# design 1

### Clock routing, design 1

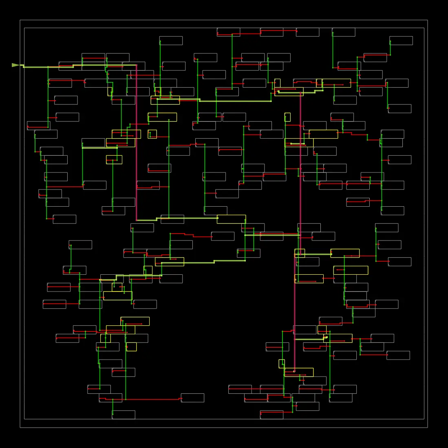

[src/rtl/lsu_pkg.sv]
// Shared definitions for the load/store unit: funct3 encodings, FSM states, lane widths.
// Build option LSU_MISALIGNED_SPLIT_EN widens the lane paths to two bus words.
package lsu_pkg;

    localparam logic TRUE  = 1'b1;
    localparam logic FALSE = 1'b0;

    localparam logic [2:0] LS_B  = 3'b000;
    localparam logic [2:0] LS_H  = 3'b001;
    localparam logic [2:0] LS_W  = 3'b010;
    localparam logic [2:0] LS_BU = 3'b100;
    localparam logic [2:0] LS_HU = 3'b101;

`ifdef LSU_MISALIGNED_SPLIT_EN
    localparam int LANE_BYTES = 8;
`else
    localparam int LANE_BYTES = 4;
`endif
    localparam int LANE_BITS = 8 * LANE_BYTES;

    typedef enum logic [2:0] {
        S_IDLE,
        S_REQ0,
        S_WAIT0,
        S_REQ1,
        S_WAIT1,
        S_RESP
    } lsu_state_e;

    function automatic logic f3_legal(input logic write, input logic [2:0] funct3);
        if (write)
            return funct3 inside {LS_B, LS_H, LS_W};
        return funct3 inside {LS_B, LS_H, LS_W, LS_BU, LS_HU};
    endfunction

    // Natural alignment: the byte offset is a multiple of the access size.
    function automatic logic f3_aligned(input logic [2:0] funct3, input logic [1:0] off);
        case (funct3[1:0])
            2'b00:   return TRUE;
            2'b01:   return ~off[0];
            default: return (off == 2'b00);
        endcase
    endfunction

endpackage

[src/rtl/lsu_align.sv]
// Combinational lane aligner: byte enables and write-data positioning for a store,
// and shift plus sign/zero extension of the returned lanes for a load.
module lsu_align
    import lsu_pkg::*;
(
    input  logic [2:0]            i_funct3,
    input  logic [1:0]            i_off,
    input  logic [31:0]           i_wdata,
    input  logic [LANE_BITS-1:0]  i_rdata,
    output logic [LANE_BYTES-1:0] o_be,
    output logic [LANE_BITS-1:0]  o_wdata,
    output logic [31:0]           o_rdata
);

    logic [3:0]  w_mask;
    logic [4:0]  w_shamt;
    logic [31:0] w_rword;

    always_comb begin
        // NOTE: every signal written in a combinational block gets a default first, so no path infers a latch.
        w_mask = 4'b0001;
        case (i_funct3[1:0])
            2'b01:   w_mask = 4'b0011;
            2'b10:   w_mask = 4'b1111;
            default: ;
        endcase
    end

    assign w_shamt = {i_off, 3'b000};
    assign o_be    = LANE_BYTES'(w_mask) << i_off;
    assign o_wdata = LANE_BITS'(i_wdata) << w_shamt;
    assign w_rword = 32'(i_rdata >> w_shamt);

    always_comb begin
        o_rdata = w_rword;
        case (i_funct3)
            LS_B:    o_rdata = {{24{w_rword[7]}}, w_rword[7:0]};
            LS_BU:   o_rdata = {24'h0, w_rword[7:0]};
            LS_H:    o_rdata = {{16{w_rword[15]}}, w_rword[15:0]};
            LS_HU:   o_rdata = {16'h0, w_rword[15:0]};
            default: ;
        endcase
    end

endmodule

[src/rtl/lsu.sv]
// RV32I load/store unit between the MEM stage and a handshaked word-organised data bus.
// Build option LSU_MISALIGNED_SPLIT_EN: word-crossing accesses become two bus beats instead of errors.
module lsu
    import lsu_pkg::*;
(
    input  logic        clock,
    input  logic        reset,
    input  logic        req_valid,
    output logic        req_ready,
    input  logic        req_write,
    input  logic [2:0]  req_funct3,
    input  logic [31:0] req_addr,
    input  logic [31:0] req_wdata,
    output logic        resp_valid,
    output logic [31:0] resp_rdata,
    output logic        resp_err,
    output logic        mem_req,
    output logic        mem_we,
    output logic [31:0] mem_addr,
    output logic [3:0]  mem_be,
    output logic [31:0] mem_wdata,
    input  logic        mem_gnt,
    input  logic        mem_rvalid,
    input  logic [31:0] mem_rdata
);

    lsu_state_e r_state, w_state_next;

    logic        r_write;
    logic [2:0]  r_funct3;
    logic [31:0] r_addr;
    logic [31:0] r_wdata;

    logic                  w_accept;
    logic                  w_bad;
    logic [2:0]            w_funct3;
    logic [1:0]            w_off;
    logic [31:0]           w_wdata;
    logic [LANE_BYTES-1:0] w_be;
    logic [LANE_BITS-1:0]  w_wlanes;
    logic [LANE_BITS-1:0]  w_rlanes;
    logic [31:0]           w_rdata_ext;

    logic        w_mem_req_n;
    logic        w_mem_we_n;
    logic [31:0] w_mem_addr_n;
    logic [3:0]  w_mem_be_n;
    logic [31:0] w_mem_wdata_n;
    logic        w_resp_err_n;
    logic [31:0] w_resp_rdata_n;

`ifdef LSU_MISALIGNED_SPLIT_EN
    logic        r_split;
    logic [31:0] r_word0;
    logic        w_split;
    logic [31:0] w_word1_addr;
`endif

    assign req_ready = (r_state == S_IDLE);
    assign w_accept  = req_valid && req_ready;

    // In IDLE the aligner sees the live request so the first bus beat registers on accept.
    assign w_funct3 = req_ready ? req_funct3    : r_funct3;
    assign w_off    = req_ready ? req_addr[1:0] : r_addr[1:0];
    assign w_wdata  = req_ready ? req_wdata     : r_wdata;

`ifdef LSU_MISALIGNED_SPLIT_EN
    assign w_split      = |w_be[7:4];
    assign w_word1_addr = {r_addr[31:2], 2'b00} + 32'd4;
    assign w_bad        = !f3_legal(req_write, req_funct3);
    assign w_rlanes     = (r_state == S_WAIT1) ? {mem_rdata, r_word0} : {32'h0, mem_rdata};
`else
    assign w_bad    = !f3_legal(req_write, req_funct3) || !f3_aligned(req_funct3, req_addr[1:0]);
    assign w_rlanes = mem_rdata;
`endif

    lsu_align u_align (
        .i_funct3 (w_funct3),
        .i_off    (w_off),
        .i_wdata  (w_wdata),
        .i_rdata  (w_rlanes),
        .o_be     (w_be),
        .o_wdata  (w_wlanes),
        .o_rdata  (w_rdata_ext)
    );

    always_comb begin
        w_state_next   = r_state;
        w_mem_we_n     = mem_we;
        w_mem_addr_n   = mem_addr;
        w_mem_be_n     = mem_be;
        w_mem_wdata_n  = mem_wdata;
        w_resp_err_n   = FALSE;
        w_resp_rdata_n = '0;

        case (r_state)
            S_IDLE: begin
                if (req_valid) begin
                    if (w_bad) begin
                        w_state_next = S_RESP;
                        w_resp_err_n = TRUE;
                    end else begin
                        w_state_next  = S_REQ0;
                        w_mem_we_n    = req_write;
                        w_mem_addr_n  = {req_addr[31:2], 2'b00};
                        w_mem_be_n    = w_be[3:0];
                        w_mem_wdata_n = w_wlanes[31:0];
                    end
                end
            end
            S_REQ0: begin
                if (mem_gnt) begin
                    w_state_next = r_write ? S_RESP : S_WAIT0;
`ifdef LSU_MISALIGNED_SPLIT_EN
                    if (r_write && r_split) begin
                        w_state_next  = S_REQ1;
                        w_mem_addr_n  = w_word1_addr;
                        w_mem_be_n    = w_be[7:4];
                        w_mem_wdata_n = w_wlanes[63:32];
                    end
`endif
                end
            end
            S_WAIT0: begin
                if (mem_rvalid) begin
                    w_state_next   = S_RESP;
                    w_resp_rdata_n = w_rdata_ext;
`ifdef LSU_MISALIGNED_SPLIT_EN
                    if (r_split) begin
                        w_state_next   = S_REQ1;
                        w_resp_rdata_n = '0;
                        w_mem_addr_n   = w_word1_addr;
                        w_mem_be_n     = w_be[7:4];
                        w_mem_wdata_n  = w_wlanes[63:32];
                    end
`endif
                end
            end
`ifdef LSU_MISALIGNED_SPLIT_EN
            S_REQ1: begin
                if (mem_gnt)
                    w_state_next = r_write ? S_RESP : S_WAIT1;
            end
            S_WAIT1: begin
                if (mem_rvalid) begin
                    w_state_next   = S_RESP;
                    w_resp_rdata_n = w_rdata_ext;
                end
            end
`endif
            S_RESP:  w_state_next = S_IDLE;
            default: w_state_next = S_IDLE;
        endcase

        w_mem_req_n = (w_state_next == S_REQ0) || (w_state_next == S_REQ1);
    end

    always_ff @(posedge clock) begin
        // NOTE: sequential state uses non-blocking assignments so every register samples pre-edge values.
        if (reset) begin
            r_state    <= S_IDLE;
            r_write    <= 1'b0;
            r_funct3   <= '0;
            r_addr     <= '0;
            r_wdata    <= '0;
            mem_req    <= 1'b0;
            mem_we     <= 1'b0;
            mem_addr   <= '0;
            mem_be     <= '0;
            mem_wdata  <= '0;
            resp_valid <= 1'b0;
            resp_err   <= 1'b0;
            resp_rdata <= '0;
`ifdef LSU_MISALIGNED_SPLIT_EN
            r_split    <= 1'b0;
            r_word0    <= '0;
`endif
        end else begin
            r_state    <= w_state_next;
            mem_req    <= w_mem_req_n;
            mem_we     <= w_mem_we_n;
            mem_addr   <= w_mem_addr_n;
            mem_be     <= w_mem_be_n;
            mem_wdata  <= w_mem_wdata_n;
            resp_valid <= (w_state_next == S_RESP);
            resp_err   <= w_resp_err_n;
            resp_rdata <= w_resp_rdata_n;
            if (w_accept) begin
                r_write  <= req_write;
                r_funct3 <= req_funct3;
                r_addr   <= req_addr;
                r_wdata  <= req_wdata;
            end
`ifdef LSU_MISALIGNED_SPLIT_EN
            if (w_accept)
                r_split <= w_split;
            if (r_state == S_WAIT0 && mem_rvalid)
                r_word0 <= mem_rdata;
`endif
        end
    end

endmodule

[config.mk]
export PLATFORM = sky130hd
export DESIGN_NAME = lsu
export DESIGN_NICKNAME = d
export VERILOG_FILES = /design/src/rtl/lsu_pkg.sv /design/src/rtl/lsu_align.sv /design/src/rtl/lsu.sv
export SDC_FILE = /design/constraint.sdc
export NUM_CORES = 1
export LEC_CHECK = 0
export CAP_MARGIN = 5
export CORE_UTILIZATION = 40
export CTS_CLUSTER_SIZE = 10
export DETAILED_ROUTE_END_ITERATION = 8
export GPL_TIMING_DRIVEN = 0
export HOLD_SLACK_MARGIN = 0.03
export PLACE_DENSITY = 0.67
export SETUP_SLACK_MARGIN = 0.02
export SLEW_MARGIN = 20
export SYNTH_ARGS = -nofsm -noshare
export SYNTH_HDL_FRONTEND = slang
export SYNTH_HIERARCHICAL = 1
export SYNTH_SLANG_ARGS = --single-unit
[constraint.sdc]
create_clock -name clock -period 8.6 [get_ports clock]
set_input_delay 1.72 -clock clock [delete_from_list [all_inputs] [get_ports clock]]
set_output_delay 1.72 -clock clock [all_outputs]
set_load 0.03 [all_outputs]
# design 2

**config.mk**
```make
export PLATFORM = sky130hd
export DESIGN_NAME = operand_fetch
export DESIGN_NICKNAME = d
export VERILOG_FILES = /design/src/rtl/operand_fetch_pkg.sv /design/src/rtl/operand_fetch_ready_check.sv /design/src/rtl/operand_fetch.sv
export SDC_FILE = /design/constraint.sdc
export NUM_CORES = 1
export LEC_CHECK = 0
export CORE_ASPECT_RATIO = 0.8
export CORE_UTILIZATION = 47
export DETAILED_ROUTE_END_ITERATION = 10
export PLACE_DENSITY = 0.92
export SKIP_CTS_REPAIR_TIMING = 1
export SLEW_MARGIN = 15
export SYNTH_ARGS = -nofsm -noshare
export SYNTH_HDL_FRONTEND = slang
export SYNTH_SLANG_ARGS = --single-unit
```
**constraint.sdc**
```tcl
create_clock -name clk -period 8.2 [get_ports clk]
set_input_delay 0.82 -clock clk [delete_from_list [all_inputs] [get_ports clk]]
set_output_delay 0.82 -clock clk [all_outputs]
set_load 0.02 [all_outputs]
```
**src/rtl/operand_fetch_pkg.sv**
```systemverilog
// Shared definitions for the operand-fetch stage and other RegisterFileIF users.
package operand_fetch_pkg;

  localparam int XLEN       = 32;
  localparam int REG_ADDR_W = 5;

  // One decoded instruction as held in the operand-fetch stage.
  typedef struct packed {
    logic [XLEN-1:0]       pc;
    logic [REG_ADDR_W-1:0] rs1Addr;
    logic [REG_ADDR_W-1:0] rs2Addr;
    logic [REG_ADDR_W-1:0] rdAddr;
    logic                  wEnable;
  } issue_t;

  // Occupancy of the single-entry hold register.
  typedef enum logic [0:0] {
    OF_IDLE = 1'b0,
    OF_WAIT = 1'b1
  } of_state_e;

endpackage

```
**src/rtl/operand_fetch_ready_check.sv**
```systemverilog
// Readiness of one source operand. x0 is always ready. A register reserved
// by the instruction issued last cycle is not yet marked busy in the register
// file scoreboard, so the pending reservation is treated as busy here.
module operand_ready_check
  import operand_fetch_pkg::*;
#(
  parameter int REG_ADDR_W = operand_fetch_pkg::REG_ADDR_W
) (
  input  logic [REG_ADDR_W-1:0] i_addr,
  input  logic                  i_rf_ready,
  input  logic                  i_pend,
  input  logic [REG_ADDR_W-1:0] i_pend_addr,
  output logic                  o_ready
);

  logic w_is_x0;
  logic w_pend_hit;

  // Combine scoreboard state with the in-flight reservation override.
  always_comb begin
    w_is_x0    = (i_addr == '0);
    w_pend_hit = i_pend & (i_pend_addr == i_addr);
    o_ready    = w_is_x0 | (i_rf_ready & ~w_pend_hit);
  end

endmodule

```
**src/rtl/operand_fetch.sv**
```systemverilog
// Operand fetch / issue stage. Holds one decoded instruction, presents its
// source addresses to the register file, waits for both operands to be ready
// and for EX to have room, then issues through a registered valid/ready port.
// The cycle after an issue it pulses the rd reservation toward the register
// file scoreboard.
module operand_fetch
  import operand_fetch_pkg::*;
#(
  parameter int XLEN       = operand_fetch_pkg::XLEN,
  parameter int REG_ADDR_W = operand_fetch_pkg::REG_ADDR_W
) (
  input  logic                  clk,
  input  logic                  rst,
  input  logic                  flush,
  // Decode side
  input  logic                  dec_valid,
  output logic                  dec_ready,
  input  logic [XLEN-1:0]       dec_pc,
  input  logic [REG_ADDR_W-1:0] dec_rs1Addr,
  input  logic [REG_ADDR_W-1:0] dec_rs2Addr,
  input  logic [REG_ADDR_W-1:0] dec_rdAddr,
  input  logic                  dec_wEnable,
  // Register file side
  output logic [REG_ADDR_W-1:0] rf_rs1Addr,
  output logic [REG_ADDR_W-1:0] rf_rs2Addr,
  input  logic [XLEN-1:0]       rf_rs1Data,
  input  logic [XLEN-1:0]       rf_rs2Data,
  input  logic                  rf_rs1Ready,
  input  logic                  rf_rs2Ready,
  output logic [REG_ADDR_W-1:0] rf_prevRdAddr,
  output logic                  rf_prevWEnable,
  // EX side
  output logic                  ex_valid,
  input  logic                  ex_ready,
  output logic [XLEN-1:0]       ex_pc,
  output logic [XLEN-1:0]       ex_rs1Data,
  output logic [XLEN-1:0]       ex_rs2Data,
  output logic [REG_ADDR_W-1:0] ex_rdAddr,
  output logic                  ex_wEnable
);

  of_state_e r_state;
  of_state_e w_state_nxt;
  issue_t    r_hold;
  logic      r_pend;

  logic      w_s_valid;
  logic      w_rs1_ok;
  logic      w_rs2_ok;
  logic      w_ex_free;
  logic      w_issue;
  logic      w_accept;
  logic      w_reserve;

  assign w_s_valid = (r_state == OF_WAIT);
  assign w_ex_free = ~ex_valid | ex_ready;

  // Source addresses come from the hold register and read as x0 when empty.
  assign rf_rs1Addr = w_s_valid ? r_hold.rs1Addr : '0;
  assign rf_rs2Addr = w_s_valid ? r_hold.rs2Addr : '0;

  operand_ready_check #(
    .REG_ADDR_W (REG_ADDR_W)
  ) u_rs1_chk (
    .i_addr      (rf_rs1Addr),
    .i_rf_ready  (rf_rs1Ready),
    .i_pend      (r_pend),
    .i_pend_addr (rf_prevRdAddr),
    .o_ready     (w_rs1_ok)
  );

  operand_ready_check #(
    .REG_ADDR_W (REG_ADDR_W)
  ) u_rs2_chk (
    .i_addr      (rf_rs2Addr),
    .i_rf_ready  (rf_rs2Ready),
    .i_pend      (r_pend),
    .i_pend_addr (rf_prevRdAddr),
    .o_ready     (w_rs2_ok)
  );

  // Hold-register occupancy: next state, issue/accept handshakes; flush wins.
  always_comb begin
    w_state_nxt = r_state;
    w_issue     = 1'b0;
    w_accept    = 1'b0;
    dec_ready   = 1'b0;
    if (flush) begin
      w_state_nxt = OF_IDLE;
    end else begin
      w_issue   = w_s_valid & w_rs1_ok & w_rs2_ok & w_ex_free;
      dec_ready = ~w_s_valid | w_issue;
      w_accept  = dec_valid & dec_ready;
      case (r_state)
        OF_IDLE: if (w_accept)             w_state_nxt = OF_WAIT;
        OF_WAIT: if (w_issue & ~w_accept)  w_state_nxt = OF_IDLE;
        default:                           w_state_nxt = OF_IDLE;
      endcase
    end
  end

  // Occupancy state register.
  always_ff @(posedge clk or posedge rst) begin
    if (rst) r_state <= OF_IDLE;
    else     r_state <= w_state_nxt;
  end

  // Hold-register payload; only meaningful while occupied, so no reset.
  always_ff @(posedge clk) begin
    if (w_accept) begin
      r_hold.pc      <= dec_pc;
      r_hold.rs1Addr <= dec_rs1Addr;
      r_hold.rs2Addr <= dec_rs2Addr;
      r_hold.rdAddr  <= dec_rdAddr;
      r_hold.wEnable <= dec_wEnable;
    end
  end

  // EX output register: load on issue, drop valid once EX has taken it.
  always_ff @(posedge clk or posedge rst) begin
    if (rst) begin
      ex_valid   <= 1'b0;
      ex_pc      <= '0;
      ex_rs1Data <= '0;
      ex_rs2Data <= '0;
      ex_rdAddr  <= '0;
      ex_wEnable <= 1'b0;
    end else if (flush) begin
      ex_valid <= 1'b0;
    end else if (w_issue) begin
      ex_valid   <= 1'b1;
      ex_pc      <= r_hold.pc;
      ex_rs1Data <= rf_rs1Data;
      ex_rs2Data <= rf_rs2Data;
      ex_rdAddr  <= r_hold.rdAddr;
      ex_wEnable <= r_hold.wEnable;
    end else if (ex_ready) begin
      ex_valid <= 1'b0;
    end
  end

  // x0 is never reserved; issue is already suppressed by flush.
  assign w_reserve = w_issue & r_hold.wEnable & (r_hold.rdAddr != '0);

  // Reservation pipeline: pending flag and the rd it refers to.
  always_ff @(posedge clk or posedge rst) begin
    if (rst) begin
      r_pend        <= 1'b0;
      rf_prevRdAddr <= '0;
    end else begin
      r_pend <= w_reserve;
      if (w_issue) rf_prevRdAddr <= r_hold.rdAddr;
    end
  end

  // A flush in the cycle after issue cancels the reservation pulse.
  assign rf_prevWEnable = r_pend & ~flush;

endmodule

```
### Cell sizes after repair, design 1

The bar under the picture is 50 µm long.
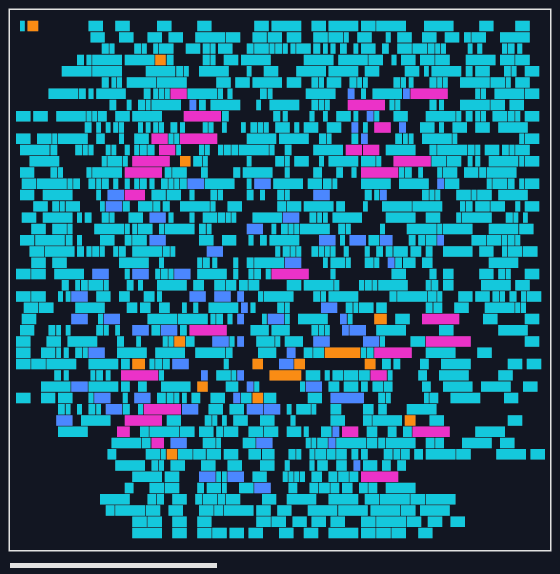
| size | color | cells | most used |
|---|---|---|---|
| x2 | blue | 73 | mux2_2 |
| x6 and larger | magenta | 29 | clkbuf_16 |
| x1 and smaller | cyan | 922 | nand2_1 |
| x3 and x4 | orange | 15 | buf_4 |

About 'Clock routing' of design 1:
CLK BUF: 19
clock insertion delay at the later pin of the skew report: 0.42 ns

==> design notes, design 1 <==
The number of hold buffers added after cts was 0; the non-clock inverter count in the final layout was 4. In the finished design the tool counted flip-flops and latches totalling 143. Counting distinct cell types in the post-synthesis netlist gives 40. With the number of warnings in the stage logs at 30, the I/O pin total is 210.

The critical path is of the flip-flop to primary output type. The number of clock buffers added by TritonCTS is 17. The async set-or-reset flop fraction in the synthesized netlist was 0.

The run finished with clean final reports. Total power for the finished layout comes to 1.93 mW. After floorplanning, the die was sized to cover 0.0170 mm². The tools report the end of the worst hold path as r_wdata[1]. The routing layer with the top usage in global route was met2. The via count of the first global-routing pass came out at 5,780. The internal portion of the total power is 1.33 mW.

The register share of the cell area was 0.302. CTS placed an instance of sky130_fd_sc_hd__clkbuf_16 at the clock tree root. The last timing report of the flow puts the setup violation total at 0. The time the worst path needs with I/O delays and setup is 4.44 ns. TritonCTS built the clock tree. For reference, the critical path cell chain is buf_2 -> nor3_1 -> clkbuf_1 -> buf_2 -> clkdlybuf4s50_1. The layout has 270 buffers outside the clock class. With the area fraction in compound gates at 0.156, the cell area power density is 204 mW/mm². RePlAce ended its routability-driven mode at a weighted congestion of 0.885. The end-of-flow core utilization came out at 0.593.
### Metal layers overlaid, design 2

The bar under the picture is 50 µm long.
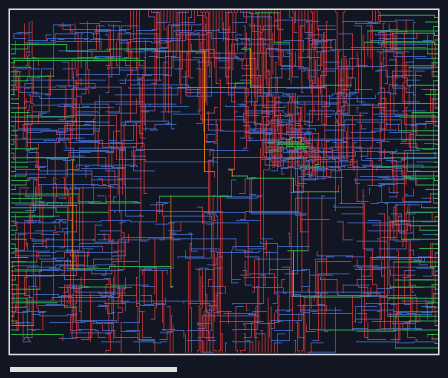
| layer | color | wire length |
|---|---|---|
| M4 | orange | 127 µm |
| M2 | red | 7,290 µm |
| M1 | blue | 5,910 µm |
| M3 | green | 1,330 µm |

### Wires at chosen ports, followed through buffers, design 2

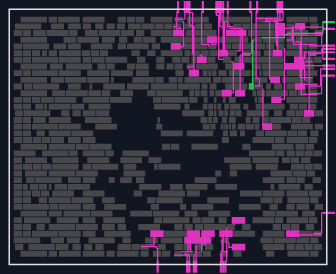
| port | color | direction | end cells | buffers | wire |
|---|---|---|---|---|---|
| `rf_prevWEnable` | green | output | 1 | 1 | 51.6 µm |
| `rf_rs2Data` | magenta | input | 32 | 32 | 817 µm |

==> design notes, design 2 <==
The run finished with clean final reports. The I/O pin total is 239, and the number of DRC markers in iteration 0 is 139. The summed standard-cell area reported by yosys was 0.00602 mm²; the power consumed by the clock network was 0.822 mW. Kind of end point of the critical path: a primary output.

The logs give 171 for the well tap count and 0 for the number of maximum-capacitance violations. The logs give 0 for the number of inserted diodes and 0 for the final count of pins violating max slew. The run gives 335 for the post-synthesis cell count. The run gives 14.6 mm for the overall routed net length. For the maximum clock path buffer count, the log shows 2. The detailed router used layers up to and including met4. The first global-routing pass estimated 21.6 mm of wire. The main area contributors are sky130_fd_sc_hd__dfrtp_1, sky130_fd_sc_hd__edfxtp_1, sky130_fd_sc_hd__mux2_4.

Synthesis instantiated 31 different standard cells from the library. In this run the most used layer during global routing was met2. The tools report the post-route DRC violation count as 0. The sequential cell area fraction in the yosys report is 0.676.

The worst min-delay path category was flip-flop to flip-flop. On the worst path, the slowest cell contributes a delay of 0.72 ns. For the pin with the worst max-slew slack, the measured transition is 0.805 ns.

==> layout pictures side by side <==
Sequential cells grouped by signal name.
The bar under the picture is 50 µm long.
Plate I
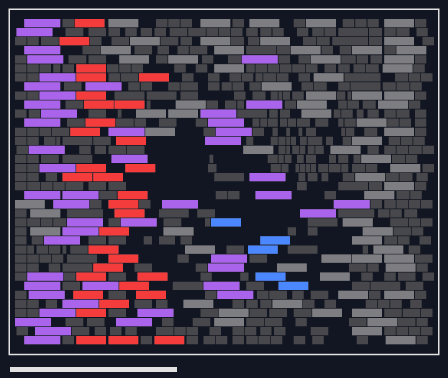
Plate II
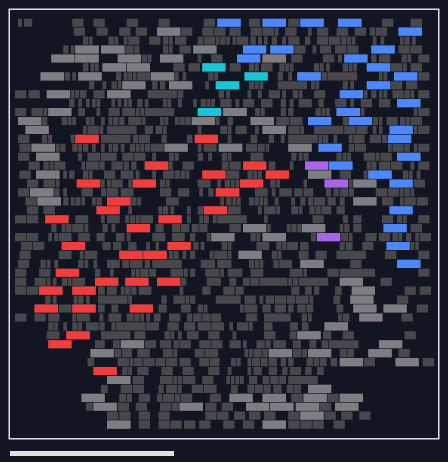
Of these, largest die: Plate II
Of these, most cells: Plate II
Plate I comes from design 2.
Plate II comes from design 1.


# design 3

### Layout detail, design 3

Region (20, 20) to (50, 50) µm. Cells in gray, sequential cells in the stronger gray; small squares are vias.
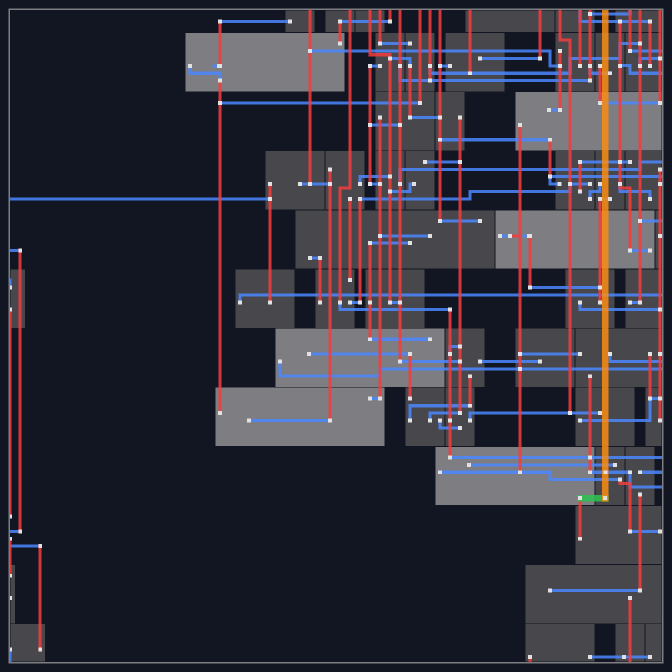

[src/rtl/hazard_ctrl_if.sv]
// Hazard-controller bundle between the RV32I pipeline datapath and hazard_ctrl.
// The datapath side uses the master modport; the controller uses the slave modport.
interface hazard_ctrl_if #(
    parameter int DATA_WIDTH = 32
);
    logic [4:0]            Rs1D;
    logic [4:0]            Rs2D;
    logic [4:0]            Rs1E;
    logic [4:0]            Rs2E;
    logic [4:0]            RdE;
    logic [4:0]            RdM;
    logic [4:0]            RdW;
    logic                  RegWriteM;
    logic                  RegWriteW;
    logic                  LoadE;
    logic                  PCSrcE;
    logic                  MemReqM;
    logic                  MemReadyM;
    logic                  StallF;
    logic                  StallD;
    logic                  StallE;
    logic                  StallM;
    logic                  FlushD;
    logic                  FlushE;
    logic                  FlushW;
    logic [1:0]            ForwardAE;
    logic [1:0]            ForwardBE;
    logic                  mem_timeout;
    logic [DATA_WIDTH-1:0] stall_cycles;
    logic [DATA_WIDTH-1:0] flush_events;

    modport master (
        output Rs1D, Rs2D, Rs1E, Rs2E, RdE, RdM, RdW,
        output RegWriteM, RegWriteW, LoadE, PCSrcE, MemReqM, MemReadyM,
        input  StallF, StallD, StallE, StallM, FlushD, FlushE, FlushW,
        input  ForwardAE, ForwardBE, mem_timeout, stall_cycles, flush_events
    );

    modport slave (
        input  Rs1D, Rs2D, Rs1E, Rs2E, RdE, RdM, RdW,
        input  RegWriteM, RegWriteW, LoadE, PCSrcE, MemReqM, MemReadyM,
        output StallF, StallD, StallE, StallM, FlushD, FlushE, FlushW,
        output ForwardAE, ForwardBE, mem_timeout, stall_cycles, flush_events
    );
endinterface

[src/rtl/hazard_ctrl.sv]
// Five-stage RV32I hazard controller: forwarding, load-use, branch flush and memory-wait freeze
// with watchdog. Define HAZARD_PERF_EN to build the saturating stall/flush performance counters.
module hazard_ctrl #(
    parameter int DATA_WIDTH = 32,
    parameter int TIMEOUT    = 255
) (
    input  logic          clk,
    input  logic          rst,
    hazard_ctrl_if.slave  bus
);
    localparam int CNT_W = (TIMEOUT < 1) ? 1 : $clog2(TIMEOUT + 1);
    localparam logic [CNT_W-1:0] TIMEOUT_C = CNT_W'(TIMEOUT);

    typedef enum logic [0:0] {
        ST_RUN      = 1'b0,
        ST_MEM_WAIT = 1'b1
    } state_t;

    state_t           state_r;
    logic [CNT_W-1:0] wait_cnt_r;
    logic             mem_timeout_r;

    logic       lw_stall_s;
    logic       br_flush_s;
    logic       mem_stall_s;
    logic       abort_s;
    logic       stall_f_s;
    logic       stall_d_s;
    logic       stall_e_s;
    logic       stall_m_s;
    logic       flush_d_s;
    logic       flush_e_s;
    logic       flush_w_s;
    logic [1:0] fwd_a_s;
    logic [1:0] fwd_b_s;

    // M-stage result wins over W; writes to x0 are never forwarded.
    function automatic logic [1:0] fwd_sel(
        input logic [4:0] rs,
        input logic [4:0] rd_m,
        input logic       we_m,
        input logic [4:0] rd_w,
        input logic       we_w
    );
        logic [1:0] sel;
        if (we_m && (rd_m != 5'd0) && (rd_m == rs)) begin
            sel = 2'b10;
        end else if (we_w && (rd_w != 5'd0) && (rd_w == rs)) begin
            sel = 2'b01;
        end else begin
            sel = 2'b00;
        end
        return sel;
    endfunction

    // Hazard detection and memory-wait classification for the current cycle.
    always_comb begin
        lw_stall_s  = bus.LoadE && (bus.RdE != 5'd0) &&
                      ((bus.RdE == bus.Rs1D) || (bus.RdE == bus.Rs2D));
        br_flush_s  = bus.PCSrcE;
        mem_stall_s = 1'b0;
        abort_s     = 1'b0;
        case (state_r)
            ST_RUN: begin
                mem_stall_s = bus.MemReqM && !bus.MemReadyM;
            end
            ST_MEM_WAIT: begin
                mem_stall_s = !bus.MemReadyM && (wait_cnt_r <  TIMEOUT_C);
                abort_s     = !bus.MemReadyM && (wait_cnt_r >= TIMEOUT_C);
            end
            default: begin
                mem_stall_s = 1'b0;
                abort_s     = 1'b0;
            end
        endcase
    end

    // Prioritised stall/flush outputs; everything is quiet while reset is held.
    always_comb begin
        stall_f_s = 1'b0;
        stall_d_s = 1'b0;
        stall_e_s = 1'b0;
        stall_m_s = 1'b0;
        flush_d_s = 1'b0;
        flush_e_s = 1'b0;
        flush_w_s = 1'b0;
        fwd_a_s   = 2'b00;
        fwd_b_s   = 2'b00;
        if (rst) begin
            fwd_a_s = 2'b00;
        end else begin
            fwd_a_s = fwd_sel(bus.Rs1E, bus.RdM, bus.RegWriteM, bus.RdW, bus.RegWriteW);
            fwd_b_s = fwd_sel(bus.Rs2E, bus.RdM, bus.RegWriteM, bus.RdW, bus.RegWriteW);
            if (mem_stall_s) begin
                // Freeze everything; a pending branch stays in E and resolves on release.
                stall_f_s = 1'b1;
                stall_d_s = 1'b1;
                stall_e_s = 1'b1;
                stall_m_s = 1'b1;
                flush_w_s = 1'b1;
            end else if (abort_s) begin
                flush_w_s = 1'b1;
                flush_d_s = br_flush_s;
                flush_e_s = br_flush_s;
            end else if (br_flush_s) begin
                flush_d_s = 1'b1;
                flush_e_s = 1'b1;
            end else if (lw_stall_s) begin
                stall_f_s = 1'b1;
                stall_d_s = 1'b1;
                flush_e_s = 1'b1;
            end else begin
                flush_w_s = 1'b0;
            end
        end
    end

    // RUN / MEM_WAIT sequencer with watchdog and sticky timeout flag.
    always_ff @(posedge clk) begin
        if (rst) begin
            state_r       <= ST_RUN;
            wait_cnt_r    <= {CNT_W{1'b0}};
            mem_timeout_r <= 1'b0;
        end else begin
            case (state_r)
                ST_RUN: begin
                    if (mem_stall_s) begin
                        state_r    <= ST_MEM_WAIT;
                        wait_cnt_r <= {CNT_W{1'b0}};
                    end else begin
                        state_r    <= ST_RUN;
                    end
                end
                ST_MEM_WAIT: begin
                    if (bus.MemReadyM) begin
                        state_r       <= ST_RUN;
                    end else if (abort_s) begin
                        state_r       <= ST_RUN;
                        mem_timeout_r <= 1'b1;
                    end else begin
                        wait_cnt_r    <= wait_cnt_r + CNT_W'(1);
                    end
                end
                default: begin
                    state_r <= ST_RUN;
                end
            endcase
        end
    end

`ifdef HAZARD_PERF_EN
    localparam logic [DATA_WIDTH-1:0] CNT_MAX_C = {DATA_WIDTH{1'b1}};
    logic [DATA_WIDTH-1:0] stall_cnt_r;
    logic [DATA_WIDTH-1:0] flush_cnt_r;

    // Saturating performance counters for fetch stalls and decode flushes.
    always_ff @(posedge clk) begin
        if (rst) begin
            stall_cnt_r <= {DATA_WIDTH{1'b0}};
            flush_cnt_r <= {DATA_WIDTH{1'b0}};
        end else begin
            if (stall_f_s && (stall_cnt_r != CNT_MAX_C)) begin
                stall_cnt_r <= stall_cnt_r + DATA_WIDTH'(1);
            end else begin
                stall_cnt_r <= stall_cnt_r;
            end
            if (flush_d_s && (flush_cnt_r != CNT_MAX_C)) begin
                flush_cnt_r <= flush_cnt_r + DATA_WIDTH'(1);
            end else begin
                flush_cnt_r <= flush_cnt_r;
            end
        end
    end

    assign bus.stall_cycles = stall_cnt_r;
    assign bus.flush_events = flush_cnt_r;
`else
    assign bus.stall_cycles = {DATA_WIDTH{1'b0}};
    assign bus.flush_events = {DATA_WIDTH{1'b0}};
`endif

    assign bus.StallF      = stall_f_s;
    assign bus.StallD      = stall_d_s;
    assign bus.StallE      = stall_e_s;
    assign bus.StallM      = stall_m_s;
    assign bus.FlushD      = flush_d_s;
    assign bus.FlushE      = flush_e_s;
    assign bus.FlushW      = flush_w_s;
    assign bus.ForwardAE   = fwd_a_s;
    assign bus.ForwardBE   = fwd_b_s;
    assign bus.mem_timeout = mem_timeout_r;
endmodule

[src/flat_wrapper.sv]
// flat-port wrapper written by rule: the top's interface ports become plain ports
module hazard_ctrl_flat 
#(
    parameter int DATA_WIDTH = 32,
    parameter int TIMEOUT    = 255
)
  (clk, rst, bus_Rs1D, bus_Rs2D, bus_Rs1E, bus_Rs2E, bus_RdE, bus_RdM, bus_RdW, bus_RegWriteM, bus_RegWriteW, bus_LoadE, bus_PCSrcE, bus_MemReqM, bus_MemReadyM, bus_StallF, bus_StallD, bus_StallE, bus_StallM, bus_FlushD, bus_FlushE, bus_FlushW, bus_ForwardAE, bus_ForwardBE, bus_mem_timeout, bus_stall_cycles, bus_flush_events);
  hazard_ctrl_if #(.DATA_WIDTH(DATA_WIDTH)) bus_i ();
  input  logic clk;
  input  logic rst;
  input wire logic [$bits(bus_i.Rs1D)-1:0] bus_Rs1D;
  input wire logic [$bits(bus_i.Rs2D)-1:0] bus_Rs2D;
  input wire logic [$bits(bus_i.Rs1E)-1:0] bus_Rs1E;
  input wire logic [$bits(bus_i.Rs2E)-1:0] bus_Rs2E;
  input wire logic [$bits(bus_i.RdE)-1:0] bus_RdE;
  input wire logic [$bits(bus_i.RdM)-1:0] bus_RdM;
  input wire logic [$bits(bus_i.RdW)-1:0] bus_RdW;
  input wire logic [$bits(bus_i.RegWriteM)-1:0] bus_RegWriteM;
  input wire logic [$bits(bus_i.RegWriteW)-1:0] bus_RegWriteW;
  input wire logic [$bits(bus_i.LoadE)-1:0] bus_LoadE;
  input wire logic [$bits(bus_i.PCSrcE)-1:0] bus_PCSrcE;
  input wire logic [$bits(bus_i.MemReqM)-1:0] bus_MemReqM;
  input wire logic [$bits(bus_i.MemReadyM)-1:0] bus_MemReadyM;
  output wire logic [$bits(bus_i.StallF)-1:0] bus_StallF;
  output wire logic [$bits(bus_i.StallD)-1:0] bus_StallD;
  output wire logic [$bits(bus_i.StallE)-1:0] bus_StallE;
  output wire logic [$bits(bus_i.StallM)-1:0] bus_StallM;
  output wire logic [$bits(bus_i.FlushD)-1:0] bus_FlushD;
  output wire logic [$bits(bus_i.FlushE)-1:0] bus_FlushE;
  output wire logic [$bits(bus_i.FlushW)-1:0] bus_FlushW;
  output wire logic [$bits(bus_i.ForwardAE)-1:0] bus_ForwardAE;
  output wire logic [$bits(bus_i.ForwardBE)-1:0] bus_ForwardBE;
  output wire logic [$bits(bus_i.mem_timeout)-1:0] bus_mem_timeout;
  output wire logic [$bits(bus_i.stall_cycles)-1:0] bus_stall_cycles;
  output wire logic [$bits(bus_i.flush_events)-1:0] bus_flush_events;
  assign bus_i.Rs1D = bus_Rs1D;
  assign bus_i.Rs2D = bus_Rs2D;
  assign bus_i.Rs1E = bus_Rs1E;
  assign bus_i.Rs2E = bus_Rs2E;
  assign bus_i.RdE = bus_RdE;
  assign bus_i.RdM = bus_RdM;
  assign bus_i.RdW = bus_RdW;
  assign bus_i.RegWriteM = bus_RegWriteM;
  assign bus_i.RegWriteW = bus_RegWriteW;
  assign bus_i.LoadE = bus_LoadE;
  assign bus_i.PCSrcE = bus_PCSrcE;
  assign bus_i.MemReqM = bus_MemReqM;
  assign bus_i.MemReadyM = bus_MemReadyM;
  assign bus_StallF = bus_i.StallF;
  assign bus_StallD = bus_i.StallD;
  assign bus_StallE = bus_i.StallE;
  assign bus_StallM = bus_i.StallM;
  assign bus_FlushD = bus_i.FlushD;
  assign bus_FlushE = bus_i.FlushE;
  assign bus_FlushW = bus_i.FlushW;
  assign bus_ForwardAE = bus_i.ForwardAE;
  assign bus_ForwardBE = bus_i.ForwardBE;
  assign bus_mem_timeout = bus_i.mem_timeout;
  assign bus_stall_cycles = bus_i.stall_cycles;
  assign bus_flush_events = bus_i.flush_events;
  hazard_ctrl #(.DATA_WIDTH(DATA_WIDTH), .TIMEOUT(TIMEOUT)) u_core (.clk(clk), .rst(rst), .bus(bus_i));
endmodule
[config.mk]
export PLATFORM = sky130hd
export DESIGN_NAME = hazard_ctrl_flat
export DESIGN_NICKNAME = d
export VERILOG_FILES = /design/src/rtl/hazard_ctrl_if.sv /design/src/rtl/hazard_ctrl.sv /design/src/flat_wrapper.sv
export SDC_FILE = /design/constraint.sdc
export NUM_CORES = 1
export LEC_CHECK = 0
export ABC_AREA = 1
export CAP_MARGIN = 10
export CORE_UTILIZATION = 35
export CTS_CLUSTER_SIZE = 16
export DETAILED_ROUTE_END_ITERATION = 6
export HOLD_SLACK_MARGIN = 0.08
export PLACE_DENSITY = 0.82
export SLEW_MARGIN = 20
export SYNTH_ARGS = -nofsm -noshare
export SYNTH_HDL_FRONTEND = slang
export SYNTH_SLANG_ARGS = --single-unit
[constraint.sdc]
create_clock -name clk -period 1.7 [get_ports clk]
set_input_delay 0.34 -clock clk [delete_from_list [all_inputs] [get_ports clk]]
set_output_delay 0.34 -clock clk [all_outputs]
set_load 0.03 [all_outputs]
# design 4

**src/rtl/ip_tx_pkg.sv**
```systemverilog
// ----------------------------------------------------------------------------
// ip_tx_pkg
// Shared definitions for the IP transmit path: the arbiter state encoding and
// the payload widths that both the arbiter and the ip_packet_tx framer use.
// No ports (package).
// ----------------------------------------------------------------------------
package ip_tx_pkg;

  localparam int IP_ADDR_W    = 32;
  localparam int MAC_ADDR_W   = 48;
  localparam int ACCEL_DATA_W = 10;
  localparam int AXIS_DATA_W  = 8;

  typedef enum logic [1:0] {
    ST_IDLE  = 2'd0,
    ST_START = 2'd1,
    ST_BUSY  = 2'd2
  } tx_state_e;

endpackage

```
**src/rtl/rr_arbiter.sv**
```systemverilog
// ----------------------------------------------------------------------------
// rr_arbiter
// Purely combinational round-robin picker. Starting at index ptr and searching
// upward (wrapping at NUM_REQ), the first asserted request wins. Kept generic
// so other shared MAC-side resources can reuse it.
//
// Ports:
//   req        in   NUM_REQ  request vector
//   ptr        in   IDX_W    highest-priority index for this cycle (< NUM_REQ)
//   grant      out  NUM_REQ  one-hot grant, all zero when no request
//   grant_idx  out  IDX_W    encoded winner index, 0 when no request
//   grant_vld  out  1        at least one request present
// ----------------------------------------------------------------------------
module rr_arbiter #(
  parameter int NUM_REQ = 2,
  parameter int IDX_W   = $clog2(NUM_REQ)
) (
  input  logic [NUM_REQ-1:0] req,
  input  logic [IDX_W-1:0]   ptr,
  output logic [NUM_REQ-1:0] grant,
  output logic [IDX_W-1:0]   grant_idx,
  output logic               grant_vld
);

  logic [IDX_W-1:0] idx;

  always_comb begin
    grant     = '0;
    grant_idx = '0;
    grant_vld = 1'b0;
    idx       = '0;
    // Offset k = 0 is the pointer itself; the first hit in offset order wins.
    for (int k = 0; k < NUM_REQ; k++) begin
      idx = IDX_W'((int'(ptr) + k) % NUM_REQ);
      if (!grant_vld && req[idx]) begin
        grant_vld = 1'b1;
        grant_idx = idx;
      end
    end
    if (grant_vld) begin
      grant[grant_idx] = 1'b1;
    end
  end

endmodule

```
**src/rtl/ip_tx_arbiter.sv**
```systemverilog
// ----------------------------------------------------------------------------
// ip_tx_arbiter
// Shares one ip_packet_tx framer between NUM_REQ requesters. Round-robin grant
// while the framer is idle, captures the winner's recipient IP/MAC/message and
// holds them for the whole frame, issues a one-cycle start strobe, then waits
// for the last MAC beat (valid & ready & last) before granting again.
//
//   state  | meaning
//   -------+---------------------------------------------------------------
//   IDLE   | waiting for framer ready and a request; grant happens here
//   START  | TX_START_IP_TXN high for this single cycle
//   BUSY   | frame in flight; payload held until the last MAC beat
//
// Ports (requester i occupies slice [i*W +: W] of the flattened vectors):
//   ACLK                      in   1                 clock, rising edge
//   ARESET                    in   1                 async reset, active low
//   REQ_VALID                 in   NUM_REQ           message pending
//   REQ_READY                 out  NUM_REQ           one-hot accept pulse
//   REQ_IP_ADDRESS            in   NUM_REQ*IP        recipient IP per requester
//   REQ_MAC_ADDRESS           in   NUM_REQ*MAC       recipient MAC per requester
//   REQ_MESSAGE               in   NUM_REQ*MSG       message per requester
//   TX_RECIPIENT_IP_ADDRESS   out  IP                captured IP to framer
//   TX_RECIPIENT_MAC_ADDRESS  out  MAC               captured MAC to framer
//   TX_RECIPIENT_MESSAGE      out  MSG               captured message to framer
//   TX_START_IP_TXN           out  1                 registered start strobe
//   TX_READY_FOR_SEND         in   1                 framer idle
//   MAC_DATA_VALID/READY/LAST in   1 each            monitored MAC handshake
//   BUSY                      out  1                 frame granted or in flight
//   GRANT_ID                  out  clog2(NUM_REQ)    current/last grantee
//   TXN_COUNT                 out  16                completed frames, wraps
// ----------------------------------------------------------------------------
module ip_tx_arbiter
  import ip_tx_pkg::*;
#(
  parameter int NUM_REQ          = 2,
  parameter int IP_ADDR_WIDTH    = IP_ADDR_W,
  parameter int MAC_ADDR_WIDTH   = MAC_ADDR_W,
  parameter int ACCEL_DATA_WIDTH = ACCEL_DATA_W
) (
  input  logic                                  ACLK,
  input  logic                                  ARESET,
  input  logic [NUM_REQ-1:0]                    REQ_VALID,
  output logic [NUM_REQ-1:0]                    REQ_READY,
  input  logic [NUM_REQ*IP_ADDR_WIDTH-1:0]      REQ_IP_ADDRESS,
  input  logic [NUM_REQ*MAC_ADDR_WIDTH-1:0]     REQ_MAC_ADDRESS,
  input  logic [NUM_REQ*ACCEL_DATA_WIDTH-1:0]   REQ_MESSAGE,
  output logic [IP_ADDR_WIDTH-1:0]              TX_RECIPIENT_IP_ADDRESS,
  output logic [MAC_ADDR_WIDTH-1:0]             TX_RECIPIENT_MAC_ADDRESS,
  output logic [ACCEL_DATA_WIDTH-1:0]           TX_RECIPIENT_MESSAGE,
  output logic                                  TX_START_IP_TXN,
  input  logic                                  TX_READY_FOR_SEND,
  input  logic                                  MAC_DATA_VALID,
  input  logic                                  MAC_DATA_READY,
  input  logic                                  MAC_DATA_LAST,
  output logic                                  BUSY,
  output logic [$clog2(NUM_REQ)-1:0]            GRANT_ID,
  output logic [15:0]                           TXN_COUNT
);

  localparam int ID_W = $clog2(NUM_REQ);

  tx_state_e           state;
  tx_state_e           state_nxt;
  logic [ID_W-1:0]     rr_ptr;
  logic [NUM_REQ-1:0]  arb_grant;
  logic [ID_W-1:0]     arb_idx;
  logic                arb_vld;
  logic                grant_take;
  logic                frame_done;
  logic                last_beat;

  rr_arbiter #(
    .NUM_REQ (NUM_REQ),
    .IDX_W   (ID_W)
  ) u_rr_arbiter (
    .req       (REQ_VALID),
    .ptr       (rr_ptr),
    .grant     (arb_grant),
    .grant_idx (arb_idx),
    .grant_vld (arb_vld)
  );

  assign last_beat = MAC_DATA_VALID & MAC_DATA_READY & MAC_DATA_LAST;

  // The accept pulse is combinational from REQ_VALID; it is also qualified by
  // the reset pin so no requester sees an accept while the block is held in
  // reset (state already reads IDLE then).
  assign REQ_READY = (grant_take && ARESET) ? arb_grant : '0;

  assign BUSY = (state != ST_IDLE);

  always_ff @(posedge ACLK or negedge ARESET) begin
    if (!ARESET) begin
      state           <= ST_IDLE;
      TX_START_IP_TXN <= 1'b0;
    end else begin
      state           <= state_nxt;
      // Registered from next-state so the strobe covers exactly the START cycle.
      TX_START_IP_TXN <= (state_nxt == ST_START);
    end
  end

  always_comb begin
    state_nxt  = state;
    grant_take = 1'b0;
    frame_done = 1'b0;
    case (state)
      ST_IDLE: begin
        if (TX_READY_FOR_SEND && arb_vld) begin
          grant_take = 1'b1;
          state_nxt  = ST_START;
        end
      end
      ST_START: begin
        state_nxt = ST_BUSY;
      end
      ST_BUSY: begin
        if (last_beat) begin
          frame_done = 1'b1;
          state_nxt  = ST_IDLE;
        end
      end
      default: begin
        state_nxt = ST_IDLE;
      end
    endcase
  end

  always_ff @(posedge ACLK or negedge ARESET) begin
    if (!ARESET) begin
      TX_RECIPIENT_IP_ADDRESS  <= '0;
      TX_RECIPIENT_MAC_ADDRESS <= '0;
      TX_RECIPIENT_MESSAGE     <= '0;
      GRANT_ID                 <= '0;
      rr_ptr                   <= '0;
      TXN_COUNT                <= '0;
    end else begin
      if (grant_take) begin
        TX_RECIPIENT_IP_ADDRESS  <= REQ_IP_ADDRESS[arb_idx*IP_ADDR_WIDTH +: IP_ADDR_WIDTH];
        TX_RECIPIENT_MAC_ADDRESS <= REQ_MAC_ADDRESS[arb_idx*MAC_ADDR_WIDTH +: MAC_ADDR_WIDTH];
        TX_RECIPIENT_MESSAGE     <= REQ_MESSAGE[arb_idx*ACCEL_DATA_WIDTH +: ACCEL_DATA_WIDTH];
        GRANT_ID                 <= arb_idx;
        // Winner drops to lowest priority for the next arbitration.
        if (arb_idx == ID_W'(NUM_REQ - 1)) begin
          rr_ptr <= '0;
        end else begin
          rr_ptr <= arb_idx + ID_W'(1);
        end
      end
      if (frame_done) begin
        TXN_COUNT <= TXN_COUNT + 16'd1;
      end
    end
  end

endmodule

```
**config.mk**
```make
export PLATFORM = sky130hd
export DESIGN_NAME = ip_tx_arbiter
export DESIGN_NICKNAME = d
export VERILOG_FILES = /design/src/rtl/ip_tx_pkg.sv /design/src/rtl/rr_arbiter.sv /design/src/rtl/ip_tx_arbiter.sv
export SDC_FILE = /design/constraint.sdc
export NUM_CORES = 1
export LEC_CHECK = 0
export ABC_AREA = 1
export ABC_CLOCK_PERIOD_IN_PS = 3100
export CORE_MARGIN = 2
export CORE_UTILIZATION = 40
export CTS_BUF_LIST = sky130_fd_sc_hd__clkbuf_2
export DETAILED_ROUTE_END_ITERATION = 12
export MAX_ROUTING_LAYER = met4
export PLACE_DENSITY = 0.85
export SYNTH_ARGS = -nofsm -noshare
export SYNTH_HDL_FRONTEND = slang
export SYNTH_SLANG_ARGS = --single-unit
```
**constraint.sdc**
```tcl
create_clock -name ACLK -period 3.1 [get_ports ACLK]
set_clock_uncertainty 0.05 [all_clocks]
set_input_delay 0.62 -clock ACLK [delete_from_list [all_inputs] [get_ports ACLK]]
set_output_delay 0.62 -clock ACLK [all_outputs]
set_load 0.05 [all_outputs]
```
# design 5

**src/rtl/bram_port_arbiter.sv**
```systemverilog
// bram_port_arbiter: shares BRAM port B between the SIMD core (requester 0) and the
// writeback/debug unit (requester 1). Define BRAM_ARB_RR_EN for round-robin conflicts.
module bram_port_arbiter #(
  parameter int unsigned AW     = 13,
  parameter int unsigned DW     = 32,
  parameter int unsigned RD_LAT = 1
) (
  input  logic          CLK,
  input  logic          RSTN,
  input  logic          REQ0,
  input  logic          REQ1,
  input  logic [3:0]    WE0,
  input  logic [3:0]    WE1,
  input  logic [AW-1:0] ADDR0,
  input  logic [AW-1:0] ADDR1,
  input  logic [DW-1:0] WDATA0,
  input  logic [DW-1:0] WDATA1,
  output logic          GNT0,
  output logic          GNT1,
  output logic          RVALID0,
  output logic          RVALID1,
  output logic [DW-1:0] RDATA0,
  output logic [DW-1:0] RDATA1,
  output logic [AW-1:0] addrb,
  output logic [DW-1:0] dinb,
  input  logic [DW-1:0] doutb,
  output logic          enb,
  output logic [3:0]    web,
  output logic          BUSY
);

`ifdef BRAM_ARB_RR_EN
  localparam logic RR_EN = 1'b1;
`else
  localparam logic RR_EN = 1'b0;
`endif

  logic              last;
  logic              gnt0_c;
  logic              gnt1_c;
  logic              gnt_any_c;
  logic              pick1_c;
  logic [3:0]        sel_we_c;
  logic [AW-1:0]     sel_addr_c;
  logic [DW-1:0]     sel_wdata_c;
  logic              rd_issue_c;
  logic [RD_LAT-1:0] pipe_vld;
  logic [RD_LAT-1:0] pipe_own;
  logic [RD_LAT-1:0] pipe_vld_n;
  logic [RD_LAT-1:0] pipe_own_n;
  logic              rvalid0_q;
  logic              rvalid1_q;
  logic [DW-1:0]     rdata0_q;
  logic [DW-1:0]     rdata1_q;
  logic              busy_q;

  // Conflict winner: under round-robin the requester that was not granted last.
  always_comb begin
    gnt0_c  = 1'b0;
    gnt1_c  = 1'b0;
    pick1_c = RR_EN & ~last;
    if (RSTN) begin
      if (REQ0 && REQ1) begin
        gnt0_c = ~pick1_c;
        gnt1_c = pick1_c;
      end else begin
        gnt0_c = REQ0;
        gnt1_c = REQ1;
      end
    end
  end

  assign gnt_any_c = gnt0_c | gnt1_c;
  assign GNT0      = gnt0_c;
  assign GNT1      = gnt1_c;

  // Mux of the granted requester's access; byte enables are zero when idle.
  always_comb begin
    sel_we_c    = 4'h0;
    sel_addr_c  = ADDR0;
    sel_wdata_c = WDATA0;
    if (gnt1_c) begin
      sel_we_c    = WE1;
      sel_addr_c  = ADDR1;
      sel_wdata_c = WDATA1;
    end else if (gnt0_c) begin
      sel_we_c    = WE0;
    end
  end

  assign rd_issue_c = gnt_any_c && (sel_we_c == 4'h0);

  // Read tracking shift register: valid + owner per stage, stage 0 aligned with enb.
  always_comb begin
    pipe_vld_n = (pipe_vld << 1) | RD_LAT'(rd_issue_c);
    pipe_own_n = (pipe_own << 1) | RD_LAT'(gnt1_c);
  end

  always_ff @(posedge CLK) begin
    if (!RSTN) begin
      enb       <= 1'b0;
      web       <= 4'h0;
      addrb     <= '0;
      dinb      <= '0;
      last      <= 1'b1;
      pipe_vld  <= '0;
      pipe_own  <= '0;
      rvalid0_q <= 1'b0;
      rvalid1_q <= 1'b0;
      rdata0_q  <= '0;
      rdata1_q  <= '0;
      busy_q    <= 1'b0;
    end else begin
      enb       <= gnt_any_c;
      web       <= sel_we_c;
      if (gnt_any_c) begin
        addrb <= sel_addr_c;
        dinb  <= sel_wdata_c;
        last  <= gnt1_c;
      end
      pipe_vld  <= pipe_vld_n;
      pipe_own  <= pipe_own_n;
      rvalid0_q <= pipe_vld[RD_LAT-1] & ~pipe_own[RD_LAT-1];
      rvalid1_q <= pipe_vld[RD_LAT-1] &  pipe_own[RD_LAT-1];
      if (rvalid0_q) rdata0_q <= doutb;
      if (rvalid1_q) rdata1_q <= doutb;
      busy_q    <= gnt_any_c | (|pipe_vld_n);
    end
  end

  // doutb is live in the return cycle; the hold registers keep it afterwards.
  assign RVALID0 = rvalid0_q;
  assign RVALID1 = rvalid1_q;
  assign RDATA0  = rvalid0_q ? doutb : rdata0_q;
  assign RDATA1  = rvalid1_q ? doutb : rdata1_q;
  assign BUSY    = busy_q;

endmodule

```
**config.mk**
```make
export PLATFORM = sky130hd
export DESIGN_NAME = bram_port_arbiter
export DESIGN_NICKNAME = d
export VERILOG_FILES = /design/src/rtl/bram_port_arbiter.sv
export SDC_FILE = /design/constraint.sdc
export NUM_CORES = 1
export LEC_CHECK = 0
export CORE_MARGIN = 8
export CORE_UTILIZATION = 42
export CTS_CLUSTER_SIZE = 40
export DETAILED_ROUTE_END_ITERATION = 8
export GPL_TIMING_DRIVEN = 1
export PLACE_DENSITY = 0.93
export SETUP_SLACK_MARGIN = 0.4
export SLEW_MARGIN = 20
export SYNTH_ARGS = -nofsm -noshare
export SYNTH_HDL_FRONTEND = slang
export SYNTH_SLANG_ARGS = --single-unit
```
**constraint.sdc**
```tcl
create_clock -name CLK -period 1.5 [get_ports CLK]
set_clock_uncertainty 0.05 [all_clocks]
set_input_delay 0.3 -clock CLK [delete_from_list [all_inputs] [get_ports CLK]]
set_output_delay 0.3 -clock CLK [all_outputs]
set_load 0.05 [all_outputs]
```
# design 6

--- src/rtl/btn_pkg.sv ---
// Shared types and helpers for the push-button front end.
package btn_pkg;

    localparam int N_BTN_DEF = 4;
    localparam int IDX_W     = $clog2(N_BTN_DEF);

    typedef logic [N_BTN_DEF-1:0] btn_vec_t;
    typedef logic [IDX_W-1:0]     btn_idx_t;

    typedef enum logic {
        IDLE  = 1'b0,
        OFFER = 1'b1
    } fsm_t;

    // Fixed-priority pick: lowest set bit wins; returns 0 for an empty vector.
    function automatic btn_idx_t lowest_set(input btn_vec_t v);
        btn_idx_t r;
        r = '0;
        for (int i = N_BTN_DEF - 1; i >= 0; i--) begin
            if (v[i]) r = btn_idx_t'(i);
        end
        return r;
    endfunction

endpackage

--- src/rtl/btn_debounce.sv ---
// Single-button synchroniser plus debounce counter and stable-level register.
// Latency: SYNC_STAGES + DB_CYCLES cycles from raw edge to stable change.
// Backpressure: none; free-running sampler.
module btn_debounce #(
    parameter int DB_CYCLES   = 8,
    parameter int SYNC_STAGES = 2
) (
    input  logic clk,
    input  logic rst,
    input  logic raw,
    output logic stable
);

    localparam int CNT_W = $clog2(DB_CYCLES + 1);

    logic [SYNC_STAGES-1:0] sync;
    logic [CNT_W-1:0]       cnt;
    logic                   s;

    assign s = sync[SYNC_STAGES-1];

    always_ff @(posedge clk or negedge rst) begin
        if (!rst) begin
            sync   <= '0;
            cnt    <= '0;
            stable <= 1'b0;
        end else begin
            sync <= {sync[SYNC_STAGES-2:0], raw};
            // Any sample agreeing with the accepted level restarts the hold window.
            if (s == stable) begin
                cnt <= '0;
            end else if (cnt == CNT_W'(DB_CYCLES - 1)) begin
                stable <= s;
                cnt    <= '0;
            end else begin
                cnt <= cnt + CNT_W'(1);
            end
        end
    end

endmodule

--- src/rtl/btn_conditioner.sv ---
// Debounces raw buttons and hands one use event per press to the LFU.
// Latency: press_pulse to use_valid is 1 cycle; back-to-back events one per cycle.
// Backpressure: use_ready low holds the offer; repeat presses merge into pending and flag ovf.
module btn_conditioner
    import btn_pkg::*;
#(
    parameter int N_BTN       = N_BTN_DEF,
    parameter int DB_CYCLES   = 8,
    parameter int SYNC_STAGES = 2
) (
    input  logic             clk,
    input  logic             rst,
    input  logic [N_BTN-1:0] btn_raw,
    output logic [N_BTN-1:0] btn_stable,
    output logic [N_BTN-1:0] press_pulse,
    output logic             use_valid,
    output btn_idx_t         use_idx,
    input  logic             use_ready,
    output logic             ovf,
    input  logic             ovf_clr
);

    logic [N_BTN-1:0] stable_d;
    logic [N_BTN-1:0] pend;
    logic [N_BTN-1:0] pend_nxt;
    logic [N_BTN-1:0] acc_mask;
    logic             ovf_set;
    fsm_t             state;
    fsm_t             state_nxt;
    btn_idx_t         idx_nxt;

    for (genvar i = 0; i < N_BTN; i++) begin : g_db
        btn_debounce #(
            .DB_CYCLES  (DB_CYCLES),
            .SYNC_STAGES(SYNC_STAGES)
        ) u_db (
            .clk   (clk),
            .rst   (rst),
            .raw   (btn_raw[i]),
            .stable(btn_stable[i])
        );
    end

    assign use_valid = (state == OFFER);

    always_comb begin
        acc_mask = '0;
        if (use_valid && use_ready) acc_mask[use_idx] = 1'b1;
        // A new press on the bit being accepted stays pending (set wins).
        pend_nxt  = (pend & ~acc_mask) | press_pulse;
        ovf_set   = |(press_pulse & pend & ~acc_mask);
        state_nxt = state;
        idx_nxt   = use_idx;
        case (state)
            IDLE: begin
                if (|pend_nxt) begin
                    state_nxt = OFFER;
                    idx_nxt   = lowest_set(btn_vec_t'(pend_nxt));
                end
            end
            OFFER: begin
                if (use_ready) begin
                    if (|pend_nxt) idx_nxt = lowest_set(btn_vec_t'(pend_nxt));
                    else           state_nxt = IDLE;
                end
            end
            default: state_nxt = IDLE;
        endcase
    end

    always_ff @(posedge clk or negedge rst) begin
        if (!rst) begin
            stable_d    <= '0;
            press_pulse <= '0;
            pend        <= '0;
            state       <= IDLE;
            use_idx     <= '0;
            ovf         <= 1'b0;
        end else begin
            stable_d    <= btn_stable;
            press_pulse <= btn_stable & ~stable_d;
            pend        <= pend_nxt;
            state       <= state_nxt;
            use_idx     <= idx_nxt;
            if (ovf_set)      ovf <= 1'b1;
            else if (ovf_clr) ovf <= 1'b0;
        end
    end

endmodule

--- config.mk ---
export PLATFORM = sky130hd
export DESIGN_NAME = btn_conditioner
export DESIGN_NICKNAME = d
export VERILOG_FILES = /design/src/rtl/btn_pkg.sv /design/src/rtl/btn_debounce.sv /design/src/rtl/btn_conditioner.sv
export SDC_FILE = /design/constraint.sdc
export NUM_CORES = 1
export LEC_CHECK = 0
export ABC_CLOCK_PERIOD_IN_PS = 1900
export CORE_ASPECT_RATIO = 0.8
export CORE_MARGIN = 2
export CORE_UTILIZATION = 54
export CTS_BUF_LIST = sky130_fd_sc_hd__clkbuf_4 sky130_fd_sc_hd__clkbuf_8 sky130_fd_sc_hd__clkbuf_16
export DETAILED_ROUTE_END_ITERATION = 6
export HOLD_SLACK_MARGIN = 0.05
export PLACE_DENSITY = 0.79
export SYNTH_ARGS = -nofsm -noshare
export SYNTH_HDL_FRONTEND = slang
export SYNTH_SLANG_ARGS = --single-unit
--- constraint.sdc ---
create_clock -name clk -period 1.9 [get_ports clk]
set_input_delay 0.285 -clock clk [delete_from_list [all_inputs] [get_ports clk]]
set_output_delay 0.285 -clock clk [all_outputs]
set_load 0.1 [all_outputs]
### Cell sizes after repair, design 6

The bar under the picture is 20 µm long.
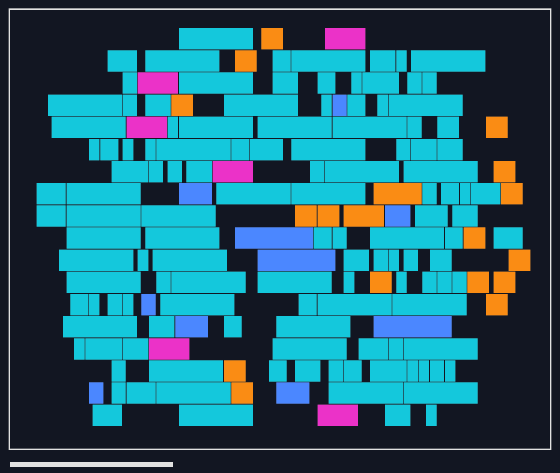
| size | color | cells |
|---|---|---|
| x3 and x4 | orange | 18 |
| x1 and smaller | cyan | 125 |
| x6 and larger | magenta | 6 |
| x2 | blue | 10 |

### Metal layers overlaid, design 6

The bar under the picture is 20 µm long.
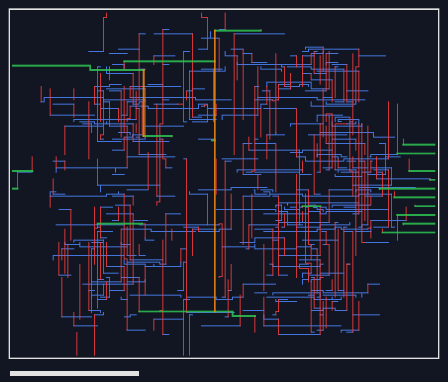
| layer | color | wire length |
|---|---|---|
| M1 | blue | 1,220 µm |
| M2 | red | 1,260 µm |
| M4 | orange | 53.7 µm |
| M3 | green | 130 µm |

==> design notes, design 6 <==
The run finished with clean final reports. Subtracting the final worst setup slack from the clock period gives 1.66 ns. The run gives 44 for the CTS sink count. The area fraction in and, or, nand and nor cells after synthesis was 0.166; the count of cells resized by post-cts repair was 0.

The post-synthesis cell count came out at 131. After layout, the setup clock skew is reported as 0.00360 ns. The tightest hold path in the finished design has a slack of 0.350 ns.

The placed instances occupy a cell area of 0.00189 mm². The number of register bits inferred by synthesis was 44. Among all cell types in the netlist, the one instantiated most often is sky130_fd_sc_hd__dfrtp_1. With the clock latency on the worst-skew pair at 0.29 ns, the area share of xor/xnor cells in the synthesized design is 0.0418.

For flop-to-flop paths, the worst setup slack is 0.26 ns. Per the layout report, the design carries 4 non-clock inverters. In this run the tool buffered the top-level ports with 19 buffer cells.
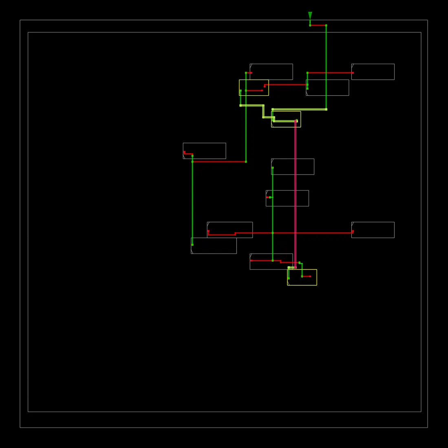
*Clock routing, design 3*
worst clock skew on the final layout: 0.000840 ns
sequential cells: 10
number of clock buffers inserted by TritonCTS: 3
clock insertion delay at the later pin of the skew report: 0.24 ns

### Metal layers overlaid, design 3

The bar under the picture is 20 µm long.
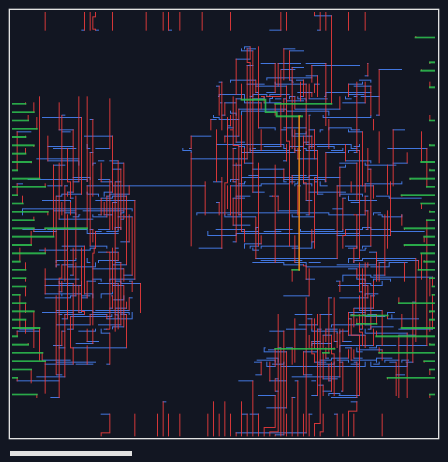
| layer | color | wire length |
|---|---|---|
| M4 | orange | 25.2 µm |
| M2 | red | 1,920 µm |
| M3 | green | 239 µm |
| M1 | blue | 1,380 µm |

Notes on 'Layout detail' of design 3 above:
| layer | color |
|---|---|
| M1 | blue |
| M3 | green |
| M2 | red |
| M4 | orange |
cells with their middle in the window: 41
most frequent: buf_4 (8), nand2_1 (6), dfxtp_1 (4)
sequential cells in the window: 6
netlist names of flops here include: `u_core.wait_cnt_r` (5), `u_core.state_r` (1)

==> design notes, design 3 <==
The run finished, with violations left. The checks that failed: negative setup slack. The area fraction in and, or, nand and nor cells after synthesis was 0.307; the count of final setup violators was 6. Number of DRC markers in iteration 0: 49.

The total via count after detailed routing was 1,550; the distinct cell type count after synthesis was 26. The run gives 0.00217 mm² for the final instance area. The synthesis run shows the most used standard cells to be sky130_fd_sc_hd__buf_4, sky130_fd_sc_hd__nand2_1, sky130_fd_sc_hd__nor2_1, sky130_fd_sc_hd__inv_1, sky130_fd_sc_hd__nand3_1. The run gives 0.00770 for the adder-cell share of the synthesized area. The most common cell type on the critical path was sky130_fd_sc_hd__nand2_4. Per the run report, area growth between synthesis and finish was 33.9%.

The top flip-flop cell by instance count after synthesis is sky130_fd_sc_hd__dfxtp_1. The number of maximum-capacitance violations is 0. The logs give 0 for the yosys warning tally and 10 for the CTS sink count.

CTS reports a maximum clock tree buffer depth of 2. The run gives 0.00441 mm² as the floorplan core area. The register with the most flip-flops in the final layout is u_core.wait_cnt_r.

The post-synth count of flops with an enable pin is 0. The most common cell in the synthesized netlist is sky130_fd_sc_hd__buf_4. sky130_fd_sc_hd__buf_4 takes more of the synthesized area than any other cell. With the number of setup buffers added after CTS at 1, the smallest setup slack after layout is -0.0906 ns.

The detail route stage leaves a number of antenna-violating nets equal to 0. Final count of pins violating max slew: 0.

For the register area, the log shows 203 µm². The critical path goes through ha_4 -> nand3_4 -> nor2_4 -> nand2_4 -> nand2_8 -> inv_6 -> nand2_4 -> inv_2 -> buf_6. The number of vias per cell after detailed routing came out at 4.09.

Height of the chip: 70.1 µm. Global route total overflow: 0.
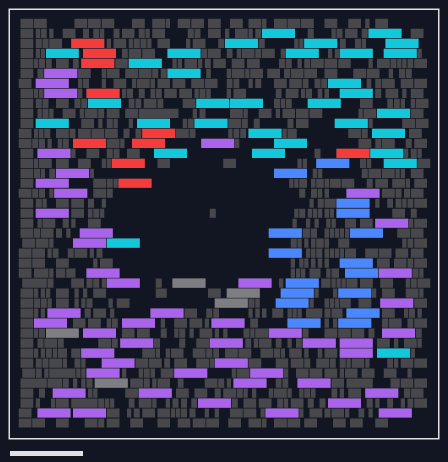
*Sequential cells grouped by signal name, design 4*
The bar under the picture is 20 µm long.
| signal | color | sequential cells |
|---|---|---|
| `TX_RECIPIENT_MESSAGE` | red | 10 |
| `TX_RECIPIENT_MAC_ADDRESS` | purple | 48 |
| `TX_RECIPIENT_IP_ADDRESS` | cyan | 32 |
| `TXN_COUNT` | blue | 16 |

### Wires at chosen ports, followed through buffers, design 4

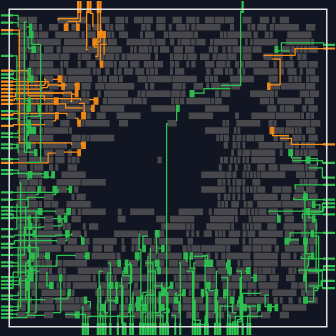
| port | color | direction | end cells | buffers | wire |
|---|---|---|---|---|---|
| `REQ_MAC_ADDRESS` | green | input | 96 | 96 | 2,070 µm |
| `REQ_MESSAGE` | orange | input | 20 | 20 | 496 µm |

==> design notes, design 4 <==
Excluding fillers, the count of instances in the completed layout stands at 1,075. The routed design uses 8.08 mm of met2 wire. The instance area after placement was 0.00818 mm²; the clock latency on the worst-skew pair was 0.59 ns. Number of search-and-repair iterations in the first detailed-routing pass: 5. The total area inside the core boundary comes to 0.0125 mm². The final-layout clock buffer total is 9. The run gives 344 MHz for the upper clock frequency limit. The fraction of layout cells with a size suffix above 1 works out to 0.0321.

The actual slew at the worst max-slew pin is 0.989 ns, and the async set-or-reset flop fraction in the synthesized netlist is 1.00. The largest individual stage delay along the critical path comes from the cell sky130_fd_sc_hd__dfrtp_1. In this run the horizontal extent of the chip is 117 µm. Along the critical path, the tally of buffer and inverter instances is 3.

The category of the critical setup timing path was flip-flop to primary output. The flow ran to the end, and the final reports show no timing, DRC or antenna violations. For the core utilization before placement, the log shows 0.405.

The well tap count was 172. In this run the worst setup path terminates at REQ_READY[0]. In this run the mean area of a mapped cell was 8.14 µm². In this run, synthesis inferred 0 flip-flops with an integrated enable. Per the timing report, the most critical flop-to-flop path originates at state[1].

The tools report the CTS sink count as 111. The final report gives the standard cell area, fillers excluded, as 0.00829 mm².
### Cell sizes after repair, design 5

The bar under the picture is 50 µm long.
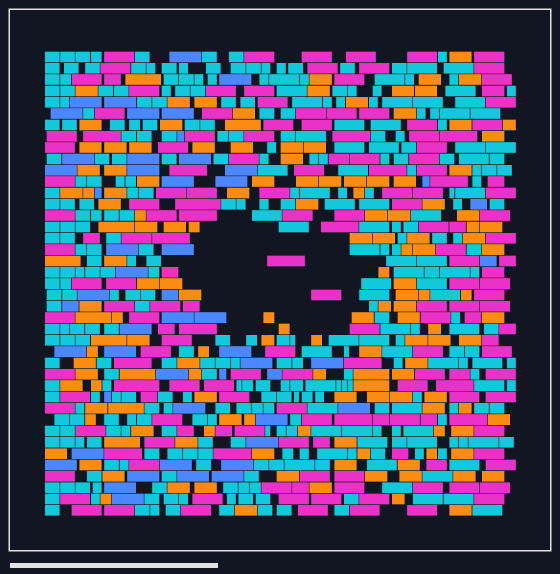
| size | color | cells | most used |
|---|---|---|---|
| x3 and x4 | orange | 148 | mux2_4 |
| x6 and larger | magenta | 168 | buf_12 |
| x2 | blue | 51 | dfxtp_2 |
| x1 and smaller | cyan | 364 | clkdlybuf4s50_1 |

### Metal layers overlaid, design 5

The bar under the picture is 50 µm long.
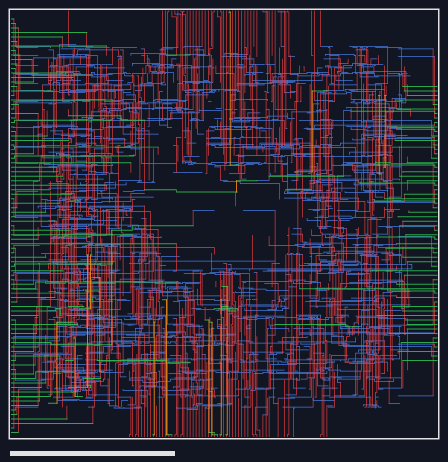
| layer | color | wire length |
|---|---|---|
| M2 | red | 10,700 µm |
| M4 | orange | 510 µm |
| M1 | blue | 7,180 µm |
| M3 | green | 2,060 µm |

==> design notes, design 5 <==
Area fraction in compound gates: 0.0917. The detailed router reports a met2 wire length of 10.7 mm. The post-detailed-placement half-perimeter wirelength is 14.3 mm.

The area fraction in and, or, nand and nor cells after synthesis came out at 0.147. From bottom edge to top edge, the die measures 130 µm. The hold path depth was 3.

The flow ran to the end, but the final reports show violations. The tree is rooted in a sky130_fd_sc_hd__clkbuf_16. The number of stages on the worst setup path was 3.

Cell with the biggest individual delay on the critical path: sky130_fd_sc_hd__dfxtp_4. Smallest setup slack after layout: -0.395 ns. After routing, the total negative slack on setup checks comes to -22.88 ns.

The run gives 66 for the count of final setup violators. The checks that failed: negative setup slack. In this run the cell area measured after placement is 0.00941 mm².

The width of the die was 130 µm. The worst hold path begins at REQ0.


==> layout pictures side by side <==
Wires at chosen ports, followed through buffers.
image #1
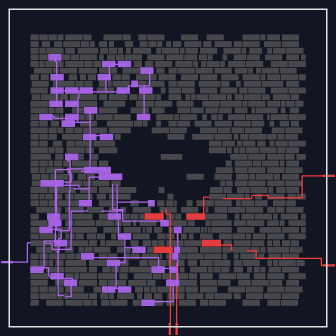
image #2
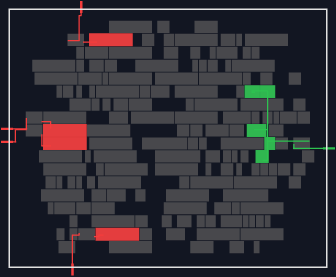
image #3
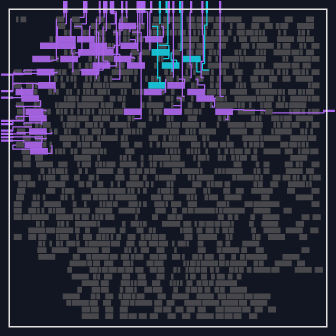
image #4
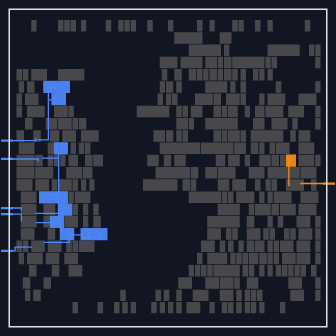
design 6 -> image #2
design 1 -> image #3
design 3 -> image #4
design 5 -> image #1
- fewest cells: image #2
- most cells: image #3

Key to image #1:
| port | color | direction | end cells | buffers | wire |
|---|---|---|---|---|---|
| `REQ1` | purple | input | 52 | 9 | 696 µm |
| `web` | red | output | 4 | 4 | 190 µm |


==> notes/layouts.md <==
Pictures saved along the way, in no particular order.

Clock routing.
panel A
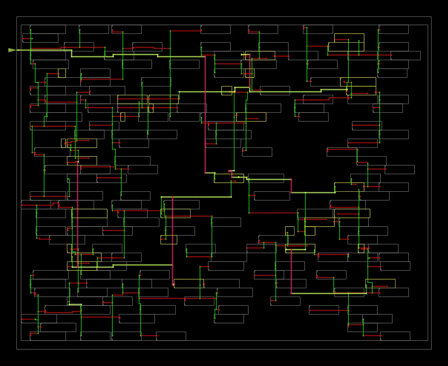
panel B
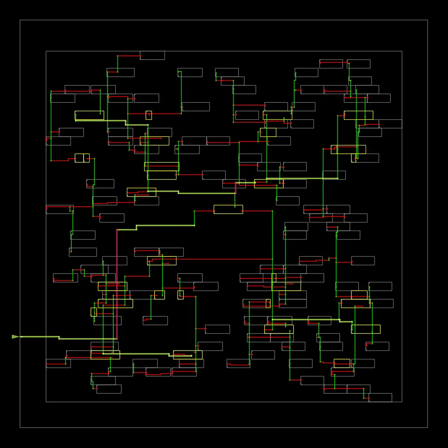
panel C
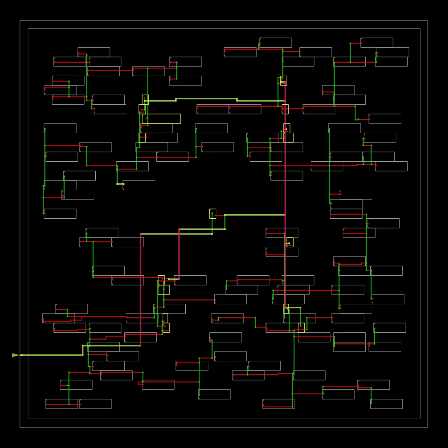
panel D
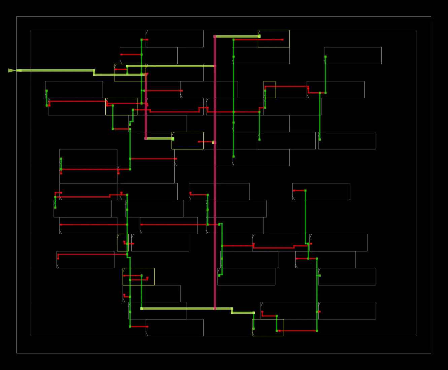
Design 5 is panel B.
Design 2 is panel A.
Design 4 is panel C.
Design 6 is panel D.
The one with the fewest sequential cells is panel D.
The one with the fewest clock buffers is panel D.

Power is estimated from default activity; no workload was simulated.
